==================== prime_mm_channel_fabric
**prime_mm_channel_fabric: signal wires by layer**

The bar under the picture is 50 µm long. Only two layers are drawn.
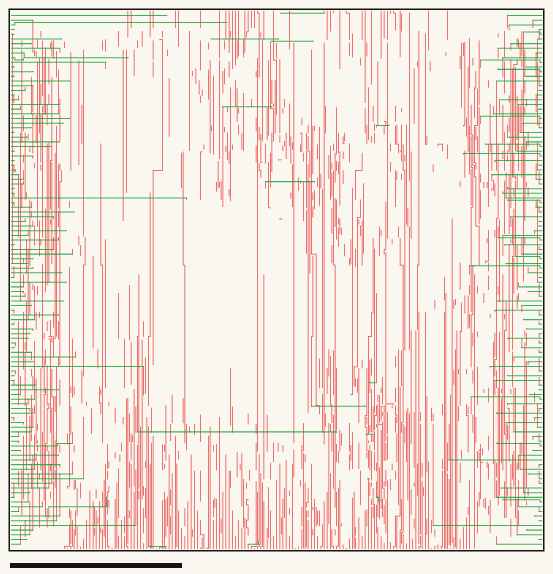

$ cat src/rtl/prime_mm_pkg.sv
// Shared definitions for the prime datapath MM channel fabric:
// local CSR window offsets, the fabric ID code and a width helper.
package prime_mm_pkg;

  typedef enum logic [1:0] {
    CSR_STATUS = 2'd0,
    CSR_MASK   = 2'd1,
    CSR_CTRL   = 2'd2,
    CSR_ID     = 2'd3
  } csr_off_e;

  localparam logic [15:0] CSR_ID_CODE = 16'h5043;

  function automatic int unsigned clog2(input int unsigned v);
    int unsigned r;
    r = 0;
    while ((64'd1 << r) < 64'(v)) r++;
    return r;
  endfunction

endpackage

$ cat src/rtl/prime_mm_irq_agg.sv
// Per-channel completion IRQ capture (STATUS, W1C) with a mask register,
// folded into a single registered interrupt line.
module prime_mm_irq_agg
  import prime_mm_pkg::*;
#(
  parameter int unsigned NUM_CH   = 4,
  parameter int unsigned IRQ_EDGE = 1
) (
  input  logic              clk,
  input  logic              rst,
  input  logic [NUM_CH-1:0] ch_irq,
  input  logic              status_wr,
  input  logic              mask_wr,
  input  logic [NUM_CH-1:0] wdata,
  output logic [NUM_CH-1:0] status,
  output logic [NUM_CH-1:0] mask,
  output logic              irq
);

  logic [NUM_CH-1:0] irq_q;
  logic [NUM_CH-1:0] set;
  logic [NUM_CH-1:0] clr;

  always_comb begin
    set = (IRQ_EDGE != 0) ? (ch_irq & ~irq_q) : ch_irq;
    clr = status_wr ? wdata : '0;
  end

  // A new event in the same cycle as a W1C keeps the bit set.
  always_ff @(posedge clk) begin
    if (rst) begin
      irq_q  <= '0;
      status <= '0;
      mask   <= '0;
      irq    <= 1'b0;
    end else begin
      irq_q  <= ch_irq;
      status <= (status & ~clr) | set;
      if (mask_wr) mask <= wdata;
      irq    <= |(status & mask);
    end
  end

endmodule

$ cat src/rtl/prime_mm_channel_fabric.sv
// Fans one Avalon-MM bridge master out to NUM_CH prime datapath channels,
// tracking pipelined reads to a single owner channel, plus a local CSR window.
module prime_mm_channel_fabric
  import prime_mm_pkg::*;
#(
  parameter int unsigned NUM_CH       = 4,
  parameter int unsigned DATA_W       = 32,
  parameter int unsigned CH_ADDR_BITS = 9,
  parameter int unsigned MAX_PENDING  = 4,
  parameter int unsigned IRQ_EDGE     = 1,
  localparam int unsigned SEL_W  = (clog2(NUM_CH) < 1) ? 1 : clog2(NUM_CH),
  localparam int unsigned ADDR_W = 1 + SEL_W + CH_ADDR_BITS
) (
  input  logic                           sys_clk_in,
  input  logic                           sys_reset_in,
  input  logic [ADDR_W-1:0]              IMC_mm_address_in,
  input  logic [DATA_W-1:0]              IMC_mm_writedata_in,
  input  logic                           IMC_mm_write_in,
  input  logic                           IMC_mm_read_in,
  output logic                           IMC_mm_waitrequest_out,
  output logic [DATA_W-1:0]              IMC_mm_readdata_out,
  output logic                           IMC_mm_readdatavalid_out,
  output logic [NUM_CH*CH_ADDR_BITS-1:0] ch_mm_address_out,
  output logic [NUM_CH*DATA_W-1:0]       ch_mm_writedata_out,
  output logic [NUM_CH-1:0]              ch_mm_write_out,
  output logic [NUM_CH-1:0]              ch_mm_read_out,
  input  logic [NUM_CH-1:0]              ch_mm_waitrequest_in,
  input  logic [NUM_CH*DATA_W-1:0]       ch_mm_readdata_in,
  input  logic [NUM_CH-1:0]              ch_mm_readdatavalid_in,
  input  logic [NUM_CH-1:0]              ch_irq_in,
  output logic                           irq_out
);

  localparam int unsigned PEND_W = clog2(MAX_PENDING) + 1;

  logic                    csr_sel;
  logic [SEL_W-1:0]        sel;
  logic [CH_ADDR_BITS-1:0] offset;
  logic [NUM_CH-1:0]       hit;
  logic [NUM_CH-1:0]       owner_hot;
  logic                    mapped, sel_wait, owner_valid, busy, full;
  logic                    stall, wait_req, rd_acc, csr_rd_acc, csr_wr, good_ret, stray;
  logic [DATA_W-1:0]       owner_data;
  logic [DATA_W-1:0]       csr_word;
  logic [PEND_W-1:0]       pending;
  logic [SEL_W-1:0]        owner;
  logic                    err;
  logic                    csr_valid;
  logic [DATA_W-1:0]       csr_rdata;
  logic [NUM_CH-1:0]       status, mask;

  assign csr_sel = IMC_mm_address_in[ADDR_W-1];
  assign sel     = IMC_mm_address_in[CH_ADDR_BITS +: SEL_W];
  assign offset  = IMC_mm_address_in[CH_ADDR_BITS-1:0];

  // One-hot decode avoids a range compare that is constant for power-of-2 NUM_CH.
  always_comb begin
    hit         = '0;
    owner_hot   = '0;
    sel_wait    = 1'b0;
    owner_valid = 1'b0;
    owner_data  = '0;
    for (int unsigned i = 0; i < NUM_CH; i++) begin
      hit[i]       = !csr_sel && (sel == SEL_W'(i));
      owner_hot[i] = (owner == SEL_W'(i));
      sel_wait     = sel_wait | (hit[i] & ch_mm_waitrequest_in[i]);
      if (owner_hot[i]) begin
        owner_valid = ch_mm_readdatavalid_in[i];
        owner_data  = ch_mm_readdata_in[i*DATA_W +: DATA_W];
      end
    end
  end

  always_comb begin
    mapped     = |hit;
    busy       = (pending != '0);
    full       = (pending == PEND_W'(MAX_PENDING));
    stall      = IMC_mm_read_in & busy & (!mapped | (sel != owner) | full);
    wait_req   = sel_wait | stall;
    rd_acc     = IMC_mm_read_in & mapped & !wait_req;
    csr_rd_acc = IMC_mm_read_in & !mapped & !wait_req;
    csr_wr     = IMC_mm_write_in & csr_sel & !wait_req;
    good_ret   = owner_valid & busy;
    stray      = (|(ch_mm_readdatavalid_in & ~owner_hot)) | (owner_valid & !busy);
  end

  always_comb begin
    for (int unsigned i = 0; i < NUM_CH; i++) begin
      ch_mm_write_out[i] = IMC_mm_write_in & hit[i];
      ch_mm_read_out[i]  = IMC_mm_read_in & hit[i] & !stall;
      ch_mm_address_out[i*CH_ADDR_BITS +: CH_ADDR_BITS] = hit[i] ? offset : '0;
      ch_mm_writedata_out[i*DATA_W +: DATA_W] = hit[i] ? IMC_mm_writedata_in : '0;
    end
  end

  always_comb begin
    csr_word = '0;
    if (csr_sel) begin
      case (csr_off_e'(offset[1:0]))
        CSR_STATUS: csr_word[NUM_CH-1:0] = status;
        CSR_MASK:   csr_word[NUM_CH-1:0] = mask;
        CSR_CTRL: begin
          csr_word[PEND_W-1:0] = pending;
          csr_word[DATA_W-1]   = err;
        end
        CSR_ID:     csr_word = DATA_W'({CSR_ID_CODE, 16'(NUM_CH)});
        default:    csr_word = '0;
      endcase
    end
  end

  always_ff @(posedge sys_clk_in) begin
    if (sys_reset_in) begin
      pending   <= '0;
      owner     <= '0;
      err       <= 1'b0;
      csr_valid <= 1'b0;
      csr_rdata <= '0;
    end else begin
      case ({rd_acc, good_ret})
        2'b10:   pending <= pending + PEND_W'(1);
        2'b01:   pending <= pending - PEND_W'(1);
        default: pending <= pending;
      endcase
      if (rd_acc) owner <= sel;
      if (stray)
        err <= 1'b1;
      else if (csr_wr && offset[1:0] == CSR_CTRL && IMC_mm_writedata_in[DATA_W-1])
        err <= 1'b0;
      csr_valid <= csr_rd_acc;
      csr_rdata <= csr_rd_acc ? csr_word : '0;
    end
  end

  assign IMC_mm_waitrequest_out   = wait_req;
  assign IMC_mm_readdatavalid_out = csr_valid | good_ret;
  assign IMC_mm_readdata_out      = csr_valid ? csr_rdata : (good_ret ? owner_data : '0);

  prime_mm_irq_agg #(
    .NUM_CH   (NUM_CH),
    .IRQ_EDGE (IRQ_EDGE)
  ) u_irq_agg (
    .clk       (sys_clk_in),
    .rst       (sys_reset_in),
    .ch_irq    (ch_irq_in),
    .status_wr (csr_wr && offset[1:0] == CSR_STATUS),
    .mask_wr   (csr_wr && offset[1:0] == CSR_MASK),
    .wdata     (IMC_mm_writedata_in[NUM_CH-1:0]),
    .status    (status),
    .mask      (mask),
    .irq       (irq_out)
  );

endmodule

$ cat config.mk
export PLATFORM = sky130hd
export DESIGN_NAME = prime_mm_channel_fabric
export DESIGN_NICKNAME = d
export VERILOG_FILES = /design/src/rtl/prime_mm_pkg.sv /design/src/rtl/prime_mm_irq_agg.sv /design/src/rtl/prime_mm_channel_fabric.sv
export SDC_FILE = /design/constraint.sdc
export NUM_CORES = 1
export LEC_CHECK = 0
export ABC_CLOCK_PERIOD_IN_PS = 2900
export CAP_MARGIN = 20
export CORE_AREA = 2 2 153 155
export CTS_CLUSTER_DIAMETER = 100
export CTS_CLUSTER_SIZE = 12
export DETAILED_ROUTE_END_ITERATION = 7
export DIE_AREA = 0 0 155 157
export HOLD_SLACK_MARGIN = 0.06
export PLACE_DENSITY = 0.56
export SLEW_MARGIN = 10
export SYNTH_ARGS = -nofsm -noshare
export SYNTH_HDL_FRONTEND = slang
export SYNTH_SLANG_ARGS = --single-unit
$ cat constraint.sdc
create_clock -name sys_clk_in -period 2.9 [get_ports sys_clk_in]
set_clock_uncertainty 0.1 [all_clocks]
set_input_delay 0.58 -clock sys_clk_in [delete_from_list [all_inputs] [get_ports sys_clk_in]]
set_output_delay 0.58 -clock sys_clk_in [all_outputs]
set_load 0.01 [all_outputs]
==================== serial_tx
[config.mk]
export PLATFORM = sky130hd
export DESIGN_NAME = serial_tx
export DESIGN_NICKNAME = d
export VERILOG_FILES = /design/src/rtl/serial_tx.sv
export SDC_FILE = /design/constraint.sdc
export NUM_CORES = 1
export LEC_CHECK = 0
export CORE_MARGIN = 2
export CORE_UTILIZATION = 40
export CTS_CLUSTER_SIZE = 12
export DETAILED_ROUTE_END_ITERATION = 7
export PLACE_DENSITY = 0.67
export RECOVER_POWER = 25
export SETUP_SLACK_MARGIN = 0.4
export SYNTH_ARGS = -nofsm -noshare
export SYNTH_HDL_FRONTEND = slang
export SYNTH_SLANG_ARGS = --single-unit
[constraint.sdc]
create_clock -name clk -period 4.1 [get_ports clk]
set_clock_uncertainty 0.15 [all_clocks]
set_input_delay 1.025 -clock clk [delete_from_list [all_inputs] [get_ports clk]]
set_output_delay 1.025 -clock clk [all_outputs]
set_load 0.01 [all_outputs]
[src/rtl/serial_tx.sv]
// Parallel-in, serial-out transmitter: accepts a WIDTH-bit word on a valid/ready
// handshake and shifts it out on sd, holding each bit for BIT_CYCLES clocks.
module serial_tx #(
  parameter int unsigned WIDTH      = 8,
  parameter int unsigned BIT_CYCLES = 1,
  parameter int unsigned MSB_FIRST  = 1
) (
  input  logic             clk,
  input  logic             reset,
  input  logic             in_valid,
  input  logic [WIDTH-1:0] in_data,
  output logic             in_ready,
  output logic             sd,
  output logic             sd_valid,
  output logic             frame,
  output logic             done
);

  localparam int unsigned BW = $clog2(WIDTH);
  localparam int unsigned CW = (BIT_CYCLES > 1) ? $clog2(BIT_CYCLES) : 1;
  localparam logic [BW-1:0] LAST_BIT = BW'(WIDTH - 1);
  localparam logic [CW-1:0] LAST_CYC = CW'(BIT_CYCLES - 1);

  typedef enum logic [1:0] {S_IDLE, S_SHIFT, S_DONE} state_t;

  state_t           state, state_n;
  logic [WIDTH-1:0] shreg, shreg_n;
  logic [BW-1:0]    bit_cnt, bit_cnt_n;
  logic [CW-1:0]    cyc_cnt, cyc_cnt_n;
  logic             in_ready_n, sd_n, sd_valid_n, frame_n, done_n;

  function automatic logic head_bit(input logic [WIDTH-1:0] v);
    return (MSB_FIRST != 0) ? v[WIDTH-1] : v[0];
  endfunction

  function automatic logic [WIDTH-1:0] advance(input logic [WIDTH-1:0] v);
    return (MSB_FIRST != 0) ? {v[WIDTH-2:0], 1'b0} : {1'b0, v[WIDTH-1:1]};
  endfunction

  always_comb begin
    state_n   = state;
    shreg_n   = shreg;
    bit_cnt_n = bit_cnt;
    cyc_cnt_n = cyc_cnt;
    case (state)
      S_IDLE: begin
        if (in_valid) begin
          state_n   = S_SHIFT;
          shreg_n   = in_data;
          bit_cnt_n = '0;
          cyc_cnt_n = '0;
        end
      end
      S_SHIFT: begin
        if (cyc_cnt == LAST_CYC) begin
          cyc_cnt_n = '0;
          shreg_n   = advance(shreg);
          if (bit_cnt == LAST_BIT) begin
            state_n   = S_DONE;
            bit_cnt_n = '0;
          end else begin
            bit_cnt_n = bit_cnt + 1'b1;
          end
        end else begin
          cyc_cnt_n = cyc_cnt + 1'b1;
        end
      end
      S_DONE:  state_n = S_IDLE;
      default: state_n = S_IDLE;
    endcase

    // Outputs are decoded from the next state so that they leave the flops aligned with it.
    in_ready_n = (state_n == S_IDLE);
    sd_valid_n = (state_n == S_SHIFT);
    sd_n       = sd_valid_n & head_bit(shreg_n);
    frame_n    = sd_valid_n && (bit_cnt_n == '0);
    done_n     = (state_n == S_DONE);
  end

  always_ff @(posedge clk) begin
    if (reset) begin
      state    <= S_IDLE;
      bit_cnt  <= '0;
      cyc_cnt  <= '0;
      in_ready <= 1'b1;
      sd       <= 1'b0;
      sd_valid <= 1'b0;
      frame    <= 1'b0;
      done     <= 1'b0;
    end else begin
      state    <= state_n;
      bit_cnt  <= bit_cnt_n;
      cyc_cnt  <= cyc_cnt_n;
      in_ready <= in_ready_n;
      sd       <= sd_n;
      sd_valid <= sd_valid_n;
      frame    <= frame_n;
      done     <= done_n;
    end
  end

  // The data register needs no reset: sd is gated by state until a word is loaded.
  always_ff @(posedge clk) begin
    shreg <= shreg_n;
  end

endmodule

**serial_tx: clock distribution**

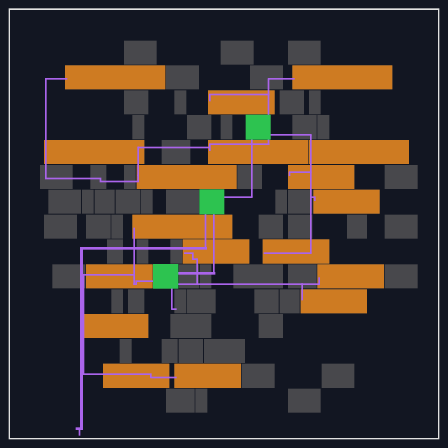
Key: flip-flops = orange [count 18]; clock-net drivers = green [count 3]; clock wires = purple [length 215 µm]
There are 4 routed clock nets.
Clk. pwr: 0.0886 mW
part of the power in the clock network: 26.2%

==> notes.md, serial_tx <==
fresh numbers from the pnr run: via count 564, # IOs 16, DR pass1 iterations 4, grt peak-use layer met2, Tmin final 2.39 ns, CTS Buf Count 3, largest net degree at the start of global routing 18, worst slew pin tran 0.556 ns, Placed Cells a little over 100, worst-path fanout max 8, RSZ-0062 raised after global routing false, deepest clock path buffer count 2, final-report max-slew violation count 0, Max power group registers, mi-comb count roughly 43, status finished, final reports clean, Sink Count 18, biggest area cells dfxtp_1 30%, edfxtp_1 29%, a22oi_1 9.2%, combinational fraction of design power around an eighth, Distinct lib cells used 22, met1 global-route usage 18.8%, Initial Util 42.5%
==> serial_tx: worst max-delay path: stages <==
cell and delay [ns]:
dlygate4sd3_1 0.59, nor2b_1 0.49, a22oi_1 0.13, nor2_1 0.14
==> serial_tx: logic make-up (layout without fill, tap and decap cells) <==
logic type                 Yosys count  count (layout)  share of synthesized area, %
adders and majority gates            2               2                          3.41
buffers and inverters                6              21                          3.07
DFF                                 18              18                          58.7
and+or+nand+nor                     23              23                          15.7
AOI/OAI and AO/OA                   18              18                          19.1
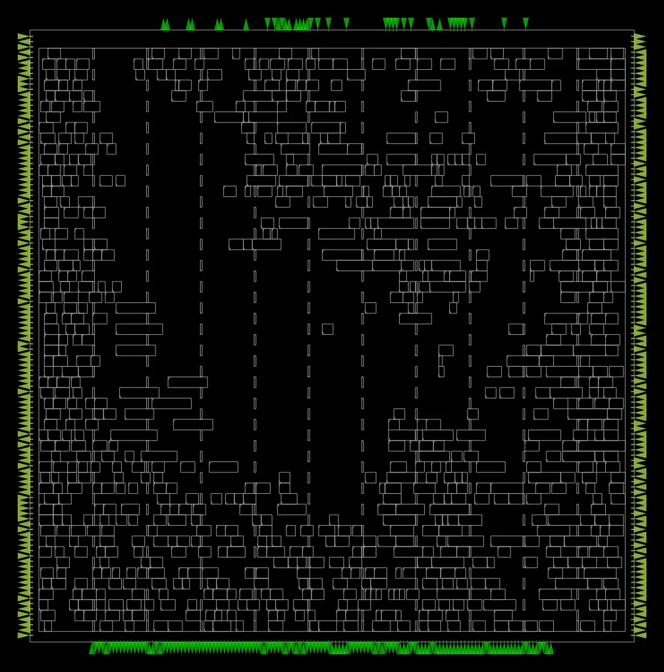
**Above:** prime_mm_channel_fabric (cell outlines without signal wires).
filler cell count: 2354
Finished Layout Cells: 1140
fin util: 37.9%
Seq area share: 6.14%
row count: 55

## Picture notes: 'signal wires by layer' of prime_mm_channel_fabric
Key: M2 = red [wire length 12200 µm]; M3 = green [wire length 2000 µm]

==> notes.md, prime_mm_channel_fabric <==
fresh numbers from the pnr run: status finished, final reports clean, Design Area, Final ~0.0085 mm², r2r endpoint pending[2]$_SDFFE_PP0P_, worst slew pin tran 0.547 ns, DRT met1 WL 8.55 mm, grt peak-use layer met2, asr flop ratio synth 0%, Area Growth Syn to Fin 145%, # IOs 395, mux share between 20% and 30%, Slew HR a little over three fifths, Non-CTS inverters 22, Synth area leader and2_1, CTS Buf Count 3, slowest CP cell mux4_2, Placed Cells between 1000 and 1500, Residual DRC 0, vias in the first global route 4984, P per Cell Area 251 mW/mm², combinational logic power 1.39 mW, Gate Area 0.00283 mm², Post-DP Area about 0.008 mm², ys cells 423, crit path capture IMC_mm_readdata_out[7], crit path from ch_mm_readdatavalid_in[3], clock latency on the worst-skew pair around 0.26 ns, fraction of area in multi-input gates 33.2%
==> prime_mm_channel_fabric: cell usage after synthesis (2+ instances only) <==
library cell and number:
a2111oi_4 2, a21oi_1 11, a22o_1 4, a22oi_1 3
and2_1 165, buf_2 6, clkbuf_1 28, dfxtp_1 26
inv_1 22, mux2i_1 10, mux4_2 34, nand2_1 11
nand2b_1 5, nand3_1 5, nor2_1 19, nor2b_1 28
nor3_1 4, nor3b_1 3, o21ai_0 15, or3_1 2
xnor2_1 2, xor2_1 2

==> layout pictures side by side <==
Power grid.
shot_01.png
The bar under the picture is 10 µm long. Pins as bars on the die edge. Tap cells in grey.
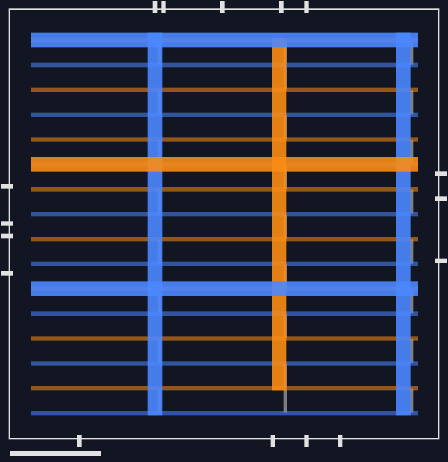
shot_02.png
The bar under the picture is 50 µm long. Pins as bars on the die edge. Tap cells in grey.
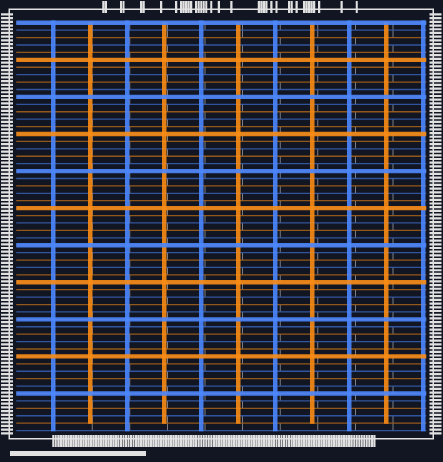
shot_02.png comes from prime_mm_channel_fabric.
shot_01.png comes from serial_tx.
Of these, most pins: shot_02.png


==================== seq_addsub_accum
**seq_addsub_accum: power grid**

The bar under the picture is 20 µm long. Pins as bars on the die edge. Tap cells in grey.
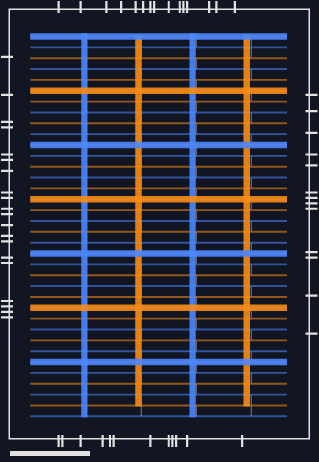

$ cat src/rtl/seq_addsub_accum.sv
// Multi-cycle add/subtract accumulator: Out = B + N*A (mode 0) or B - N*A (mode 1),
// one WIDTH-bit ripple add/sub per clock, with start/busy/done handshake and sticky overflow.
module seq_addsub_accum #(
  parameter int WIDTH = 16,
  parameter int CNT_W = 4
) (
  input  logic             clk,
  input  logic             rst,
  input  logic             start,
  input  logic             mode,
  input  logic [WIDTH-1:0] A,
  input  logic [WIDTH-1:0] B,
  input  logic [CNT_W-1:0] N,
  output logic [WIDTH-1:0] Out,
  output logic             Cout,
  output logic             V,
  output logic             busy,
  output logic             done
);

  typedef enum logic [1:0] {
    S_IDLE = 2'd0,
    S_RUN  = 2'd1,
    S_DONE = 2'd2
  } state_t;

  state_t                  state_q, state_d;
  logic signed [WIDTH-1:0] out_q, out_d;
  logic signed [WIDTH-1:0] a_q, a_d;
  logic                    mode_q, mode_d;
  logic [CNT_W-1:0]        cnt_q, cnt_d;
  logic                    cout_q, cout_d;
  logic                    v_q, v_d;

  // One add/sub step. Returns {overflow, carry_out, sum}.
  // Subtraction is acc + ~opnd + 1, so carry_out = 1 means no borrow.
  function automatic logic [WIDTH+1:0] addsub_step(
    input logic signed [WIDTH-1:0] acc,
    input logic signed [WIDTH-1:0] opnd,
    input logic                    sub
  );
    logic [WIDTH-1:0] opnd_eff;
    logic [WIDTH:0]   full;
    logic             ovf;
    opnd_eff = sub ? ~opnd : opnd;
    full     = {1'b0, acc} + {1'b0, opnd_eff} + {{WIDTH{1'b0}}, sub};
    if (sub) begin
      ovf = (opnd[WIDTH-1] != acc[WIDTH-1]) && (full[WIDTH-1] != acc[WIDTH-1]);
    end else begin
      ovf = (opnd[WIDTH-1] == acc[WIDTH-1]) && (full[WIDTH-1] != acc[WIDTH-1]);
    end
    return {ovf, full[WIDTH], full[WIDTH-1:0]};
  endfunction

  logic [WIDTH+1:0]        step_res;
  logic signed [WIDTH-1:0] step_sum;
  logic                    step_cout;
  logic                    step_ovf;

  always_comb begin
    step_res  = addsub_step(out_q, a_q, mode_q);
    step_sum  = step_res[WIDTH-1:0];
    step_cout = step_res[WIDTH];
    step_ovf  = step_res[WIDTH+1];
  end

  always_comb begin
    state_d = state_q;
    out_d   = out_q;
    a_d     = a_q;
    mode_d  = mode_q;
    cnt_d   = cnt_q;
    cout_d  = cout_q;
    v_d     = v_q;
    case (state_q)
      S_IDLE: begin
        if (start) begin
          a_d     = A;
          mode_d  = mode;
          out_d   = B;
          cnt_d   = N;
          cout_d  = 1'b0;
          v_d     = 1'b0;
          state_d = (N != '0) ? S_RUN : S_DONE;
        end
      end
      S_RUN: begin
        out_d  = step_sum;
        cout_d = step_cout;
        v_d    = v_q | step_ovf;
        cnt_d  = cnt_q - CNT_W'(1);
        if (cnt_q == CNT_W'(1)) begin
          state_d = S_DONE;
        end
      end
      S_DONE: begin
        state_d = S_IDLE;
      end
      default: begin
        state_d = S_IDLE;
      end
    endcase
  end

  // Reset clears the result too, so an aborted operation leaves nothing behind.
  always_ff @(posedge clk or posedge rst) begin
    if (rst) begin
      state_q <= S_IDLE;
      out_q   <= '0;
      a_q     <= '0;
      mode_q  <= 1'b0;
      cnt_q   <= '0;
      cout_q  <= 1'b0;
      v_q     <= 1'b0;
    end else begin
      state_q <= state_d;
      out_q   <= out_d;
      a_q     <= a_d;
      mode_q  <= mode_d;
      cnt_q   <= cnt_d;
      cout_q  <= cout_d;
      v_q     <= v_d;
    end
  end

  assign Out  = out_q;
  assign Cout = cout_q;
  assign V    = v_q;
  assign busy = (state_q != S_IDLE);
  assign done = (state_q == S_DONE);

endmodule

$ cat config.mk
export PLATFORM = sky130hd
export DESIGN_NAME = seq_addsub_accum
export DESIGN_NICKNAME = d
export VERILOG_FILES = /design/src/rtl/seq_addsub_accum.sv
export SDC_FILE = /design/constraint.sdc
export NUM_CORES = 1
export LEC_CHECK = 0
export CORE_ASPECT_RATIO = 1.5
export CORE_MARGIN = 5
export CORE_UTILIZATION = 45
export DETAILED_ROUTE_END_ITERATION = 10
export PLACE_DENSITY_LB_ADDON = 0.08
export SLEW_MARGIN = 40
export SYNTH_ARGS = -nofsm -noshare
export SYNTH_HDL_FRONTEND = slang
export SYNTH_SLANG_ARGS = --single-unit
$ cat constraint.sdc
create_clock -name clk -period 3.28 [get_ports clk]
set_input_delay 0.328 -clock clk [delete_from_list [all_inputs] [get_ports clk]]
set_output_delay 0.328 -clock clk [all_outputs]
set_load 0.005 [all_outputs]
==================== ps2_key_encoder_flat
`src/rtl/ps2_key_encoder_pkg.sv`:
```
// Shared constants, decoder state type and ps2_key field positions for the
// PS/2 scancode-set-2 key encoder.
package ps2_pkg;

  localparam int unsigned KEY_W       = 11;
  localparam int unsigned CODE_W      = 8;
  localparam int unsigned KEY_TOGGLE  = 10;
  localparam int unsigned KEY_PRESSED = 9;
  localparam int unsigned KEY_EXT     = 8;
  localparam int unsigned FRAME_BITS  = 11;
  localparam int unsigned BITCNT_W    = 4;

  localparam logic [7:0] PS2_EXT    = 8'hE0;
  localparam logic [7:0] PS2_BRK    = 8'hF0;
  localparam logic [7:0] PS2_ACK    = 8'hFA;
  localparam logic [7:0] PS2_BAT    = 8'hAA;
  localparam logic [7:0] PS2_ECHO   = 8'hEE;
  localparam logic [7:0] PS2_RESEND = 8'hFE;
  localparam logic [7:0] PS2_ERR0   = 8'h00;
  localparam logic [7:0] PS2_ERR1   = 8'hFF;

  typedef enum logic [1:0] {
    IDLE    = 2'd0,
    EXT     = 2'd1,
    BRK     = 2'd2,
    EXT_BRK = 2'd3
  } ps2_dec_t;

endpackage

```
`src/rtl/ps2_key_encoder_if.sv`:
```
// PS/2 pin inputs and key-event outputs of the encoder.
//   ps2_clk_in, ps2_dat_in : raw asynchronous PS/2 lines
//   ps2_key                : [10] toggle, [9] pressed, [8] extended, [7:0] code
//   frame_err              : one-cycle pulse on a rejected/timed-out frame
//   busy                   : a frame is partially received
interface ps2_key_encoder_if;
  import ps2_pkg::*;

  logic              ps2_clk_in;
  logic              ps2_dat_in;
  logic [KEY_W-1:0]  ps2_key;
  logic              frame_err;
  logic              busy;

  // slave: the encoder; master: whoever drives the pins and consumes events
  modport slave  (input ps2_clk_in, ps2_dat_in, output ps2_key, frame_err, busy);
  modport master (output ps2_clk_in, ps2_dat_in, input ps2_key, frame_err, busy);
endinterface

```
`src/rtl/ps2_key_encoder_line_filter.sv`:
```
// Synchronises the raw PS/2 lines, glitch-filters the clock and emits a
// one-cycle strobe on each filtered falling edge with the matching data bit.
//   CLK, RESET        : system clock, async active-high reset
//   ps2_clk_in/dat_in : raw asynchronous lines
//   strobe            : one-cycle pulse on filtered 1->0 of the PS/2 clock
//   dat               : synchronised data, valid while strobe is high
module ps2_line_filter #(
  parameter int unsigned FILTER_CYCLES = 8
) (
  input  logic CLK,
  input  logic RESET,
  input  logic ps2_clk_in,
  input  logic ps2_dat_in,
  output logic strobe,
  output logic dat
);

  localparam int unsigned CW = (FILTER_CYCLES < 2) ? 1 : $clog2(FILTER_CYCLES);

  logic [1:0]    clk_sync;
  logic [1:0]    dat_sync;
  logic          filt_clk;
  logic [CW-1:0] cnt;

  // Lines idle high, so synchroniser and filter reset to 1.
  always_ff @(posedge CLK or posedge RESET) begin
    if (RESET) begin
      clk_sync <= 2'b11;
      dat_sync <= 2'b11;
      filt_clk <= 1'b1;
      cnt      <= '0;
      strobe   <= 1'b0;
      dat      <= 1'b1;
    end else begin
      clk_sync <= {clk_sync[0], ps2_clk_in};
      dat_sync <= {dat_sync[0], ps2_dat_in};
      dat      <= dat_sync[1];
      strobe   <= 1'b0;
      // Count consecutive samples that disagree with the filtered level.
      if (clk_sync[1] != filt_clk) begin
        if (cnt == CW'(FILTER_CYCLES - 1)) begin
          filt_clk <= clk_sync[1];
          cnt      <= '0;
          strobe   <= filt_clk & ~clk_sync[1];
        end else begin
          cnt <= cnt + CW'(1);
        end
      end else begin
        cnt <= '0;
      end
    end
  end

endmodule

```
`src/rtl/ps2_key_encoder.sv`:
```
// PS/2 keyboard receiver: deserialises 11-bit frames, folds E0/F0 prefixes
// and publishes each key event as an 11-bit toggle-format word.
//   CLK, RESET : system clock, async active-high reset
//   bus        : slave side of ps2_key_encoder_if (pins in, key/err/busy out)
module ps2_key_encoder
  import ps2_pkg::*;
#(
  parameter int unsigned FILTER_CYCLES  = 8,
  parameter int unsigned TIMEOUT_CYCLES = 48000
) (
  input  logic                  CLK,
  input  logic                  RESET,
  ps2_key_encoder_if.slave      bus
);

  localparam int unsigned WD_W = $clog2(TIMEOUT_CYCLES + 1);

  logic strobe;
  logic dat;

  ps2_line_filter #(.FILTER_CYCLES(FILTER_CYCLES)) u_filter (
    .CLK        (CLK),
    .RESET      (RESET),
    .ps2_clk_in (bus.ps2_clk_in),
    .ps2_dat_in (bus.ps2_dat_in),
    .strobe     (strobe),
    .dat        (dat)
  );

  logic [BITCNT_W-1:0] bit_cnt, bit_cnt_n;
  logic [9:0]          shreg, shreg_n;
  logic [WD_W-1:0]     wd, wd_n;
  logic                busy_q;
  logic                last_bit_c;
  logic                timeout_c;
  logic                frame_ok_c;
  logic                err_c;
  logic [7:0]          code_c;

  ps2_dec_t         state, state_n;
  logic [KEY_W-1:0] key_q, key_n;
  logic             err_q;

  // shreg collects start (bit 0), data (8:1) and parity (9); stop arrives live.
  assign last_bit_c = strobe && (bit_cnt == BITCNT_W'(FRAME_BITS - 1));
  assign timeout_c  = !strobe && (bit_cnt != '0) && (wd == WD_W'(TIMEOUT_CYCLES - 1));
  assign code_c     = shreg[8:1];
  assign frame_ok_c = last_bit_c && !shreg[0] && (^shreg[9:1]) && dat;
  assign err_c      = (last_bit_c && !frame_ok_c) || timeout_c;

  // Frame counter, shift register and watchdog next-state.
  always_comb begin
    bit_cnt_n = bit_cnt;
    shreg_n   = shreg;
    wd_n      = '0;
    if (strobe) begin
      if (last_bit_c) begin
        bit_cnt_n = '0;
      end else begin
        bit_cnt_n = bit_cnt + BITCNT_W'(1);
        shreg_n   = {dat, shreg[9:1]};
      end
    end else if (bit_cnt != '0) begin
      if (timeout_c) begin
        bit_cnt_n = '0;
      end else begin
        wd_n = wd + WD_W'(1);
      end
    end
  end

  always_ff @(posedge CLK or posedge RESET) begin
    if (RESET) begin
      bit_cnt <= '0;
      shreg   <= '0;
      wd      <= '0;
      busy_q  <= 1'b0;
    end else begin
      bit_cnt <= bit_cnt_n;
      shreg   <= shreg_n;
      wd      <= wd_n;
      busy_q  <= (bit_cnt_n != '0);
    end
  end

  // Decoder state register.
  always_ff @(posedge CLK or posedge RESET) begin
    if (RESET) begin
      state <= IDLE;
      key_q <= '0;
      err_q <= 1'b0;
    end else begin
      state <= state_n;
      key_q <= key_n;
      err_q <= err_c;
    end
  end

  // Prefix folding and event generation.
  always_comb begin
    state_n = state;
    key_n   = key_q;
    if (err_c) begin
      state_n = IDLE;
    end else if (frame_ok_c) begin
      case (code_c)
        PS2_EXT: state_n = EXT;
        PS2_BRK: begin
          case (state)
            IDLE:    state_n = BRK;
            EXT:     state_n = EXT_BRK;
            default: state_n = state;
          endcase
        end
        PS2_ACK, PS2_BAT, PS2_ECHO, PS2_RESEND, PS2_ERR0, PS2_ERR1: state_n = IDLE;
        default: begin
          key_n = {~key_q[KEY_TOGGLE],
                   ~((state == BRK) || (state == EXT_BRK)),
                   (state == EXT) || (state == EXT_BRK),
                   code_c};
          state_n = IDLE;
        end
      endcase
    end
  end

  assign bus.ps2_key   = key_q;
  assign bus.frame_err = err_q;
  assign bus.busy      = busy_q;

endmodule

```
`src/flat_wrapper.sv`:
```
// flat-port wrapper written by rule: the top's interface ports become plain ports
module ps2_key_encoder_flat import ps2_pkg::*;
#(
  parameter int unsigned FILTER_CYCLES  = 8,
  parameter int unsigned TIMEOUT_CYCLES = 48000
)
  (CLK, RESET, bus_ps2_clk_in, bus_ps2_dat_in, bus_ps2_key, bus_frame_err, bus_busy);
  ps2_key_encoder_if bus_i ();
  input  logic CLK;
  input  logic RESET;
  input wire logic [$bits(bus_i.ps2_clk_in)-1:0] bus_ps2_clk_in;
  input wire logic [$bits(bus_i.ps2_dat_in)-1:0] bus_ps2_dat_in;
  output wire logic [$bits(bus_i.ps2_key)-1:0] bus_ps2_key;
  output wire logic [$bits(bus_i.frame_err)-1:0] bus_frame_err;
  output wire logic [$bits(bus_i.busy)-1:0] bus_busy;
  assign bus_i.ps2_clk_in = bus_ps2_clk_in;
  assign bus_i.ps2_dat_in = bus_ps2_dat_in;
  assign bus_ps2_key = bus_i.ps2_key;
  assign bus_frame_err = bus_i.frame_err;
  assign bus_busy = bus_i.busy;
  ps2_key_encoder #(.FILTER_CYCLES(FILTER_CYCLES), .TIMEOUT_CYCLES(TIMEOUT_CYCLES)) u_core (.CLK(CLK), .RESET(RESET), .bus(bus_i));
endmodule
```
`config.mk`:
```
export PLATFORM = sky130hd
export DESIGN_NAME = ps2_key_encoder_flat
export DESIGN_NICKNAME = d
export VERILOG_FILES = /design/src/rtl/ps2_key_encoder_pkg.sv /design/src/rtl/ps2_key_encoder_if.sv /design/src/rtl/ps2_key_encoder_line_filter.sv /design/src/rtl/ps2_key_encoder.sv /design/src/flat_wrapper.sv
export SDC_FILE = /design/constraint.sdc
export NUM_CORES = 1
export LEC_CHECK = 0
export CORE_UTILIZATION = 58
export CTS_CLUSTER_DIAMETER = 80
export DETAILED_ROUTE_END_ITERATION = 7
export PLACE_DENSITY = 0.83
export SLEW_MARGIN = 25
export SYNTH_ARGS = -nofsm -noshare
export SYNTH_HDL_FRONTEND = slang
export SYNTH_SLANG_ARGS = --single-unit
```
`constraint.sdc`:
```
create_clock -name CLK -period 3.35 [get_ports CLK]
set_clock_uncertainty 0.15 [all_clocks]
set_input_delay 0.67 -clock CLK [delete_from_list [all_inputs] [get_ports CLK]]
set_output_delay 0.67 -clock CLK [all_outputs]
set_load 0.01 [all_outputs]
```

==> screenshots <==
Clock distribution.
picture 1
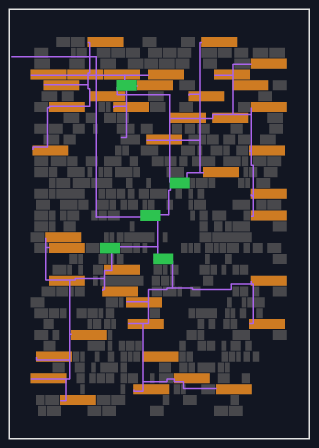
picture 2
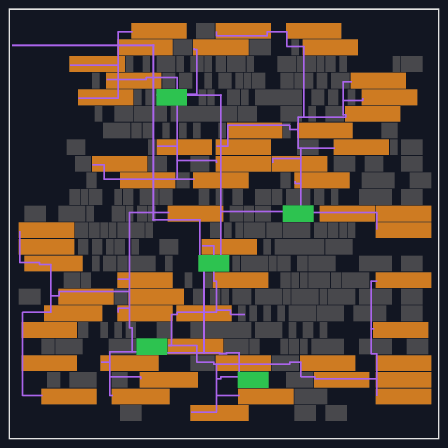
The one with the most sequential cells is picture 2.
Picture 2 is ps2_key_encoder_flat.
Picture 1 is seq_addsub_accum.

Key to picture 1:
Key: flip-flops = orange [count 41]; clock-net drivers = green [count 5]; clock wires = purple [length 581 µm]
There are 6 routed clock nets. Position of the flops: widely spread.

**ps2_key_encoder_flat: signal wires by layer**

The bar under the picture is 20 µm long. Only two layers are drawn.
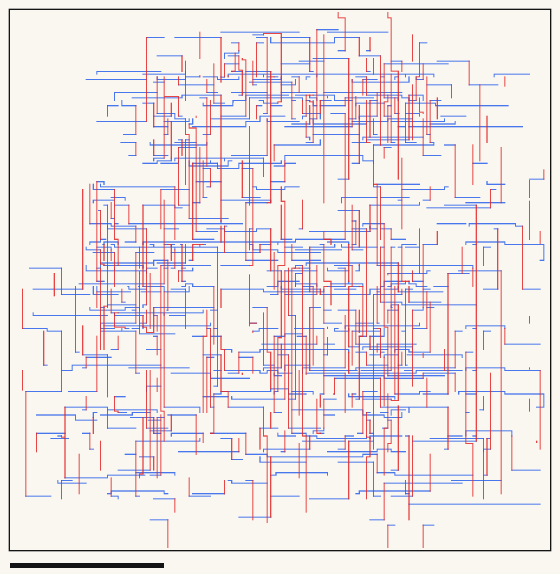
Key: M2 = red [wire length 2030 µm]; M1 = blue [wire length 2040 µm]
via count: 1736
Total Wirelength: 4.30 mm
total global-route track usage: 20.3%
wire per inst: 13.6 µm

==> notes.md, ps2_key_encoder_flat <==
fresh numbers from the pnr run: top cells by count 49 x dfrtp_1, 25 x nor2_1, 20 x nand2_1, 19 x ha_1, post-CTS resize count 0, critical path's top delay family XOR/XNOR gates, Root Driver clkbuf_8, aggregate global routing overflow 0, ys flops 55, DR pass1 iterations 4, R2R Path Start u_core.shreg[1]$_DFFE_PP0P_, tally of yosys warning messages 0, clock latency on the worst-skew pair around 0.31 ns, Adder Area Share 8.85%, mi-comb count roughly 160, crit path capture u_core.bus.ps2_key[6]$_DFFE_PP0P_, GP Congestion 0.931, status finished, final reports clean, I/O Buffers 16, worst-path fanout max 11, ys cells 243, grt peak-use layer met2, Non-CTS inverters 18, cycle use final 81.6%, tool warnings 36, CP peak stage delay 0.41 ns, Area Growth Syn to Fin 11.7%, final hold slack 0.211 ns, Sink Count 55, chip area 0.00491 mm², Slew HR between 40 and 50%, Max H-tree Level 2, dpl hpwl 3.15 mm, Seq cells 55, met3 Use GR between 4 and 5%, slowest CP cell mux2_4, most common logic cells in the final layout 49 x dfrtp_1, 25 x nor2_1, 20 x nand2_1, worst min-delay path startpoint u_core.u_filter.dat_sync[0]$_DFF_PP1_, met1 global-route usage 26.5%, Initial Util 60.8%, largest net degree at the start of global routing 25, simple share 14.5%
-- ps2_key_encoder_flat: stage by stage --
stage | cell area, µm² | worst slack, ns
floorplan | 2690 | 0.968
global placement | 2890 | 0.718
detailed placement | 2890 | 0.621
CTS | 3000 | 0.608
global route | 3000 | 0.442
finish | 3000 | 0.615
-- ps2_key_encoder_flat: per-layer routing --
metal	vias up	wire [µm]	share of wire, %
li1	856	-	-
met1	835	2040	47
met2	34	2030	47
met3	11	137	3.2
met4	0	87	2.0
met5	-	0	0
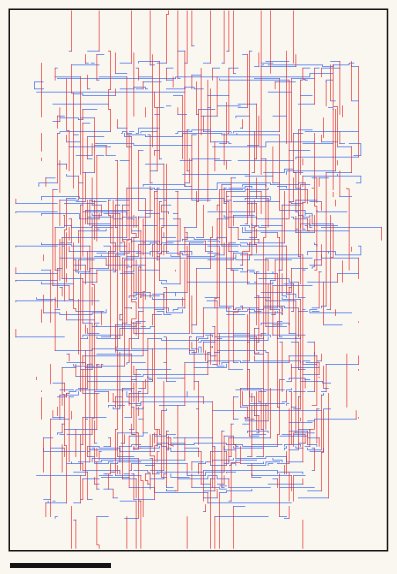
**Above:** seq_addsub_accum (signal wires by layer).
The bar under the picture is 20 µm long. Only two layers are drawn.
Key: M1 = blue [wire length 2970 µm]; M2 = red [wire length 3910 µm]
wire per inst: 16.8 µm
via count: 2475

## Picture notes: 'power grid' of seq_addsub_accum
Key: VSS = blue; VDD = orange
36 met1 rails follow the rows. 7 straps on met5. 74 tap cells. 4 straps on met4. 60 signal pins sit on the boundary.

==> notes.md, seq_addsub_accum <==
fresh numbers from the pnr run: Startpoint Class register, met2 wire length 3.91 mm, Mean Syn Cell Area just over 9 µm², ys flops between 40 and 50, most common logic cells in the final layout 59 x clkdlybuf4s50_1, 41 x dfrtp_1, 28 x a21oi_1, fraction of area in multi-input gates around 47%, most used flip-flop cell dfrtp_1, Non-clock buffers, area share 18.2%, syn nets 366, Chip Area, Yosys approximately 0.0028 mm², Finished Layout Cells 439, Synth top cell by count dfrtp_1, final-report max-slew violation count 0, global-route wire length before repair 12.0 mm, status finished, final reports clean, CTS tree yes, fin util 59.1%, Slew HR 61.4%, tally of yosys warning messages 0, Max Cap Viol 0, critical path's top delay family AND-OR/OR-AND gates, Distinct lib cells used approximately 50, Area Growth Syn to Fin 27.7%, tool warnings 28, XOR Share, Synth under 10%
==> seq_addsub_accum: state kept, by name, summed over array words and instances (netlist names) <==
signal and cells:
V 1, state_q 2, a_q 16, mode_q 1, cnt_q 4, Cout 1
Out 16

==================== key_repeat
**key_repeat: signal wires by layer**

The bar under the picture is 20 µm long. Only two layers are drawn.
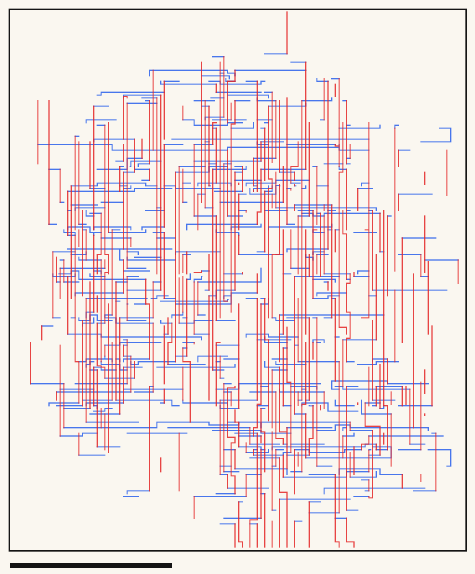

### src/rtl/key_repeat.sv
// Keyboard-to-game-action conditioner: turns a held HID keycode into one-frame
// move/rotate/drop strobes with delayed auto-shift and auto-repeat.
module key_repeat #(
    parameter int unsigned DAS_FRAMES  = 10,
    parameter int unsigned ARR_FRAMES  = 3,
    parameter int unsigned DROP_FRAMES = 2
) (
    input  logic       frame_clk,
    input  logic       Reset,
    input  logic [7:0] keycode,
    input  logic       enable,
    output logic       move_left,
    output logic       move_right,
    output logic       soft_drop,
    output logic       rotate,
    output logic       hard_drop,
    output logic [7:0] held_key
);

    typedef enum logic [1:0] {
        IDLE,
        DELAY,
        REPEAT,
        ONCE
    } state_t;

    typedef enum logic [2:0] {
        ACT_NONE,
        ACT_LEFT,
        ACT_RIGHT,
        ACT_DROP,
        ACT_ROTATE,
        ACT_HARD
    } action_t;

    localparam logic [7:0] KEY_LEFT   = 8'h04;
    localparam logic [7:0] KEY_RIGHT  = 8'h07;
    localparam logic [7:0] KEY_DROP   = 8'h16;
    localparam logic [7:0] KEY_ROTATE = 8'h1A;
    localparam logic [7:0] KEY_HARD   = 8'h2C;

    // Compare values are "frames minus one" so a parameter of 1 fires every frame.
    localparam logic [7:0] DAS_LAST  = 8'(DAS_FRAMES - 1);
    localparam logic [7:0] ARR_LAST  = 8'(ARR_FRAMES - 1);
    localparam logic [7:0] DROP_LAST = 8'(DROP_FRAMES - 1);

    state_t     state, state_next;
    logic [7:0] count, count_next;
    logic [7:0] held_next;
    logic       fire;

    action_t    action;
    logic       repeatable;
    logic [7:0] delay_last;
    logic [7:0] repeat_last;

    logic       move_left_next;
    logic       move_right_next;
    logic       soft_drop_next;
    logic       rotate_next;
    logic       hard_drop_next;

    // Keycode decode: which action, whether it auto-repeats, and its timing.
    // NOTE: every always_comb output gets a default first so no path infers a latch.
    always_comb begin
        action      = ACT_NONE;
        repeatable  = 1'b0;
        delay_last  = DAS_LAST;
        repeat_last = ARR_LAST;
        case (keycode)
            KEY_LEFT: begin
                action     = ACT_LEFT;
                repeatable = 1'b1;
            end
            KEY_RIGHT: begin
                action     = ACT_RIGHT;
                repeatable = 1'b1;
            end
            KEY_DROP: begin
                action      = ACT_DROP;
                repeatable  = 1'b1;
                delay_last  = DROP_LAST;
                repeat_last = DROP_LAST;
            end
            KEY_ROTATE: action = ACT_ROTATE;
            KEY_HARD:   action = ACT_HARD;
            default:    action = ACT_NONE;
        endcase
    end

    // Next-state logic, evaluated in strict priority order.
    always_comb begin
        state_next = state;
        count_next = count;
        held_next  = held_key;
        fire       = 1'b0;

        if (!enable || action == ACT_NONE) begin
            state_next = IDLE;
            count_next = 8'd0;
            held_next  = 8'h00;
        end else if (keycode != held_key) begin
            // A fresh press (or a direct key switch) pre-empts any repeat that was due.
            fire       = 1'b1;
            held_next  = keycode;
            count_next = 8'd0;
            state_next = repeatable ? DELAY : ONCE;
        end else begin
            case (state)
                DELAY: begin
                    if (count == delay_last) begin
                        fire       = 1'b1;
                        count_next = 8'd0;
                        state_next = REPEAT;
                    end else begin
                        count_next = count + 8'd1;
                    end
                end
                REPEAT: begin
                    if (count == repeat_last) begin
                        fire       = 1'b1;
                        count_next = 8'd0;
                    end else begin
                        count_next = count + 8'd1;
                    end
                end
                ONCE: begin
                    state_next = ONCE;
                end
                default: begin
                    state_next = IDLE;
                    count_next = 8'd0;
                    held_next  = 8'h00;
                end
            endcase
        end
    end

    // One strobe per firing action, so at most one output is ever high.
    always_comb begin
        move_left_next  = 1'b0;
        move_right_next = 1'b0;
        soft_drop_next  = 1'b0;
        rotate_next     = 1'b0;
        hard_drop_next  = 1'b0;
        if (fire) begin
            case (action)
                ACT_LEFT:   move_left_next  = 1'b1;
                ACT_RIGHT:  move_right_next = 1'b1;
                ACT_DROP:   soft_drop_next  = 1'b1;
                ACT_ROTATE: rotate_next     = 1'b1;
                ACT_HARD:   hard_drop_next  = 1'b1;
                default:    move_left_next  = 1'b0;
            endcase
        end
    end

    // NOTE: sequential state uses non-blocking assignments so every register
    // samples the pre-edge values regardless of statement order.
    always_ff @(posedge frame_clk or negedge Reset) begin
        if (!Reset) begin
            state      <= IDLE;
            count      <= 8'd0;
            held_key   <= 8'h00;
            move_left  <= 1'b0;
            move_right <= 1'b0;
            soft_drop  <= 1'b0;
            rotate     <= 1'b0;
            hard_drop  <= 1'b0;
        end else begin
            state      <= state_next;
            count      <= count_next;
            held_key   <= held_next;
            move_left  <= move_left_next;
            move_right <= move_right_next;
            soft_drop  <= soft_drop_next;
            rotate     <= rotate_next;
            hard_drop  <= hard_drop_next;
        end
    end

endmodule

### config.mk
export PLATFORM = sky130hd
export DESIGN_NAME = key_repeat
export DESIGN_NICKNAME = d
export VERILOG_FILES = /design/src/rtl/key_repeat.sv
export SDC_FILE = /design/constraint.sdc
export NUM_CORES = 1
export LEC_CHECK = 0
export CORE_ASPECT_RATIO = 1.2
export CORE_MARGIN = 2
export CORE_UTILIZATION = 45
export CTS_CLUSTER_DIAMETER = 150
export CTS_CLUSTER_SIZE = 30
export DETAILED_ROUTE_END_ITERATION = 6
export PLACE_DENSITY = 0.75
export SLEW_MARGIN = 40
export SYNTH_ARGS = -nofsm -noshare
export SYNTH_HDL_FRONTEND = slang
export SYNTH_SLANG_ARGS = --single-unit
### constraint.sdc
create_clock -name frame_clk -period 1.9 [get_ports frame_clk]
set_input_delay 0.285 -clock frame_clk [delete_from_list [all_inputs] [get_ports frame_clk]]
set_output_delay 0.285 -clock frame_clk [all_outputs]
set_load 0.01 [all_outputs]
==================== iter_divider_flat
`src/rtl/iter_divider_pkg.sv`:
```
// ---------------------------------------------------------------------------
// iter_divider_pkg
// Shared definitions for the iterative restoring divider that serves the
// MIPS DIV/DIVU instructions.
//   - divState_t    : FSM state encoding (IDLE, CALC, FIXUP, DONE)
//   - DIV_WIDTH     : default operand width
//   - DIV_CNT_W     : iteration counter width for the default operand width
//   - DIV_ZERO_QUOT : quotient reported for a divide by zero (all ones)
//   - cntWidth()    : counter width for an arbitrary operand width
// ---------------------------------------------------------------------------
package iter_divider_pkg;

   // The encoding is fixed so state values can be recognised directly on a
   // debug bus without any decode table.
   typedef enum logic [1:0] {
      IDLE  = 2'd0,
      CALC  = 2'd1,
      FIXUP = 2'd2,
      DONE  = 2'd3
   } divState_t;

   localparam int DIV_WIDTH = 32;

   // The counter only has to reach WIDTH-1, so $clog2(WIDTH) bits are enough.
   // The floor of one bit keeps the counter vector legal for tiny widths.
   function automatic int cntWidth(input int width);
      return (width <= 2) ? 1 : $clog2(width);
   endfunction

   localparam int DIV_CNT_W = cntWidth(DIV_WIDTH);

   localparam logic [DIV_WIDTH-1:0] DIV_ZERO_QUOT = '1;

endpackage : iter_divider_pkg

```
`src/rtl/iter_divider_if.sv`:
```
// ---------------------------------------------------------------------------
// iter_divider_if
// Groups the request and result signals between the control unit and the
// divider.
//   master : control unit side. It drives start, is_signed, dividend and
//            divisor, and it observes busy, done and the results.
//   slave  : divider side. It is the mirror image of master.
// Signals:
//   start, is_signed        request and operation type (DIV = 1, DIVU = 0)
//   dividend, divisor       operands, sampled together with start
//   busy, done              stall indication and one-cycle result strobe
//   quotient, remainder     LO and HI results
//   div_by_zero             flag for the last operation
// ---------------------------------------------------------------------------
interface iter_divider_if #(
   parameter int WIDTH = 32
);
   logic             start;
   logic             is_signed;
   logic [WIDTH-1:0] dividend;
   logic [WIDTH-1:0] divisor;
   logic             busy;
   logic             done;
   logic [WIDTH-1:0] quotient;
   logic [WIDTH-1:0] remainder;
   logic             div_by_zero;

   modport master (
      output start, is_signed, dividend, divisor,
      input  busy, done, quotient, remainder, div_by_zero
   );

   modport slave (
      input  start, is_signed, dividend, divisor,
      output busy, done, quotient, remainder, div_by_zero
   );

endinterface : iter_divider_if

```
`src/rtl/iter_divider_div_step.sv`:
```
// ---------------------------------------------------------------------------
// div_step
// One combinational iteration of a restoring divider. The pair
// {partial remainder, quotient register} is shifted left by one bit. The
// divisor magnitude is then trial-subtracted from the shifted remainder. The
// difference is kept only when it is not negative.
// Ports:
//   i_partRem  : current partial remainder
//   i_quot     : current quotient register; its MSB feeds the remainder
//   i_divMag   : divisor magnitude
//   o_nextRem  : partial remainder after this iteration
//   o_nextQuot : quotient register with the new quotient bit in the LSB
// ---------------------------------------------------------------------------
module div_step #(
   parameter int WIDTH = 32
) (
   input  logic [WIDTH-1:0] i_partRem,
   input  logic [WIDTH-1:0] i_quot,
   input  logic [WIDTH-1:0] i_divMag,
   output logic [WIDTH-1:0] o_nextRem,
   output logic [WIDTH-1:0] o_nextQuot
);

   logic [WIDTH:0] wShifted;
   logic [WIDTH:0] wTrial;

   // The partial remainder is always below the divisor magnitude, so the
   // shifted value stays below 2^(WIDTH+1). The subtraction therefore fits
   // in WIDTH+1 bits. A set MSB on the difference means the trial went
   // negative. When that happens the shifted value itself is below the
   // divisor, so restoring it loses no bits.
   assign wShifted = {i_partRem, i_quot[WIDTH-1]};
   assign wTrial   = wShifted - {1'b0, i_divMag};

   // Keep the trial result when it is non-negative and shift in a quotient
   // one. Otherwise restore the shifted remainder and shift in a zero.
   assign o_nextRem  = wTrial[WIDTH] ? wShifted[WIDTH-1:0] : wTrial[WIDTH-1:0];
   assign o_nextQuot = {i_quot[WIDTH-2:0], ~wTrial[WIDTH]};

endmodule : div_step

```
`src/rtl/iter_divider.sv`:
```
// ---------------------------------------------------------------------------
// iter_divider
// Multi-cycle restoring divider for the MIPS DIV/DIVU instructions. It
// produces HI = remainder and LO = quotient. The divider works on operand
// magnitudes for WIDTH cycles. It then applies the result signs in a single
// FIXUP cycle and strobes done for one cycle.
// Ports:
//   clk   : rising-edge clock
//   rst_n : asynchronous active-low reset; it aborts any operation in flight
//   bus   : slave side of iter_divider_if. It carries start, is_signed,
//           dividend and divisor in. It carries busy, done, quotient,
//           remainder and div_by_zero out.
// ---------------------------------------------------------------------------
module iter_divider
   import iter_divider_pkg::*;
#(
   parameter int WIDTH = DIV_WIDTH
) (
   input  logic           clk,
   input  logic           rst_n,
   iter_divider_if.slave  bus
);

   localparam int             CNT_W    = cntWidth(WIDTH);
   localparam logic [CNT_W-1:0] LAST_CNT = CNT_W'(WIDTH - 1);

   divState_t        rState;
   divState_t        wNextState;
   logic [CNT_W-1:0] rCount;
   logic [WIDTH-1:0] rPartRem;
   logic [WIDTH-1:0] rQuot;
   logic [WIDTH-1:0] rDivMag;
   logic             rNegQ;
   logic             rNegR;
   logic [WIDTH-1:0] rQuotient;
   logic [WIDTH-1:0] rRemainder;
   logic             rDivZero;

   logic             wAccept;
   logic             wDivisorZero;
   logic             wLastIter;
   logic [WIDTH-1:0] wDividendMag;
   logic [WIDTH-1:0] wDivisorMag;
   logic [WIDTH-1:0] wNextRem;
   logic [WIDTH-1:0] wNextQuot;

   // A request is honoured only in IDLE. A start in any other state is
   // dropped rather than queued, because the control unit is still stalled
   // on busy at that point.
   assign wAccept      = (rState == IDLE) && bus.start;
   assign wDivisorZero = (bus.divisor == '0);
   assign wLastIter    = (rCount == LAST_CNT);

   // The iteration runs on magnitudes only. For DIV, a negative operand is
   // converted to its magnitude. The most negative value maps to itself,
   // and that value read as unsigned is exactly its magnitude.
   assign wDividendMag = (bus.is_signed && bus.dividend[WIDTH-1]) ? -bus.dividend : bus.dividend;
   assign wDivisorMag  = (bus.is_signed && bus.divisor[WIDTH-1])  ? -bus.divisor  : bus.divisor;

   div_step #(
      .WIDTH(WIDTH)
   ) u_divStep (
      .i_partRem (rPartRem),
      .i_quot    (rQuot),
      .i_divMag  (rDivMag),
      .o_nextRem (wNextRem),
      .o_nextQuot(wNextQuot)
   );

   // State register. Reset returns to IDLE at once, so an operation in
   // flight never reaches DONE.
   always_ff @(posedge clk or negedge rst_n) begin
      if (!rst_n) begin
         rState <= IDLE;
      end else begin
         rState <= wNextState;
      end
   end

   // Next-state logic. A zero divisor skips the iterations and goes straight
   // to DONE, so that case is reported one cycle after start.
   always_comb begin
      wNextState = rState;
      unique case (rState)
         IDLE: begin
            if (bus.start) begin
               wNextState = wDivisorZero ? DONE : CALC;
            end
         end
         CALC: begin
            if (wLastIter) begin
               wNextState = FIXUP;
            end
         end
         FIXUP:   wNextState = DONE;
         DONE:    wNextState = IDLE;
         default: wNextState = IDLE;
      endcase
   end

   // Working registers. On an accepted request the dividend magnitude is
   // loaded into the quotient register. The iterations shift it out through
   // the partial remainder while the quotient bits shift in behind it. The
   // operand ports are ignored once CALC has started.
   always_ff @(posedge clk or negedge rst_n) begin
      if (!rst_n) begin
         rCount   <= '0;
         rPartRem <= '0;
         rQuot    <= '0;
         rDivMag  <= '0;
         rNegQ    <= 1'b0;
         rNegR    <= 1'b0;
      end else if (wAccept && !wDivisorZero) begin
         rCount   <= '0;
         rPartRem <= '0;
         rQuot    <= wDividendMag;
         rDivMag  <= wDivisorMag;
         rNegQ    <= bus.is_signed & (bus.dividend[WIDTH-1] ^ bus.divisor[WIDTH-1]);
         rNegR    <= bus.is_signed & bus.dividend[WIDTH-1];
      end else if (rState == CALC) begin
         rPartRem <= wNextRem;
         rQuot    <= wNextQuot;
         rCount   <= wLastIter ? '0 : rCount + 1'b1;
      end
   end

   // Result registers. They change only in FIXUP or on a divide by zero, and
   // they hold their values otherwise. The remainder takes the sign of the
   // dividend. The quotient is negative when the operand signs differ.
   // Overflow of the most negative value divided by -1 wraps silently, the
   // same way MIPS does.
   always_ff @(posedge clk or negedge rst_n) begin
      if (!rst_n) begin
         rQuotient  <= '0;
         rRemainder <= '0;
         rDivZero   <= 1'b0;
      end else if (wAccept && wDivisorZero) begin
         rQuotient  <= {WIDTH{1'b1}};
         rRemainder <= bus.dividend;
         rDivZero   <= 1'b1;
      end else if (rState == FIXUP) begin
         rQuotient  <= rNegQ ? -rQuot : rQuot;
         rRemainder <= rNegR ? -rPartRem : rPartRem;
         rDivZero   <= 1'b0;
      end
   end

   // Status outputs decode directly from the state register. This makes done
   // a clean one-cycle pulse and keeps busy high across CALC and FIXUP.
   assign bus.busy        = (rState == CALC) || (rState == FIXUP);
   assign bus.done        = (rState == DONE);
   assign bus.quotient    = rQuotient;
   assign bus.remainder   = rRemainder;
   assign bus.div_by_zero = rDivZero;

endmodule : iter_divider

```
`src/flat_wrapper.sv`:
```
// flat-port wrapper written by rule: the top's interface ports become plain ports
module iter_divider_flat import iter_divider_pkg::*;
#(
   parameter int WIDTH = DIV_WIDTH
)
  (clk, rst_n, bus_start, bus_is_signed, bus_dividend, bus_divisor, bus_busy, bus_done, bus_quotient, bus_remainder, bus_div_by_zero);
  iter_divider_if #(.WIDTH(WIDTH)) bus_i ();
  input  logic clk;
  input  logic rst_n;
  input wire logic [$bits(bus_i.start)-1:0] bus_start;
  input wire logic [$bits(bus_i.is_signed)-1:0] bus_is_signed;
  input wire logic [$bits(bus_i.dividend)-1:0] bus_dividend;
  input wire logic [$bits(bus_i.divisor)-1:0] bus_divisor;
  output wire logic [$bits(bus_i.busy)-1:0] bus_busy;
  output wire logic [$bits(bus_i.done)-1:0] bus_done;
  output wire logic [$bits(bus_i.quotient)-1:0] bus_quotient;
  output wire logic [$bits(bus_i.remainder)-1:0] bus_remainder;
  output wire logic [$bits(bus_i.div_by_zero)-1:0] bus_div_by_zero;
  assign bus_i.start = bus_start;
  assign bus_i.is_signed = bus_is_signed;
  assign bus_i.dividend = bus_dividend;
  assign bus_i.divisor = bus_divisor;
  assign bus_busy = bus_i.busy;
  assign bus_done = bus_i.done;
  assign bus_quotient = bus_i.quotient;
  assign bus_remainder = bus_i.remainder;
  assign bus_div_by_zero = bus_i.div_by_zero;
  iter_divider #(.WIDTH(WIDTH)) u_core (.clk(clk), .rst_n(rst_n), .bus(bus_i));
endmodule
```
`config.mk`:
```
export PLATFORM = sky130hd
export DESIGN_NAME = iter_divider_flat
export DESIGN_NICKNAME = d
export VERILOG_FILES = /design/src/rtl/iter_divider_pkg.sv /design/src/rtl/iter_divider_if.sv /design/src/rtl/iter_divider_div_step.sv /design/src/rtl/iter_divider.sv /design/src/flat_wrapper.sv
export SDC_FILE = /design/constraint.sdc
export NUM_CORES = 1
export LEC_CHECK = 0
export ABC_AREA = 1
export CORE_ASPECT_RATIO = 1.4
export CORE_UTILIZATION = 24
export DETAILED_ROUTE_END_ITERATION = 10
export REMOVE_ABC_BUFFERS = 1
export SYNTH_ARGS = -nofsm -noshare
export SYNTH_HDL_FRONTEND = slang
export SYNTH_HIERARCHICAL = 1
export SYNTH_SLANG_ARGS = --single-unit
```
`constraint.sdc`:
```
create_clock -name clk -period 3.3 [get_ports clk]
set_clock_uncertainty 0.05 [all_clocks]
set_input_delay 0.66 -clock clk [delete_from_list [all_inputs] [get_ports clk]]
set_output_delay 0.66 -clock clk [all_outputs]
set_load 0.005 [all_outputs]
```
==================== accu_result_fifo
--- config.mk ---
export PLATFORM = sky130hd
export DESIGN_NAME = accu_result_fifo
export DESIGN_NICKNAME = d
export VERILOG_FILES = /design/src/rtl/accu_result_fifo.sv
export SDC_FILE = /design/constraint.sdc
export NUM_CORES = 1
export LEC_CHECK = 0
export CAP_MARGIN = 40
export CORE_MARGIN = 5
export CORE_UTILIZATION = 55
export DETAILED_ROUTE_END_ITERATION = 6
export DONT_BUFFER_PORTS = 1
export PLACE_DENSITY = 0.67
export RECOVER_POWER = 25
export SLEW_MARGIN = 25
export SYNTH_ARGS = -nofsm -noshare
export SYNTH_HDL_FRONTEND = slang
export SYNTH_SLANG_ARGS = --single-unit
--- constraint.sdc ---
create_clock -name clk -period 6.2 [get_ports clk]
set_clock_uncertainty 0.15 [all_clocks]
set_input_delay 1.86 -clock clk [delete_from_list [all_inputs] [get_ports clk]]
set_output_delay 1.86 -clock clk [all_outputs]
set_load 0.01 [all_outputs]
--- src/rtl/accu_result_fifo.sv ---
// rtl/accu_result_fifo.sv - circular result buffer behind the 50-sample accumulator
//
// Captures one signed window sum per rising edge of the accumulator's
// data_valid and presents the oldest stored sum first-word-fall-through
// on a valid/ready handshake.
//
// Ports:
//   clk        - single clock, rising edge
//   rst        - asynchronous active-low reset
//   din        - signed window sum from the accumulator
//   din_valid  - accumulator data_valid (may be held high for several cycles)
//   dout       - oldest stored sum (0 while empty)
//   dout_valid - dout holds a valid entry
//   dout_ready - consumer accepts dout when dout_valid is also high
//   count      - stored entries, 0..DEPTH
//   full       - count == DEPTH
//   empty      - count == 0
//   overflow   - sticky, set when a capture is dropped
//   ovf_clr    - synchronous clear of overflow (a same-cycle drop wins)
module accu_result_fifo #(
    parameter int DATA_W = 37,
    parameter int DEPTH  = 16,
    parameter int ADDR_W = 4
) (
    input  logic                     clk,
    input  logic                     rst,
    input  logic signed [DATA_W-1:0] din,
    input  logic                     din_valid,
    output logic signed [DATA_W-1:0] dout,
    output logic                     dout_valid,
    input  logic                     dout_ready,
    output logic [ADDR_W:0]          count,
    output logic                     full,
    output logic                     empty,
    output logic                     overflow,
    input  logic                     ovf_clr
);

    localparam logic [ADDR_W:0] DEPTH_C = (ADDR_W + 1)'(DEPTH);

    logic signed [DATA_W-1:0] mem_q [DEPTH];

    logic              din_valid_q, din_valid_d;
    logic [ADDR_W-1:0] wr_ptr_q, wr_ptr_d;
    logic [ADDR_W-1:0] rd_ptr_q, rd_ptr_d;
    logic [ADDR_W:0]   count_q, count_d;
    logic              overflow_q, overflow_d;

    logic push;
    logic pop;
    logic do_write;
    logic drop;

    assign empty      = (count_q == '0);
    assign full       = (count_q == DEPTH_C);
    assign dout_valid = ~empty;
    assign count      = count_q;
    assign overflow   = overflow_q;
    assign dout       = empty ? '0 : mem_q[rd_ptr_q];

    always_comb begin
        // A held data_valid yields a single capture on its rising edge.
        push = din_valid & ~din_valid_q;
        pop  = dout_valid & dout_ready;

        // A full buffer still accepts a capture when a pop frees a slot
        // in the same cycle.
        do_write = push & (~full | pop);
        drop     = push & full & ~pop;

        din_valid_d = din_valid;
        wr_ptr_d    = wr_ptr_q;
        rd_ptr_d    = rd_ptr_q;
        count_d     = count_q;
        overflow_d  = overflow_q;

        if (do_write) begin
            wr_ptr_d = wr_ptr_q + ADDR_W'(1);
        end
        if (pop) begin
            rd_ptr_d = rd_ptr_q + ADDR_W'(1);
        end

        if (do_write && !pop) begin
            count_d = count_q + (ADDR_W + 1)'(1);
        end else if (pop && !do_write) begin
            count_d = count_q - (ADDR_W + 1)'(1);
        end

        // Set has priority over clear so a lost window is never hidden.
        if (drop) begin
            overflow_d = 1'b1;
        end else if (ovf_clr) begin
            overflow_d = 1'b0;
        end
    end

    always_ff @(posedge clk or negedge rst) begin
        if (!rst) begin
            din_valid_q <= 1'b0;
            wr_ptr_q    <= '0;
            rd_ptr_q    <= '0;
            count_q     <= '0;
            overflow_q  <= 1'b0;
        end else begin
            din_valid_q <= din_valid_d;
            wr_ptr_q    <= wr_ptr_d;
            rd_ptr_q    <= rd_ptr_d;
            count_q     <= count_d;
            overflow_q  <= overflow_d;
        end
    end

    // Storage needs no reset; empty masks stale contents on dout.
    always_ff @(posedge clk) begin
        if (do_write) begin
            mem_q[wr_ptr_q] <= din;
        end
    end

endmodule

**key_repeat: power grid**

The bar under the picture is 20 µm long. Pins as bars on the die edge. Tap cells in grey.
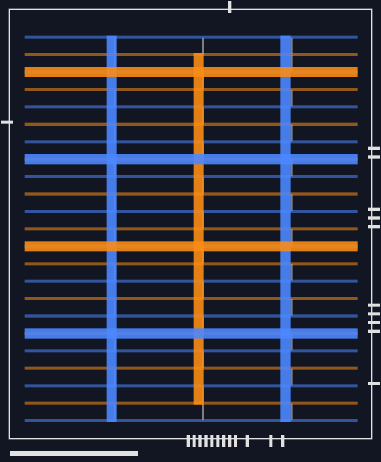
Key: VDD = orange; VSS = blue
24 signal pins sit on the boundary. 23 met1 rails follow the rows.
Chip Width: 56.3 µm
Max VDD drop: 0.000292 V
Die Span Y: 66.8 µm
core area: 0.00311 mm²

About 'signal wires by layer' of key_repeat:
Key: M2 = red [wire length 2100 µm]; M1 = blue [wire length 1400 µm]

==> notes.md, key_repeat <==
fresh numbers from the pnr run: XOR Share, Synth 6.51%, switching share of power 24.7%, EDFF count, synth 0, Root Driver clkbuf_4, combinational logic power 0.116 mW, buffers outside the clock class 53, Reg2Reg Setup Slack -0.02 ns, P_sw 0.208 mW, crit path cell chain nor4_2 > nand2_1 > a211o_1 > a22oi_4 > nor4b_2 > a211o_1, via count 1294, largest net degree at the start of global routing 24, clock latency on the worst-skew pair 0.31 ns, Setup Buffers After CTS 2, most numerous logic cell after layout buf_4, Worst Slack Setup Final -0.0151 ns, critical path's top delay family AND-OR/OR-AND gates, fraction of area in multi-input gates between 40% and 50%, CTS tree yes, asr flop ratio synth 100%, CTS Hold Bufs 0, DRT met1 WL 1.40 mm, vias per cell between 5 and 6, simple share 24.2%, status complete, but fails checks, combinational fraction of design power 13.8%, Area Growth Syn to Fin 38.0%, Final clock-cell share 1.29%, slowest CP cell dfrtp_1, Setup-failing EPs final 2, final hold slack between 0.3 and 0.4 ns, tool warnings 32, clkbuf count 4, Adder Area Share 5.08%, Placed Cells around 220, Internal roughly 0.63 mW, Clk. pwr ~0.23 mW, Synth Cell Area approximately 0.0015 mm², R2R Path Start count[6]$_DFFE_PN0P_, met2 Use GR between 40% and 50%, r2r endpoint count[2]$_DFFE_PN0P_, part of the power in the clock network 27.3%, failing checks negative setup slack, GP Congestion 0.817, 1st-iter DRT viols 21
==> key_repeat: synth_stat cells, types with 2 or more instances <==
library cell	n
nor3_1	6
inv_1	6
a211o_1	5
a21oi_1	3
nor4b_1	2
dfrtp_1	23
nor2_1	4
a22o_1	6
nand3_1	3
ha_1	6
nand2_1	10
nand2b_1	2
nand4_1	3
xnor2_1	10
o21ai_1	4
or3_1	2
nor3_4	2
buf_2	3
nor4_1	3
nor4_2	2
==> key_repeat: registers in the layout, indices dropped and copies added, names as in the netlist <==
name        count
count           8
hard_drop       1
held_key        8
move_left       1
move_right      1
rotate          1
soft_drop       1
state           2
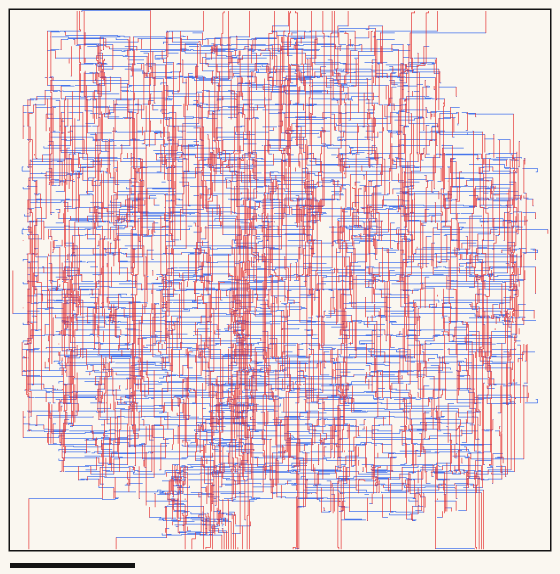
**Above:** accu_result_fifo (signal wires by layer).
The bar under the picture is 50 µm long. Only two layers are drawn.
Key: M1 = blue [wire length 19500 µm]; M2 = red [wire length 22.9 mm]

==> notes.md, accu_result_fifo <==
fresh numbers from the pnr run: asr flop ratio synth 2.47%, ys flops 607, I/O Buffers 0, Flop area 0.0182 mm², cycle use final 82.7%, ys cells 1009, clkbuf count 72, Sequential Power 5.03 mW, status finished, final reports clean, CTS Buf Count 58, fmax approximately 0.19 GHz, fin util approximately 62%, top cells by count 592 x edfxtp_1, 148 x mux4_2, 39 x mux2_2, 37 x a221o_1, 37 x nor2b_1, setup total negative slack 0 ns, number of nets in the layout between 1000 and 1500, Levels on crit path 4, tally of yosys warning messages 0, Finished Layout Cells 1636, Residual DRC 0, Die Span Y 216 µm, Area Growth Syn to Fin 11.6%, Max VDD drop 0.000293 V, met1 global-route usage between 20% and 30%, R2R Path Start count[0]$_DFFE_PN0P_, chip area 0.0468 mm², Fin. Hold Viols 0, post-CTS resize count 0, combinational logic power around 3.0 mW, Max H-tree Level 2, Synth Seq Share between 70% and 80%, XOR Share, Synth 0.337%, crit path capture dout[35], met2 Use GR 33.1%, CTS tree yes, fraction of area in multi-input gates 19.3%, clock slew at reported path FFs 0.06 ns, Slew HR 45.0%, layout cells sized above 1 a little under 30%, Tmin final 5.13 ns, Placed Cells 1531
[accu_result_fifo: placed cells by master (no fill, tap or decap), types with 6 or more instances in the layout]
| master | n |
|---|---|
| dfrtp_1 | 12 |
| mux4_2 | 148 |
| nand2_1 | 13 |
| nand3_1 | 6 |
| a221o_1 | 37 |
| ha_1 | 9 |
| edfxtp_1 | 592 |
| clkinv_2 | 7 |
| nor2b_1 | 37 |
| clkbuf_16 | 58 |
| buf_12 | 11 |
| clkbuf_1 | 14 |
| mux2_2 | 39 |
| xnor2_1 | 7 |
| clkinv_1 | 17 |
| buf_4 | 22 |
| nor3_2 | 6 |
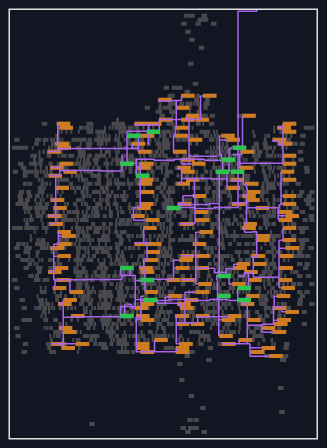
**Above:** iter_divider_flat (clock distribution).
Key: clock-net drivers = green [count 17]; flip-flops = orange [count 170]; clock wires = purple [length 2490 µm]
There are 18 routed clock nets.

==> notes.md, iter_divider_flat <==
fresh numbers from the pnr run: RSZ-0062 raised after global routing false, ys cells 2337, R2R Path Start u_core/rQuot[31]$_DFFE_PN0P_, Fin. Hold Viols 0, clock slew at reported path FFs about 0.07 ns, EDFF count, synth 0, WP data arrival 3.25 ns, Setup Buffers After CTS 0, antenna cell count 2, buffers outside the clock class roughly 170, # Taps ~750, DP Worst Slack ~0.16 ns, status finished, final reports clean, aggregate global routing overflow 0, Setup-failing EPs final 0, Residual DRC 0, CP Data Required Time 3.62 ns, R2R cell count 18, Startpoint Class register, filler cell count 6544, layout cells sized above 1 4.44%, fraction of area in multi-input gates 49.4%, Post-DP Area 0.0163 mm², Largest type area fraction 29.7%, wire per inst between 15 and 20 µm, r2r endpoint u_core/rPartRem[10]$_DFFE_PN0P_, dpl hpwl just under 40 mm, total global-route track usage 16.1%, P per Cell Area 1040 mW/mm², Total Wirelength about 49 mm, grt peak-use layer met2, Levels on crit path 18, Non-clock buffers, area share 9.77%, Gate Area 0.00832 mm², clkbuf count 18, P_leak 8.59 nW, setup total negative slack 0 ns, clock latency on the worst-skew pair 0.44 ns, asr flop ratio synth 100%, fin util 28.7%, met2 Use GR between 20% and 30%, 1st-iter DRT viols 894, Slew HR 44.8%, Synth area leader dfrtp_1
iter_divider_flat: where the power goes:
part / internal [mW] / leakage, nW / total [mW] / switching [mW]
combinational: 4.15 / 6.22 / 11.4 / 7.22
clock: 1.04 / 0.251 / 1.94 / 0.905
sequential: 3.05 / 2.12 / 4.11 / 1.06
total: 8.25 / 8.59 / 17.4 / 9.19
iter_divider_flat: kinds of logic after synthesis:
family | after synthesis | share of synthesized area [%]
compound gates | 196 | 7.48
fa+ha+maj | 44 | 3.90
xor+xnor | 75 | 4.59
simple gates | 1450 | 42.1
flops | 170 | 29.7
buf+inv | 402 | 12.2

## Gallery

Cell classes on the final placement.
(a)
The bar under the picture is 20 µm long.
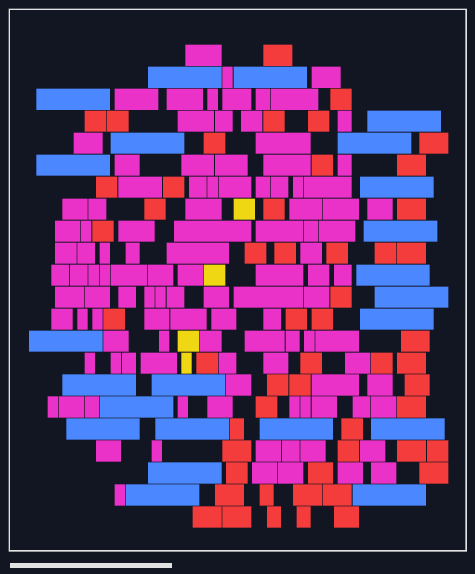
(b)
The bar under the picture is 50 µm long.
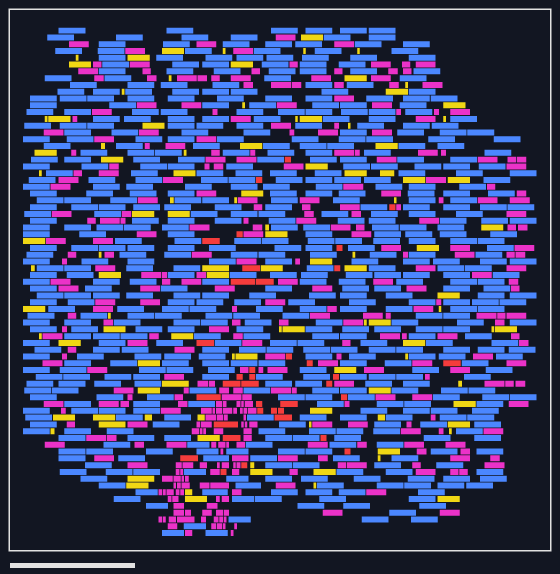
(c)
The bar under the picture is 50 µm long.
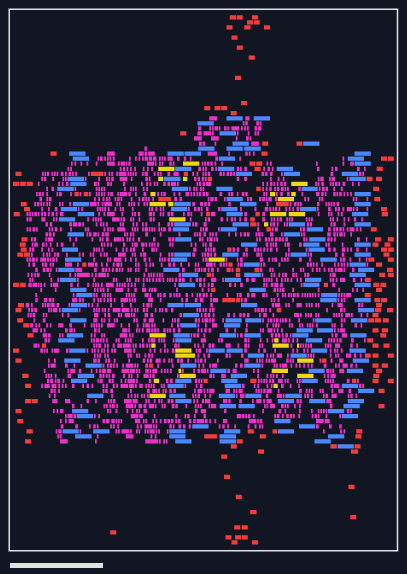
key_repeat: (a)
accu_result_fifo: (b)
iter_divider_flat: (c)


==================== uart_rx
--- src/rtl/uart_pkg.sv ---
// uart_pkg: shared receiver FSM state type, configuration limits and helpers.
package uart_pkg;

   localparam int unsigned DATA_BITS_MIN = 5;
   localparam int unsigned DATA_BITS_MAX = 8;

   typedef enum logic [2:0] {
      ST_IDLE,
      ST_START,
      ST_DATA,
      ST_PARITY,
      ST_STOP
   } rx_state_t;

   // 2-of-3 majority vote
   function automatic logic maj3(input logic a, input logic b, input logic c);
      return (a & b) | (a & c) | (b & c);
   endfunction

endpackage

--- src/rtl/uart_rx_sync.sv ---
// uart_rx_sync: 2-flop synchronizer for the serial line plus falling-edge detect.
// All flops reset to 1 so an idle-high line never produces a spurious edge.
module uart_rx_sync (
   input  logic clk_i,
   input  logic reset_ni,
   input  logic rx_i,
   output logic line_o,
   output logic fall_o
);

   logic meta_q, meta_d;
   logic line_q, line_d;
   logic prev_q, prev_d;

   // Next-state for the synchronizer chain and the edge-detect history flop
   always_comb begin
      meta_d = rx_i;
      line_d = meta_q;
      prev_d = line_q;
   end

   // Synchronizer and edge-detect registers
   always_ff @(posedge clk_i or negedge reset_ni) begin
      if (!reset_ni) begin
         meta_q <= 1'b1;
         line_q <= 1'b1;
         prev_q <= 1'b1;
      end else begin
         meta_q <= meta_d;
         line_q <= line_d;
         prev_q <= prev_d;
      end
   end

   assign line_o = line_q;
   assign fall_o = prev_q & ~line_q;

endmodule

--- src/rtl/uart_rx.sv ---
// uart_rx: oversampled UART receiver (start, DATA_BITS data LSB first,
// optional parity, one stop bit) with a ready/valid output register.
// Optional feature: define UART_RX_MAJORITY_EN for 2-of-3 majority sampling.
module uart_rx
   import uart_pkg::*;
#(
   parameter int unsigned OSR       = 16,
   parameter int unsigned DATA_BITS = 8
) (
   input  logic       clk_i,
   input  logic       reset_ni,
   input  logic       enable_i,
   input  logic       osr_tick_i,
   input  logic       rx_i,
   input  logic       parity_en_i,
   input  logic       parity_odd_i,
   output logic [7:0] rx_data_o,
   output logic       rx_valid_o,
   input  logic       rx_ready_i,
   output logic       parity_err_o,
   output logic       frame_err_o,
   output logic       overrun_err_o,
   output logic       busy_o
);

   localparam int unsigned CW = $clog2(OSR);
   localparam logic [CW-1:0] CNT_MAX = CW'(OSR - 1);

   if (DATA_BITS < DATA_BITS_MIN || DATA_BITS > DATA_BITS_MAX || OSR < 8 || (OSR % 2) != 0) begin : g_bad_cfg
      $error("uart_rx: unsupported OSR/DATA_BITS configuration");
   end

   logic line, fall;

   uart_rx_sync u_sync (
      .clk_i    (clk_i),
      .reset_ni (reset_ni),
      .rx_i     (rx_i),
      .line_o   (line),
      .fall_o   (fall)
   );

   rx_state_t       state_q, state_d;
   logic [CW-1:0]   cnt_q, cnt_d;
   logic [2:0]      bit_cnt_q, bit_cnt_d;
   logic [7:0]      shreg_q, shreg_d;
   logic            par_acc_q, par_acc_d;
   logic            par_en_q, par_en_d;
   logic            par_odd_q, par_odd_d;
   logic            par_err_q, par_err_d;
   logic [7:0]      data_q, data_d;
   logic            valid_q, valid_d;
   logic            perr_q, perr_d;
   logic            ferr_q, ferr_d;
   logic            ovr_q, ovr_d;

   logic [CW-1:0]   cnt_inc;
   logic [CW-1:0]   cnt_after_start;
   logic            start_pt, bit_pt, samp, complete;

`ifdef UART_RX_MAJORITY_EN
   logic [1:0]      hist_q, hist_d;

   // Line history on each oversample tick: [0] newest, [1] one tick older
   always_comb begin
      hist_d = hist_q;
      if (osr_tick_i) begin
         hist_d = {hist_q[0], line};
      end
   end

   // Majority history register
   always_ff @(posedge clk_i or negedge reset_ni) begin
      if (!reset_ni) begin
         hist_q <= '1;
      end else begin
         hist_q <= hist_d;
      end
   end

   // The vote needs the value at N+1, so each decision is taken one tick
   // after the nominal point; the counter restarts at 1 after the start
   // decision so every later bit keeps the nominal mid-bit alignment.
   always_comb begin
      cnt_inc         = (cnt_q == CNT_MAX) ? '0 : cnt_q + 1'b1;
      start_pt        = osr_tick_i && (cnt_inc == CW'(OSR / 2));
      bit_pt          = osr_tick_i && (cnt_inc == '0);
      samp            = maj3(hist_q[1], hist_q[0], line);
      cnt_after_start = CW'(1);
   end
`else
   // Sample-point decode: single line value at the nominal point
   always_comb begin
      cnt_inc         = (cnt_q == CNT_MAX) ? '0 : cnt_q + 1'b1;
      start_pt        = osr_tick_i && (cnt_inc == CW'(OSR / 2 - 1));
      bit_pt          = osr_tick_i && (cnt_inc == CNT_MAX);
      samp            = line;
      cnt_after_start = '0;
   end
`endif

   // Frame FSM next-state, bit assembly and output-register update
   always_comb begin
      state_d   = state_q;
      cnt_d     = cnt_q;
      bit_cnt_d = bit_cnt_q;
      shreg_d   = shreg_q;
      par_acc_d = par_acc_q;
      par_en_d  = par_en_q;
      par_odd_d = par_odd_q;
      par_err_d = par_err_q;
      data_d    = data_q;
      valid_d   = valid_q;
      perr_d    = perr_q;
      ferr_d    = ferr_q;
      ovr_d     = 1'b0;
      complete  = 1'b0;

      if (valid_q && rx_ready_i) begin
         valid_d = 1'b0;
      end

      if (state_q != ST_IDLE && osr_tick_i) begin
         cnt_d = cnt_inc;
      end

      case (state_q)
         ST_IDLE: begin
            if (enable_i && fall) begin
               state_d = ST_START;
               cnt_d   = '0;
            end
         end
         ST_START: begin
            if (start_pt) begin
               if (samp) begin
                  state_d = ST_IDLE;
                  cnt_d   = '0;
               end else begin
                  state_d   = ST_DATA;
                  cnt_d     = cnt_after_start;
                  bit_cnt_d = '0;
                  par_acc_d = 1'b0;
                  par_err_d = 1'b0;
                  par_en_d  = parity_en_i;
                  par_odd_d = parity_odd_i;
               end
            end
         end
         ST_DATA: begin
            if (bit_pt) begin
               shreg_d   = {samp, shreg_q[7:1]};
               par_acc_d = par_acc_q ^ samp;
               if (bit_cnt_q == 3'(DATA_BITS - 1)) begin
                  state_d = par_en_q ? ST_PARITY : ST_STOP;
               end else begin
                  bit_cnt_d = bit_cnt_q + 3'd1;
               end
            end
         end
         ST_PARITY: begin
            if (bit_pt) begin
               par_err_d = (par_acc_q ^ samp) != par_odd_q;
               state_d   = ST_STOP;
            end
         end
         ST_STOP: begin
            if (bit_pt) begin
               state_d  = ST_IDLE;
               cnt_d    = '0;
               complete = 1'b1;
            end
         end
         default: begin
            state_d = ST_IDLE;
            cnt_d   = '0;
         end
      endcase

      if (!enable_i) begin
         state_d  = ST_IDLE;
         cnt_d    = '0;
         complete = 1'b0;
      end

      if (complete) begin
         if (valid_q && !rx_ready_i) begin
            ovr_d = 1'b1;
         end else begin
            data_d  = shreg_q >> (DATA_BITS_MAX - DATA_BITS);
            perr_d  = par_err_q;
            ferr_d  = ~samp;
            valid_d = 1'b1;
         end
      end
   end

   // State, datapath and output registers
   always_ff @(posedge clk_i or negedge reset_ni) begin
      if (!reset_ni) begin
         state_q   <= ST_IDLE;
         cnt_q     <= '0;
         bit_cnt_q <= '0;
         shreg_q   <= '0;
         par_acc_q <= 1'b0;
         par_en_q  <= 1'b0;
         par_odd_q <= 1'b0;
         par_err_q <= 1'b0;
         data_q    <= '0;
         valid_q   <= 1'b0;
         perr_q    <= 1'b0;
         ferr_q    <= 1'b0;
         ovr_q     <= 1'b0;
      end else begin
         state_q   <= state_d;
         cnt_q     <= cnt_d;
         bit_cnt_q <= bit_cnt_d;
         shreg_q   <= shreg_d;
         par_acc_q <= par_acc_d;
         par_en_q  <= par_en_d;
         par_odd_q <= par_odd_d;
         par_err_q <= par_err_d;
         data_q    <= data_d;
         valid_q   <= valid_d;
         perr_q    <= perr_d;
         ferr_q    <= ferr_d;
         ovr_q     <= ovr_d;
      end
   end

   assign rx_data_o     = data_q;
   assign rx_valid_o    = valid_q;
   assign parity_err_o  = perr_q;
   assign frame_err_o   = ferr_q;
   assign overrun_err_o = ovr_q;
   assign busy_o        = (state_q != ST_IDLE);

endmodule

--- config.mk ---
export PLATFORM = sky130hd
export DESIGN_NAME = uart_rx
export DESIGN_NICKNAME = d
export VERILOG_FILES = /design/src/rtl/uart_pkg.sv /design/src/rtl/uart_rx_sync.sv /design/src/rtl/uart_rx.sv
export SDC_FILE = /design/constraint.sdc
export NUM_CORES = 1
export LEC_CHECK = 0
export ABC_AREA = 1
export CORE_AREA = 5 5 49 94
export CTS_CLUSTER_SIZE = 30
export DETAILED_ROUTE_END_ITERATION = 16
export DIE_AREA = 0 0 54 99
export MAX_ROUTING_LAYER = met4
export PLACE_DENSITY_LB_ADDON = 0.1
export SYNTH_ARGS = -nofsm -noshare
export SYNTH_HDL_FRONTEND = slang
export SYNTH_SLANG_ARGS = --single-unit
--- constraint.sdc ---
create_clock -name clk_i -period 1.74 [get_ports clk_i]
set_clock_uncertainty 0.2 [all_clocks]
set_input_delay 0.174 -clock clk_i [delete_from_list [all_inputs] [get_ports clk_i]]
set_output_delay 0.174 -clock clk_i [all_outputs]
set_load 0.01 [all_outputs]
==================== branch_resolver
<file path="src/rtl/branch_resolver.sv">
// branch_resolver: holds in-order branch predictions until they resolve.
// Each resolve is compared with the oldest prediction. The result drives a
// one-cycle training strobe back to the predictor and a mispredict/flush
// pulse. Saturating hit and miss counters and a sticky underflow flag are
// also kept.
module branch_resolver #(
  parameter int DEPTH = 4,
  parameter int CNT_W = 8
) (
  input  logic                     clk,
  input  logic                     reset,
  input  logic                     pred_valid,
  input  logic                     predict,
  output logic                     pred_ready,
  input  logic                     res_valid,
  input  logic                     res_taken,
  output logic                     upd_valid,
  output logic                     upd_taken,
  output logic                     mispredict,
  output logic [$clog2(DEPTH):0]   occupancy,
  output logic [CNT_W-1:0]         hit_cnt,
  output logic [CNT_W-1:0]         miss_cnt,
  output logic                     underflow_err
);

  localparam int AW = $clog2(DEPTH);
  localparam logic [AW:0] FULL_CNT = (AW + 1)'(DEPTH);

  logic [AW-1:0]    head_reg, head_next;
  logic [AW-1:0]    tail_reg, tail_next;
  logic [AW:0]      count_reg, count_next;
  logic [DEPTH-1:0] entry_bits;
  logic             upd_valid_reg, upd_taken_reg, mispredict_reg;
  logic [CNT_W-1:0] hit_cnt_reg, miss_cnt_reg;
  logic             underflow_reg;

  logic full, empty, head_bit;
  logic push_ok, pop, miss_pop, hit_pop, push_wr;

  assign full     = (count_reg == FULL_CNT);
  assign empty    = (count_reg == '0);
  assign head_bit = entry_bits[head_reg];
  assign push_ok  = pred_valid && !full;
  assign pop      = res_valid && !empty;
  assign miss_pop = pop && (head_bit != res_taken);
  assign hit_pop  = pop && !miss_pop;
  // A misprediction flushes everything younger, including a same-cycle push.
  assign push_wr  = push_ok && !miss_pop;

  // Storage: one flop per slot, written only when the tail points at it.
  // Slots are not reset; the pointers and count define which ones are live.
  for (genvar gi = 0; gi < DEPTH; gi++) begin : gen_entry
    logic entry_reg;
    // Capture the prediction into this slot on a push at the tail.
    always_ff @(posedge clk) begin
      if (push_wr && (tail_reg == AW'(gi))) begin
        entry_reg <= predict;
      end
    end
    assign entry_bits[gi] = entry_reg;
  end

  // Next pointer/count: a flush empties the FIFO by moving head onto tail.
  always_comb begin
    head_next  = head_reg;
    tail_next  = tail_reg;
    count_next = count_reg;
    if (miss_pop) begin
      head_next  = tail_reg;
      count_next = '0;
    end else begin
      if (pop)     head_next = head_reg + 1'b1;
      if (push_wr) tail_next = tail_reg + 1'b1;
      count_next = count_reg + {{AW{1'b0}}, push_wr} - {{AW{1'b0}}, pop};
    end
  end

  // Pointer, status, training and statistics registers.
  always_ff @(posedge clk) begin
    if (reset) begin
      head_reg       <= '0;
      tail_reg       <= '0;
      count_reg      <= '0;
      upd_valid_reg  <= 1'b0;
      upd_taken_reg  <= 1'b0;
      mispredict_reg <= 1'b0;
      hit_cnt_reg    <= '0;
      miss_cnt_reg   <= '0;
      underflow_reg  <= 1'b0;
    end else begin
      head_reg       <= head_next;
      tail_reg       <= tail_next;
      count_reg      <= count_next;
      upd_valid_reg  <= pop;
      mispredict_reg <= miss_pop;
      if (pop) upd_taken_reg <= res_taken;
      if (hit_pop && (hit_cnt_reg != '1))   hit_cnt_reg  <= hit_cnt_reg + 1'b1;
      if (miss_pop && (miss_cnt_reg != '1)) miss_cnt_reg <= miss_cnt_reg + 1'b1;
      if (res_valid && empty) underflow_reg <= 1'b1;
    end
  end

  assign pred_ready    = !full;
  assign occupancy     = count_reg;
  assign upd_valid     = upd_valid_reg;
  assign upd_taken     = upd_taken_reg;
  assign mispredict    = mispredict_reg;
  assign hit_cnt       = hit_cnt_reg;
  assign miss_cnt      = miss_cnt_reg;
  assign underflow_err = underflow_reg;

endmodule

</file>
<file path="config.mk">
export PLATFORM = sky130hd
export DESIGN_NAME = branch_resolver
export DESIGN_NICKNAME = d
export VERILOG_FILES = /design/src/rtl/branch_resolver.sv
export SDC_FILE = /design/constraint.sdc
export NUM_CORES = 1
export LEC_CHECK = 0
export CORE_UTILIZATION = 35
export CTS_CLUSTER_SIZE = 24
export DETAILED_ROUTE_END_ITERATION = 8
export PLACE_DENSITY = 0.6
export SLEW_MARGIN = 20
export SYNTH_ARGS = -nofsm -noshare
export SYNTH_HDL_FRONTEND = slang
export SYNTH_SLANG_ARGS = --single-unit
</file>
<file path="constraint.sdc">
create_clock -name clk -period 2.7 [get_ports clk]
set_input_delay 0.675 -clock clk [delete_from_list [all_inputs] [get_ports clk]]
set_output_delay 0.675 -clock clk [all_outputs]
set_load 0.02 [all_outputs]
</file>
**uart_rx: cell outlines without signal wires**

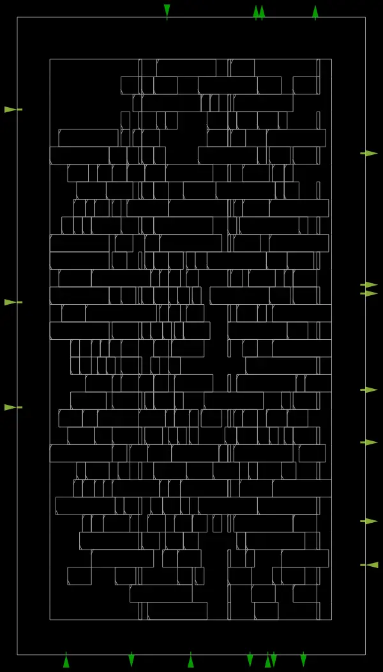
Finished Layout Cells: 304
Seq area share: 35.5%

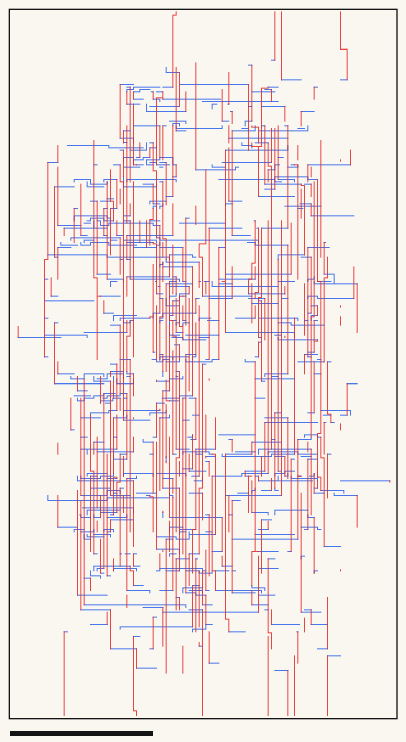
**Above:** uart_rx (signal wires by layer).
The bar under the picture is 20 µm long. Only two layers are drawn.
Key: M1 = blue [wire length 1340 µm]; M2 = red [wire length 2490 µm]

==> notes.md, uart_rx <==
fresh numbers from the pnr run: status complete, but fails checks, failing checks negative setup slack, R2R Path Start cnt_q[0]$_DFF_PN0_, P per Cell Area between 900 and 1000 mW/mm², syn nets 214, top cells by count 51 x nand2_1, 34 x dfrtp_1, 25 x inv_1, 12 x nor2_1, 11 x nand3_1, tool warnings 30, global-route wire length before repair around 6.8 mm, aggregate global routing overflow 0, Total Wirelength 4.23 mm, P_leak 1.17 nW, Internal 1.69 mW, CP Capture Type register, layout cells sized above 1 37.9%, Startpoint Class register, most numerous logic cell after layout dfrtp_1, Hold Path Class input port to async pin, Cells after Synth 202, switching share of power 28.4%, clock latency on the worst-skew pair 0.29 ns, deepest clock path buffer count 2, Reg2Reg Setup Slack -0.18 ns, CTS Hold Bufs 0, Worst Slack Setup Final -0.176 ns, Top Metal Used met4, Setup-failing EPs final 34, chip area 0.00535 mm², clock slew at reported path FFs 0.08 ns
-- uart_rx: metrics by stage --
step	cells	total power, mW	setup WS, ns	cell area, µm²	utilization (%)
after floorplan	202	1.20	-0.0541	1800	-
after global placement	284	1.38	-0.0841	2170	57.0
after detailed placement	284	1.40	-0.158	2170	57.0
after CTS	297	2.34	-0.124	2390	62.9
after global routing	304	2.48	-0.256	2620	68.9
final	304	2.36	-0.176	2620	68.9
-- uart_rx: sequential cells by signal (all words and copies together), names as in the netlist, 3 cells and up --
name	cells
bit_cnt_q	3
cnt_q	4
rx_data_o	8
shreg_q	8
state_q	3
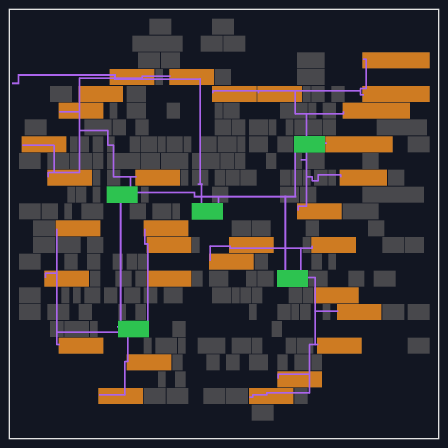
**Above:** branch_resolver (clock distribution).
Key: flip-flops = orange [count 31]; clock-net drivers = green [count 5]; clock wires = purple [length 411 µm]
There are 6 routed clock nets.

==> notes.md, branch_resolver <==
fresh numbers from the pnr run: status finished, final reports clean, Chip Area, Yosys 0.00159 mm², Clk. pwr 0.335 mW, syn nets 189, Final clock-cell share 3.61%, vias in the first global route 1396, Hold Path Stages 2, combinational logic power between 0.7 and 0.8 mW, CP Buf/Inv Count 2, crit path kind register to register, Max VDD drop between 0.0003 and 0.0004 V, combinational fraction of design power 42.9%, part of the power in the clock network between 20% and 30%, mi-comb count around 130, largest net degree at the start of global routing 26, Slew HR 48.6%, ys cells 174, # IOs 30, crit path from head_reg[0]$_SDFFE_PP0P_, Design Area, Final between 0.002 and 0.0025 mm², Tmin final 2.64 ns, Fin. Hold Viols 0, # Taps 52, total global-route track usage 16.6%, Gate Area a little under 900 µm², top cells by count 27 x dfxtp_1, 16 x nand2_1, 12 x nand3_1, 11 x a21oi_1, 10 x inv_1
-- branch_resolver: layer usage --
layer	up-vias	track usage (%)	wire length [µm]
met1	679	21.9	1790
met2	32	26.3	1640
met3	6	3.92	165
li1	725	-	-
met4	0	6.12	52
met5	-	0	0
-- branch_resolver: worst reg2reg max path: stages (launching register included) --
cell	delay, ns
dfxtp_2	0.34
mux4_2	0.56
xor2_4	0.19
a21oi_2	0.14
inv_1	0.05
ha_1	0.26
inv_1	0.04
ha_2	0.17
fa_2	0.33
xor2_1	0.15
xnor2_1	0.13
and3_1	0.16

==> gallery <==
Cell classes on the final placement.
The bar under the picture is 20 µm long.
image #1
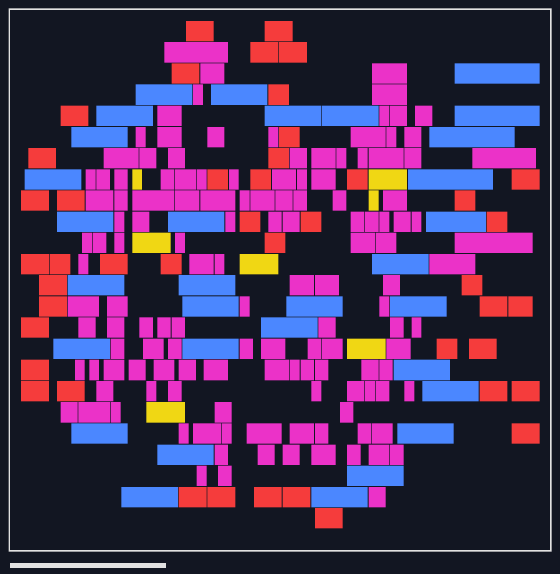
image #2
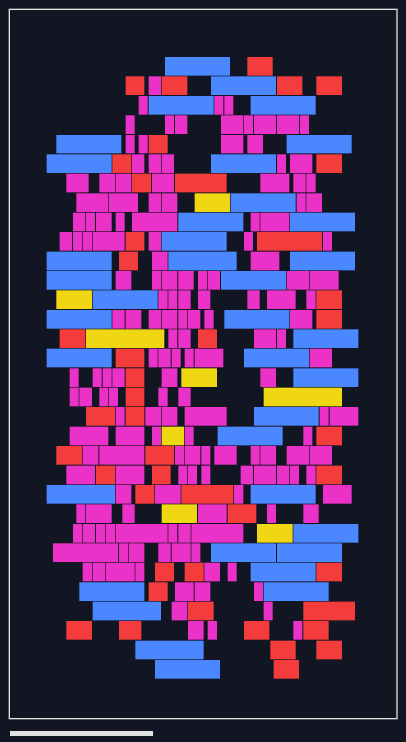
branch_resolver is image #1.
uart_rx is image #2.
The one with the highest utilization is image #2.


==================== quad_core_fetch_unit
## src/rtl/quad_core_fetch_unit.sv

```systemverilog
// Instruction fetch stage for a 4-core processor: one PC, one-entry instruction
// register and IDLE/RUN/HALT controller per core, all driving a shared 4-port RAM.

module quad_core_fetch_unit_core #(
  parameter logic [15:0] BASE      = 16'd0,
  parameter logic [15:0] HALT_WORD = 16'hFFFF
) (
  input  logic        clk,
  input  logic        reset,
  input  logic        start,
  input  logic [15:0] ram_data,
  input  logic        ready,
  input  logic        redirect_en,
  input  logic [15:0] redirect_addr,
  output logic [15:0] pc,
  output logic [15:0] instr,
  output logic        valid,
  output logic        halted
);

  typedef enum logic [1:0] {
    IDLE = 2'd0,
    RUN  = 2'd1,
    HALT = 2'd2
  } state_t;

  state_t state;

  // The slot can accept a new word when it is empty or its current word is
  // being consumed this cycle.
  logic slot_free;
  logic is_halt_word;

  always_comb begin
    slot_free    = !valid || ready;
    is_halt_word = (ram_data == HALT_WORD);
  end

  // NOTE: all state is updated with non-blocking assignments so every register
  // samples the pre-edge values of its neighbours, independent of statement order.
  always_ff @(posedge clk) begin
    // NOTE: reset is sampled on the clock edge and wins over start, redirect and
    // any in-flight capture in the same cycle.
    if (reset) begin
      state  <= IDLE;
      pc     <= BASE;
      instr  <= 16'h0000;
      valid  <= 1'b0;
      halted <= 1'b0;
    end else begin
      case (state)
        IDLE: begin
          if (redirect_en) pc <= redirect_addr;
          if (start) state <= RUN;
        end
        RUN: begin
          if (redirect_en) begin
            // Flush: any held word belongs to the abandoned path.
            pc    <= redirect_addr;
            valid <= 1'b0;
          end else if (slot_free) begin
            if (!is_halt_word) begin
              instr <= ram_data;
              valid <= 1'b1;
              pc    <= pc + 16'd1;
            end else begin
              valid  <= 1'b0;
              halted <= 1'b1;
              state  <= HALT;
            end
          end
        end
        HALT: begin
          // Frozen until reset; every input is ignored.
        end
        default: begin
          state <= IDLE;
        end
      endcase
    end
  end

endmodule

module quad_core_fetch_unit #(
  parameter logic [15:0] CORE0_BASE = 16'd0,
  parameter logic [15:0] CORE1_BASE = 16'd6,
  parameter logic [15:0] CORE2_BASE = 16'd12,
  parameter logic [15:0] CORE3_BASE = 16'd18,
  parameter logic [15:0] HALT_WORD  = 16'hFFFF
) (
  input  logic        clk,
  input  logic        reset,
  input  logic        start,
  output logic [15:0] ram_address0,
  output logic [15:0] ram_address1,
  output logic [15:0] ram_address2,
  output logic [15:0] ram_address3,
  input  logic [15:0] ram_dataout0,
  input  logic [15:0] ram_dataout1,
  input  logic [15:0] ram_dataout2,
  input  logic [15:0] ram_dataout3,
  output logic [63:0] instr,
  output logic [3:0]  instr_valid,
  input  logic [3:0]  instr_ready,
  input  logic [3:0]  redirect_en,
  input  logic [63:0] redirect_addr,
  output logic [3:0]  halted,
  output logic        all_halted
);

  logic [15:0] pc       [4];
  logic [15:0] ram_data [4];

  always_comb begin
    ram_data[0] = ram_dataout0;
    ram_data[1] = ram_dataout1;
    ram_data[2] = ram_dataout2;
    ram_data[3] = ram_dataout3;
  end

  // The RAM is addressed directly by each core's PC; no arbitration needed.
  assign ram_address0 = pc[0];
  assign ram_address1 = pc[1];
  assign ram_address2 = pc[2];
  assign ram_address3 = pc[3];

  for (genvar i = 0; i < 4; i++) begin : g_core
    localparam logic [15:0] BASE = (i == 0) ? CORE0_BASE :
                                   (i == 1) ? CORE1_BASE :
                                   (i == 2) ? CORE2_BASE : CORE3_BASE;

    quad_core_fetch_unit_core #(
      .BASE      (BASE),
      .HALT_WORD (HALT_WORD)
    ) u_core (
      .clk           (clk),
      .reset         (reset),
      .start         (start),
      .ram_data      (ram_data[i]),
      .ready         (instr_ready[i]),
      .redirect_en   (redirect_en[i]),
      .redirect_addr (redirect_addr[16*i +: 16]),
      .pc            (pc[i]),
      .instr         (instr[16*i +: 16]),
      .valid         (instr_valid[i]),
      .halted        (halted[i])
    );
  end

  assign all_halted = &halted;

endmodule

```

## config.mk

```make
export PLATFORM = sky130hd
export DESIGN_NAME = quad_core_fetch_unit
export DESIGN_NICKNAME = d
export VERILOG_FILES = /design/src/rtl/quad_core_fetch_unit.sv
export SDC_FILE = /design/constraint.sdc
export NUM_CORES = 1
export LEC_CHECK = 0
export CORE_AREA = 2 2 125 139
export DETAILED_ROUTE_END_ITERATION = 12
export DIE_AREA = 0 0 127 141
export PLACE_DENSITY = 0.81
export SYNTH_ARGS = -nofsm -noshare
export SYNTH_HDL_FRONTEND = slang
export SYNTH_HIERARCHICAL = 1
export SYNTH_SLANG_ARGS = --single-unit
```

## constraint.sdc

```tcl
create_clock -name clk -period 2.7 [get_ports clk]
set_input_delay 0.81 -clock clk [delete_from_list [all_inputs] [get_ports clk]]
set_output_delay 0.81 -clock clk [all_outputs]
set_load 0.005 [all_outputs]
```

==================== key_event_fifo
--- src/rtl/key_event_fifo.sv ---
// key_event_fifo
//   Turns changes of a debounced 16-key mask into a queue of key events.
//   Each time `en` pulses, the new mask is scanned one key per cycle,
//   in index order 0..15. The scan compares the new mask against the last
//   fully scanned mask. Every key whose state differs pushes one event
//   {pressed, index} into a circular FIFO. The bus side pops events from
//   that FIFO.
//
// Parameters
//   DEPTH     number of FIFO entries (power of two, 2..64)
//
// Ports
//   clk       clock, rising-edge active
//   rst       asynchronous active-high reset
//   key_deb   debounced key mask (1 = pressed), valid when en=1
//   en        one-cycle pulse: key_deb changed
//   rd_en     pop request
//   ovf_clr   clears the sticky overflow flag
//   rd_data   head event {press, index[3:0]}, 5'h00 when empty (show-ahead)
//   empty     no events stored
//   full      DEPTH events stored
//   count     number of stored events
//   overflow  sticky: an event was dropped because the FIFO was full
//   irq       level interrupt, equal to ~empty
module key_event_fifo #(
  parameter int DEPTH = 8
) (
  input  logic                     clk,
  input  logic                     rst,
  input  logic [15:0]              key_deb,
  input  logic                     en,
  input  logic                     rd_en,
  input  logic                     ovf_clr,
  output logic [4:0]               rd_data,
  output logic                     empty,
  output logic                     full,
  output logic [$clog2(DEPTH):0]   count,
  output logic                     overflow,
  output logic                     irq
);

  localparam int AW = $clog2(DEPTH);
  localparam logic [AW:0] FULL_CNT = (AW + 1)'(DEPTH);

  typedef enum logic {IDLE, SCAN} state_t;

  // Scanner state
  state_t         state_q, state_d;
  logic [3:0]     idx_q, idx_d;
  logic [15:0]    prev_mask_q, prev_mask_d;
  logic [15:0]    cur_mask_q, cur_mask_d;
  logic [15:0]    pend_mask_q, pend_mask_d;
  logic           pend_q, pend_d;

  // FIFO state
  logic [4:0]     mem [DEPTH];
  logic [AW-1:0]  wr_ptr_q, wr_ptr_d;
  logic [AW-1:0]  rd_ptr_q, rd_ptr_d;
  logic [AW:0]    count_q, count_d;
  logic           overflow_q, overflow_d;

  logic           scan_push;
  logic [4:0]     scan_event;
  logic           empty_int;
  logic           full_int;
  logic           do_pop;
  logic           push_ok;
  logic           drop;

  // --------------------------------------------------------------------
  // Scanner: one key per cycle while in SCAN
  // --------------------------------------------------------------------
  assign scan_push  = (state_q == SCAN) && (cur_mask_q[idx_q] != prev_mask_q[idx_q]);
  assign scan_event = {cur_mask_q[idx_q], idx_q};

  always_comb begin
    state_d     = state_q;
    idx_d       = idx_q;
    prev_mask_d = prev_mask_q;
    cur_mask_d  = cur_mask_q;
    pend_mask_d = pend_mask_q;
    pend_d      = pend_q;

    case (state_q)
      IDLE: begin
        if (en) begin
          cur_mask_d = key_deb;
          idx_d      = 4'd0;
          state_d    = SCAN;
        end
      end

      SCAN: begin
        if (idx_q == 4'd15) begin
          // The reference mask advances even if some events of this
          // scan were dropped, so a lost change is never re-reported.
          prev_mask_d = cur_mask_q;
          idx_d       = 4'd0;
          if (en) begin
            // A mask arriving exactly at completion is newer than any
            // pending one, so it wins and the pending mask is discarded.
            cur_mask_d = key_deb;
            pend_d     = 1'b0;
          end else if (pend_q) begin
            cur_mask_d = pend_mask_q;
            pend_d     = 1'b0;
          end else begin
            state_d = IDLE;
          end
        end else begin
          idx_d = idx_q + 4'd1;
          // Only the most recent mask seen during a scan is kept.
          if (en) begin
            pend_mask_d = key_deb;
            pend_d      = 1'b1;
          end
        end
      end

      default: state_d = IDLE;
    endcase
  end

  // --------------------------------------------------------------------
  // FIFO control
  // --------------------------------------------------------------------
  assign empty_int = (count_q == '0);
  assign full_int  = (count_q == FULL_CNT);

  // A pop on an empty FIFO is ignored, even if a push lands on the
  // same edge. A pop on a full FIFO frees the slot for a push on the
  // same edge.
  assign do_pop  = rd_en && !empty_int;
  assign push_ok = scan_push && (!full_int || do_pop);
  assign drop    = scan_push && full_int && !do_pop;

  always_comb begin
    wr_ptr_d   = wr_ptr_q;
    rd_ptr_d   = rd_ptr_q;
    count_d    = count_q + (AW + 1)'(push_ok) - (AW + 1)'(do_pop);
    overflow_d = overflow_q;

    if (push_ok) begin
      wr_ptr_d = wr_ptr_q + AW'(1);
    end
    if (do_pop) begin
      rd_ptr_d = rd_ptr_q + AW'(1);
    end

    // A drop on the same edge as a clear keeps the flag set.
    if (drop) begin
      overflow_d = 1'b1;
    end else if (ovf_clr) begin
      overflow_d = 1'b0;
    end
  end

  // --------------------------------------------------------------------
  // State registers
  // --------------------------------------------------------------------
  always_ff @(posedge clk or posedge rst) begin
    if (rst) begin
      state_q     <= IDLE;
      idx_q       <= 4'd0;
      prev_mask_q <= 16'h0000;
      cur_mask_q  <= 16'h0000;
      pend_mask_q <= 16'h0000;
      pend_q      <= 1'b0;
      wr_ptr_q    <= '0;
      rd_ptr_q    <= '0;
      count_q     <= '0;
      overflow_q  <= 1'b0;
    end else begin
      state_q     <= state_d;
      idx_q       <= idx_d;
      prev_mask_q <= prev_mask_d;
      cur_mask_q  <= cur_mask_d;
      pend_mask_q <= pend_mask_d;
      pend_q      <= pend_d;
      wr_ptr_q    <= wr_ptr_d;
      rd_ptr_q    <= rd_ptr_d;
      count_q     <= count_d;
      overflow_q  <= overflow_d;
    end
  end

  // Event storage needs no reset: the rd_data mux hides stale entries
  // while the FIFO is empty.
  always_ff @(posedge clk) begin
    if (push_ok) begin
      mem[wr_ptr_q] <= scan_event;
    end
  end

  // --------------------------------------------------------------------
  // Outputs
  // --------------------------------------------------------------------
  assign rd_data  = empty_int ? 5'h00 : mem[rd_ptr_q];
  assign empty    = empty_int;
  assign full     = full_int;
  assign count    = count_q;
  assign overflow = overflow_q;
  assign irq      = !empty_int;

endmodule

--- config.mk ---
export PLATFORM = sky130hd
export DESIGN_NAME = key_event_fifo
export DESIGN_NICKNAME = d
export VERILOG_FILES = /design/src/rtl/key_event_fifo.sv
export SDC_FILE = /design/constraint.sdc
export NUM_CORES = 1
export LEC_CHECK = 0
export CAP_MARGIN = 15
export CORE_AREA = 4 4 143 145
export CTS_CLUSTER_SIZE = 16
export DETAILED_ROUTE_END_ITERATION = 16
export DIE_AREA = 0 0 147 149
export GPL_ROUTABILITY_DRIVEN = 0
export PLACE_DENSITY = 0.43
export SETUP_SLACK_MARGIN = 0.5
export SYNTH_ARGS = -nofsm -noshare
export SYNTH_HDL_FRONTEND = slang
export SYNTH_SLANG_ARGS = --single-unit
--- constraint.sdc ---
create_clock -name clk -period 3.72 [get_ports clk]
set_input_delay 0.558 -clock clk [delete_from_list [all_inputs] [get_ports clk]]
set_output_delay 0.558 -clock clk [all_outputs]
set_load 0.1 [all_outputs]
**quad_core_fetch_unit: cell classes on the final placement**

The bar under the picture is 50 µm long.
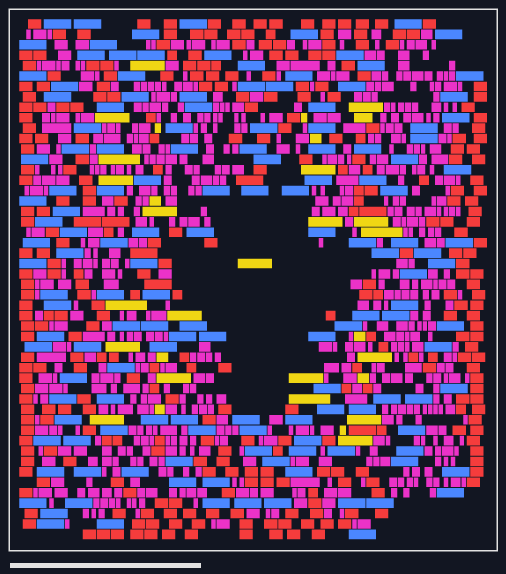
Key: remaining buffers and delay cells = red [cells 321, share of their area 29%]; registers = blue [cells 144, share of their area 27%]; clock drivers and dummy loads = yellow [cells 31, share of their area 5.8%]; remaining logic cells = magenta [cells 660, share of their area 38%]

==> notes.md, quad_core_fetch_unit <==
fresh numbers from the pnr run: slowest CP cell nor3_4, CP peak stage delay 0.78 ns, buffers outside the clock class 321, status finished, final reports clean, Synth top cell by count dfxtp_1, Area Growth Syn to Fin 50.6%, aggregate global routing overflow 0, crit path cell chain clkdlybuf4s50_1 > nand4_1 > nor4_4 > buf_4 > nor3_4 > mux2i_1 > nor2_1, Hold Path Stages 2, largest net degree at the start of global routing 54, Setup-failing EPs final 0, dpl hpwl ~16 mm, Gate Area 0.00407 mm², Largest type area fraction 39.3%, worst-path fanout max 16, CTS Hold Bufs 0, Chip Area, Yosys 0.00734 mm², cycle use final 93.0%
## quad_core_fetch_unit: logic make-up after synthesis
family | Yosys count
adder cells (fa/ha/maj) | 4
multiplexers | 70
buffers and inverters | 65
AND/OR/NAND/NOR | 359
AND-OR/OR-AND | 220
flip-flops | 144
## quad_core_fetch_unit: state kept, by name, indices dropped and copies added (netlist names)
name / flops
g_core.u_core/instr: 64
g_core.u_core/pc: 64
g_core.u_core/state: 8
g_core.u_core/halted: 4
g_core.u_core/valid: 4
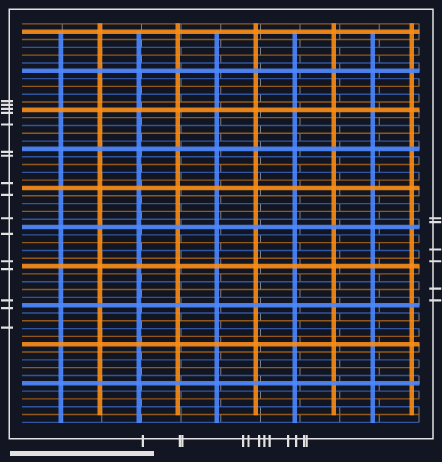
**Above:** key_event_fifo (power grid).
The bar under the picture is 50 µm long. Pins as bars on the die edge. Tap cells in grey.
Key: VDD = orange; VSS = blue
10 straps on met4. 265 tap cells. The core has 51 rows.
core area: 0.0192 mm²
Chip Width: 147 µm
Die Span Y: 149 µm

==> notes.md, key_event_fifo <==
fresh numbers from the pnr run: status finished, final reports clean, CTS Hold Bufs 0, Gate Area about 0.0018 mm², worst-path fanout max 11, CTS Buf Count 9, number of flip-flops in the largest register 40, Distinct lib cells used 40, crit path cell chain buf_6 > mux4_2 > a22oi_2 > nand3_2 > xor2_4 > a21oi_2 > a31o_2 > ha_1 > inv_1 > fa_1 > inv_1, vias in the first global route 2856, Non-CTS inverters 12, grt peak-use layer met2, deepest clock path buffer count 2, mi-comb count 222, worst min-delay path startpoint prev_mask_q[0]$_DFFE_PP0P_, Post-DP Area 0.00547 mm², asr flop ratio synth 61.9%, vias per cell just over 4, global-route wire length before repair 15.5 mm, number of nets in the layout 430, Chip Area, Yosys 0.00473 mm², Setup Buffers After CTS 0, Seq area share approximately 49%, fin util 30.2%, crit path from idx_q[0]$_DFFE_PP0P_, via count 2772, CP peak stage delay approximately 0.52 ns, Slew HR roughly a third, DR pass1 iterations 4, Final clock-cell share 5.18%, DP Worst Slack 0.513 ns, Synth area leader dfrtp_1, WP data arrival about 3.3 ns, dpl hpwl 6.53 mm, EDFF count, synth 40, R2R cell count 11, slowest CP cell mux4_2
[key_event_fifo: cells by family after synthesis]
| kind of cell | share of synthesized area (%) |
|---|---|
| AND/OR/NAND/NOR | 11.5 |
| multiplexers | 17.5 |
| buffers and inverters | 2.75 |
| AND-OR/OR-AND | 4.24 |
| flip-flops | 59.8 |
| adder cells (fa/ha/maj) | 2.54 |
| XOR/XNOR | 1.69 |


==> layout pictures side by side <==
Cell classes on the final placement.
panel A
The bar under the picture is 10 µm long.
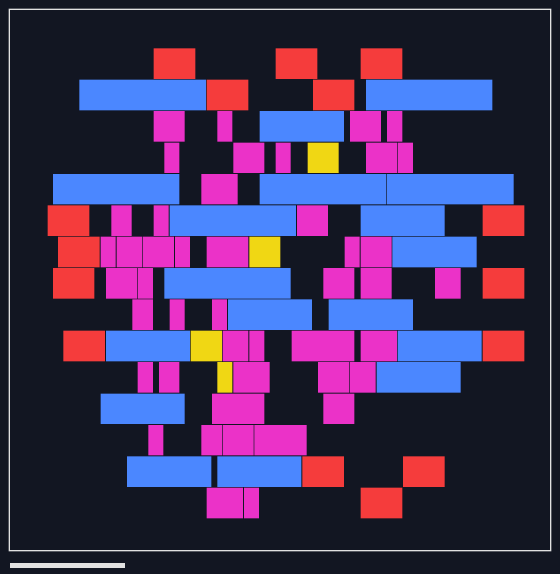
panel B
The bar under the picture is 50 µm long.
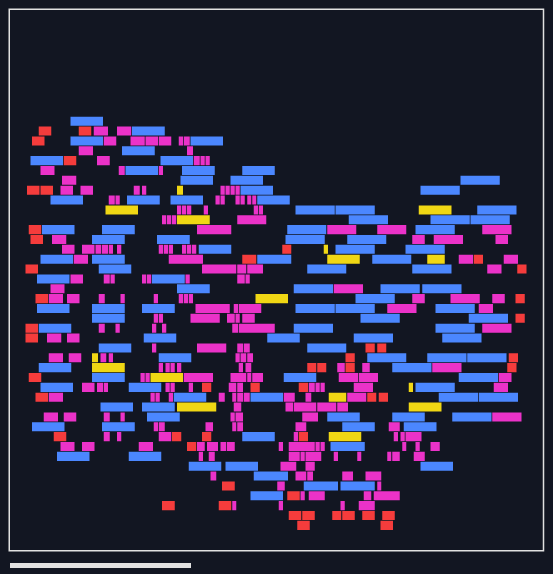
panel C
The bar under the picture is 20 µm long.
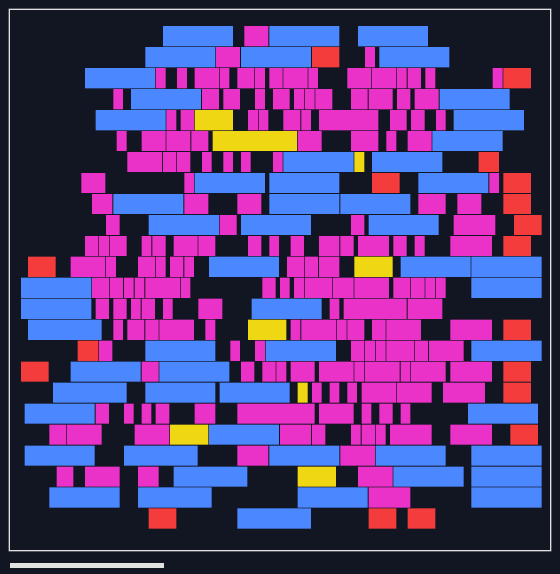
panel D
The bar under the picture is 20 µm long.
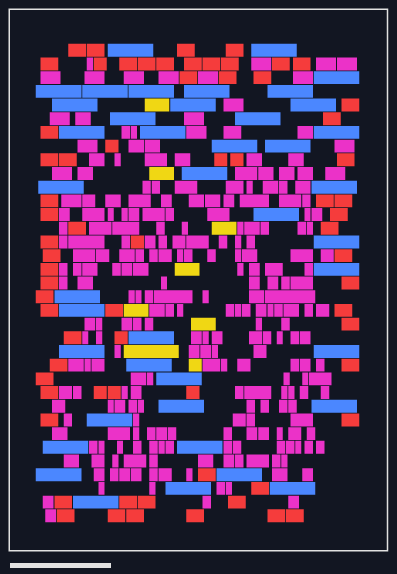
panel E
The bar under the picture is 50 µm long.
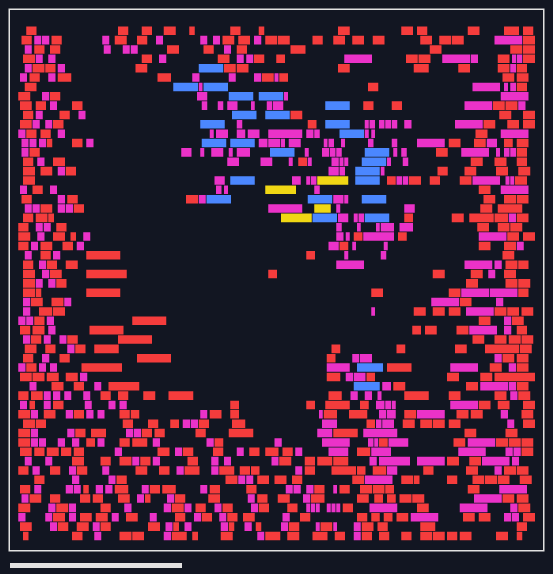
- lowest utilization: panel B
- panel B = key_event_fifo
- panel E = prime_mm_channel_fabric
- panel A = serial_tx
- panel D = seq_addsub_accum
- panel C = ps2_key_encoder_flat

Key to panel C:
Key: remaining logic cells = magenta [cells 182, share of their area 43%]; clock drivers and dummy loads = yellow [cells 8, share of their area 3.6%]; registers = blue [cells 55, share of their area 47%]; remaining buffers and delay cells = red [cells 18, share of their area 6.0%]


==> screenshots <==
Power grid.
Plate I
The bar under the picture is 50 µm long. Pins as bars on the die edge. Tap cells in grey.
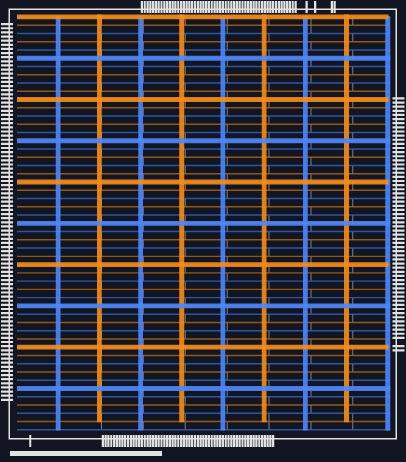
Plate II
The bar under the picture is 20 µm long. Pins as bars on the die edge. Tap cells in grey.
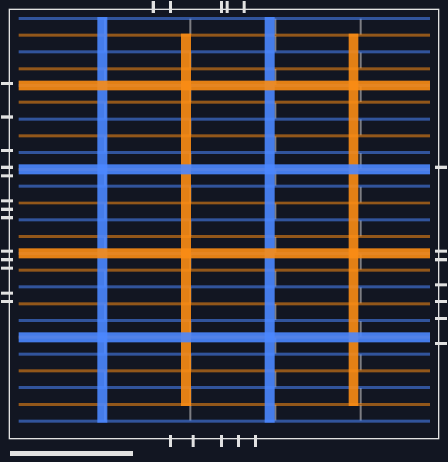
Plate III
The bar under the picture is 50 µm long. Pins as bars on the die edge. Tap cells in grey.
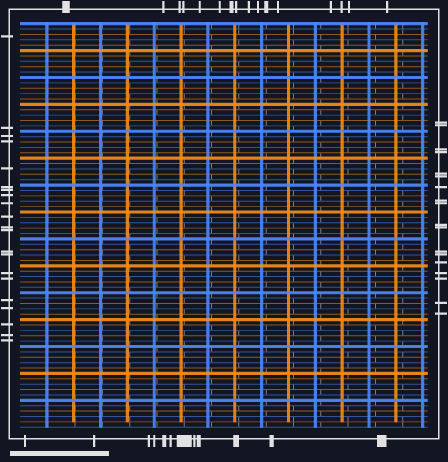
Plate IV
The bar under the picture is 20 µm long. Pins as bars on the die edge. Tap cells in grey.
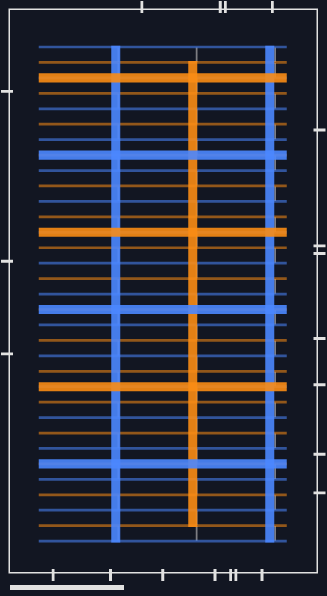
Plate V
The bar under the picture is 20 µm long. Pins as bars on the die edge. Tap cells in grey.
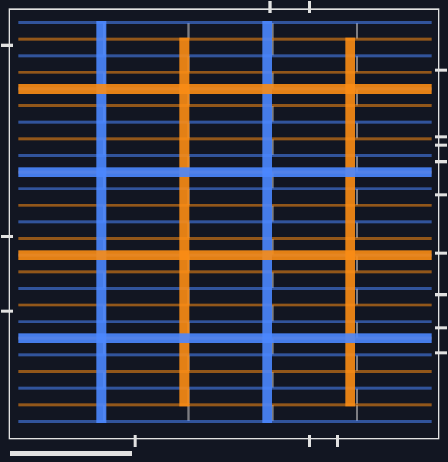
Plate VI
The bar under the picture is 50 µm long. Pins as bars on the die edge. Tap cells in grey.
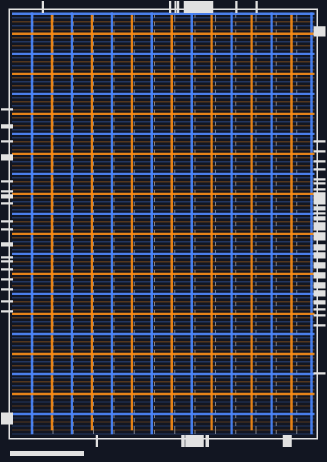
The one with the largest die is Plate VI.
The one with the most pins is Plate I.
Plate II is branch_resolver.
Plate I is quad_core_fetch_unit.
Plate III is accu_result_fifo.
Plate V is ps2_key_encoder_flat.
Plate VI is iter_divider_flat.
Plate IV is uart_rx.

Key to Plate IV:
Key: VDD = orange; VSS = blue
3 straps on met4. 51 tap cells. 21 signal pins sit on the boundary.

Power is estimated from default activity; no workload was simulated.
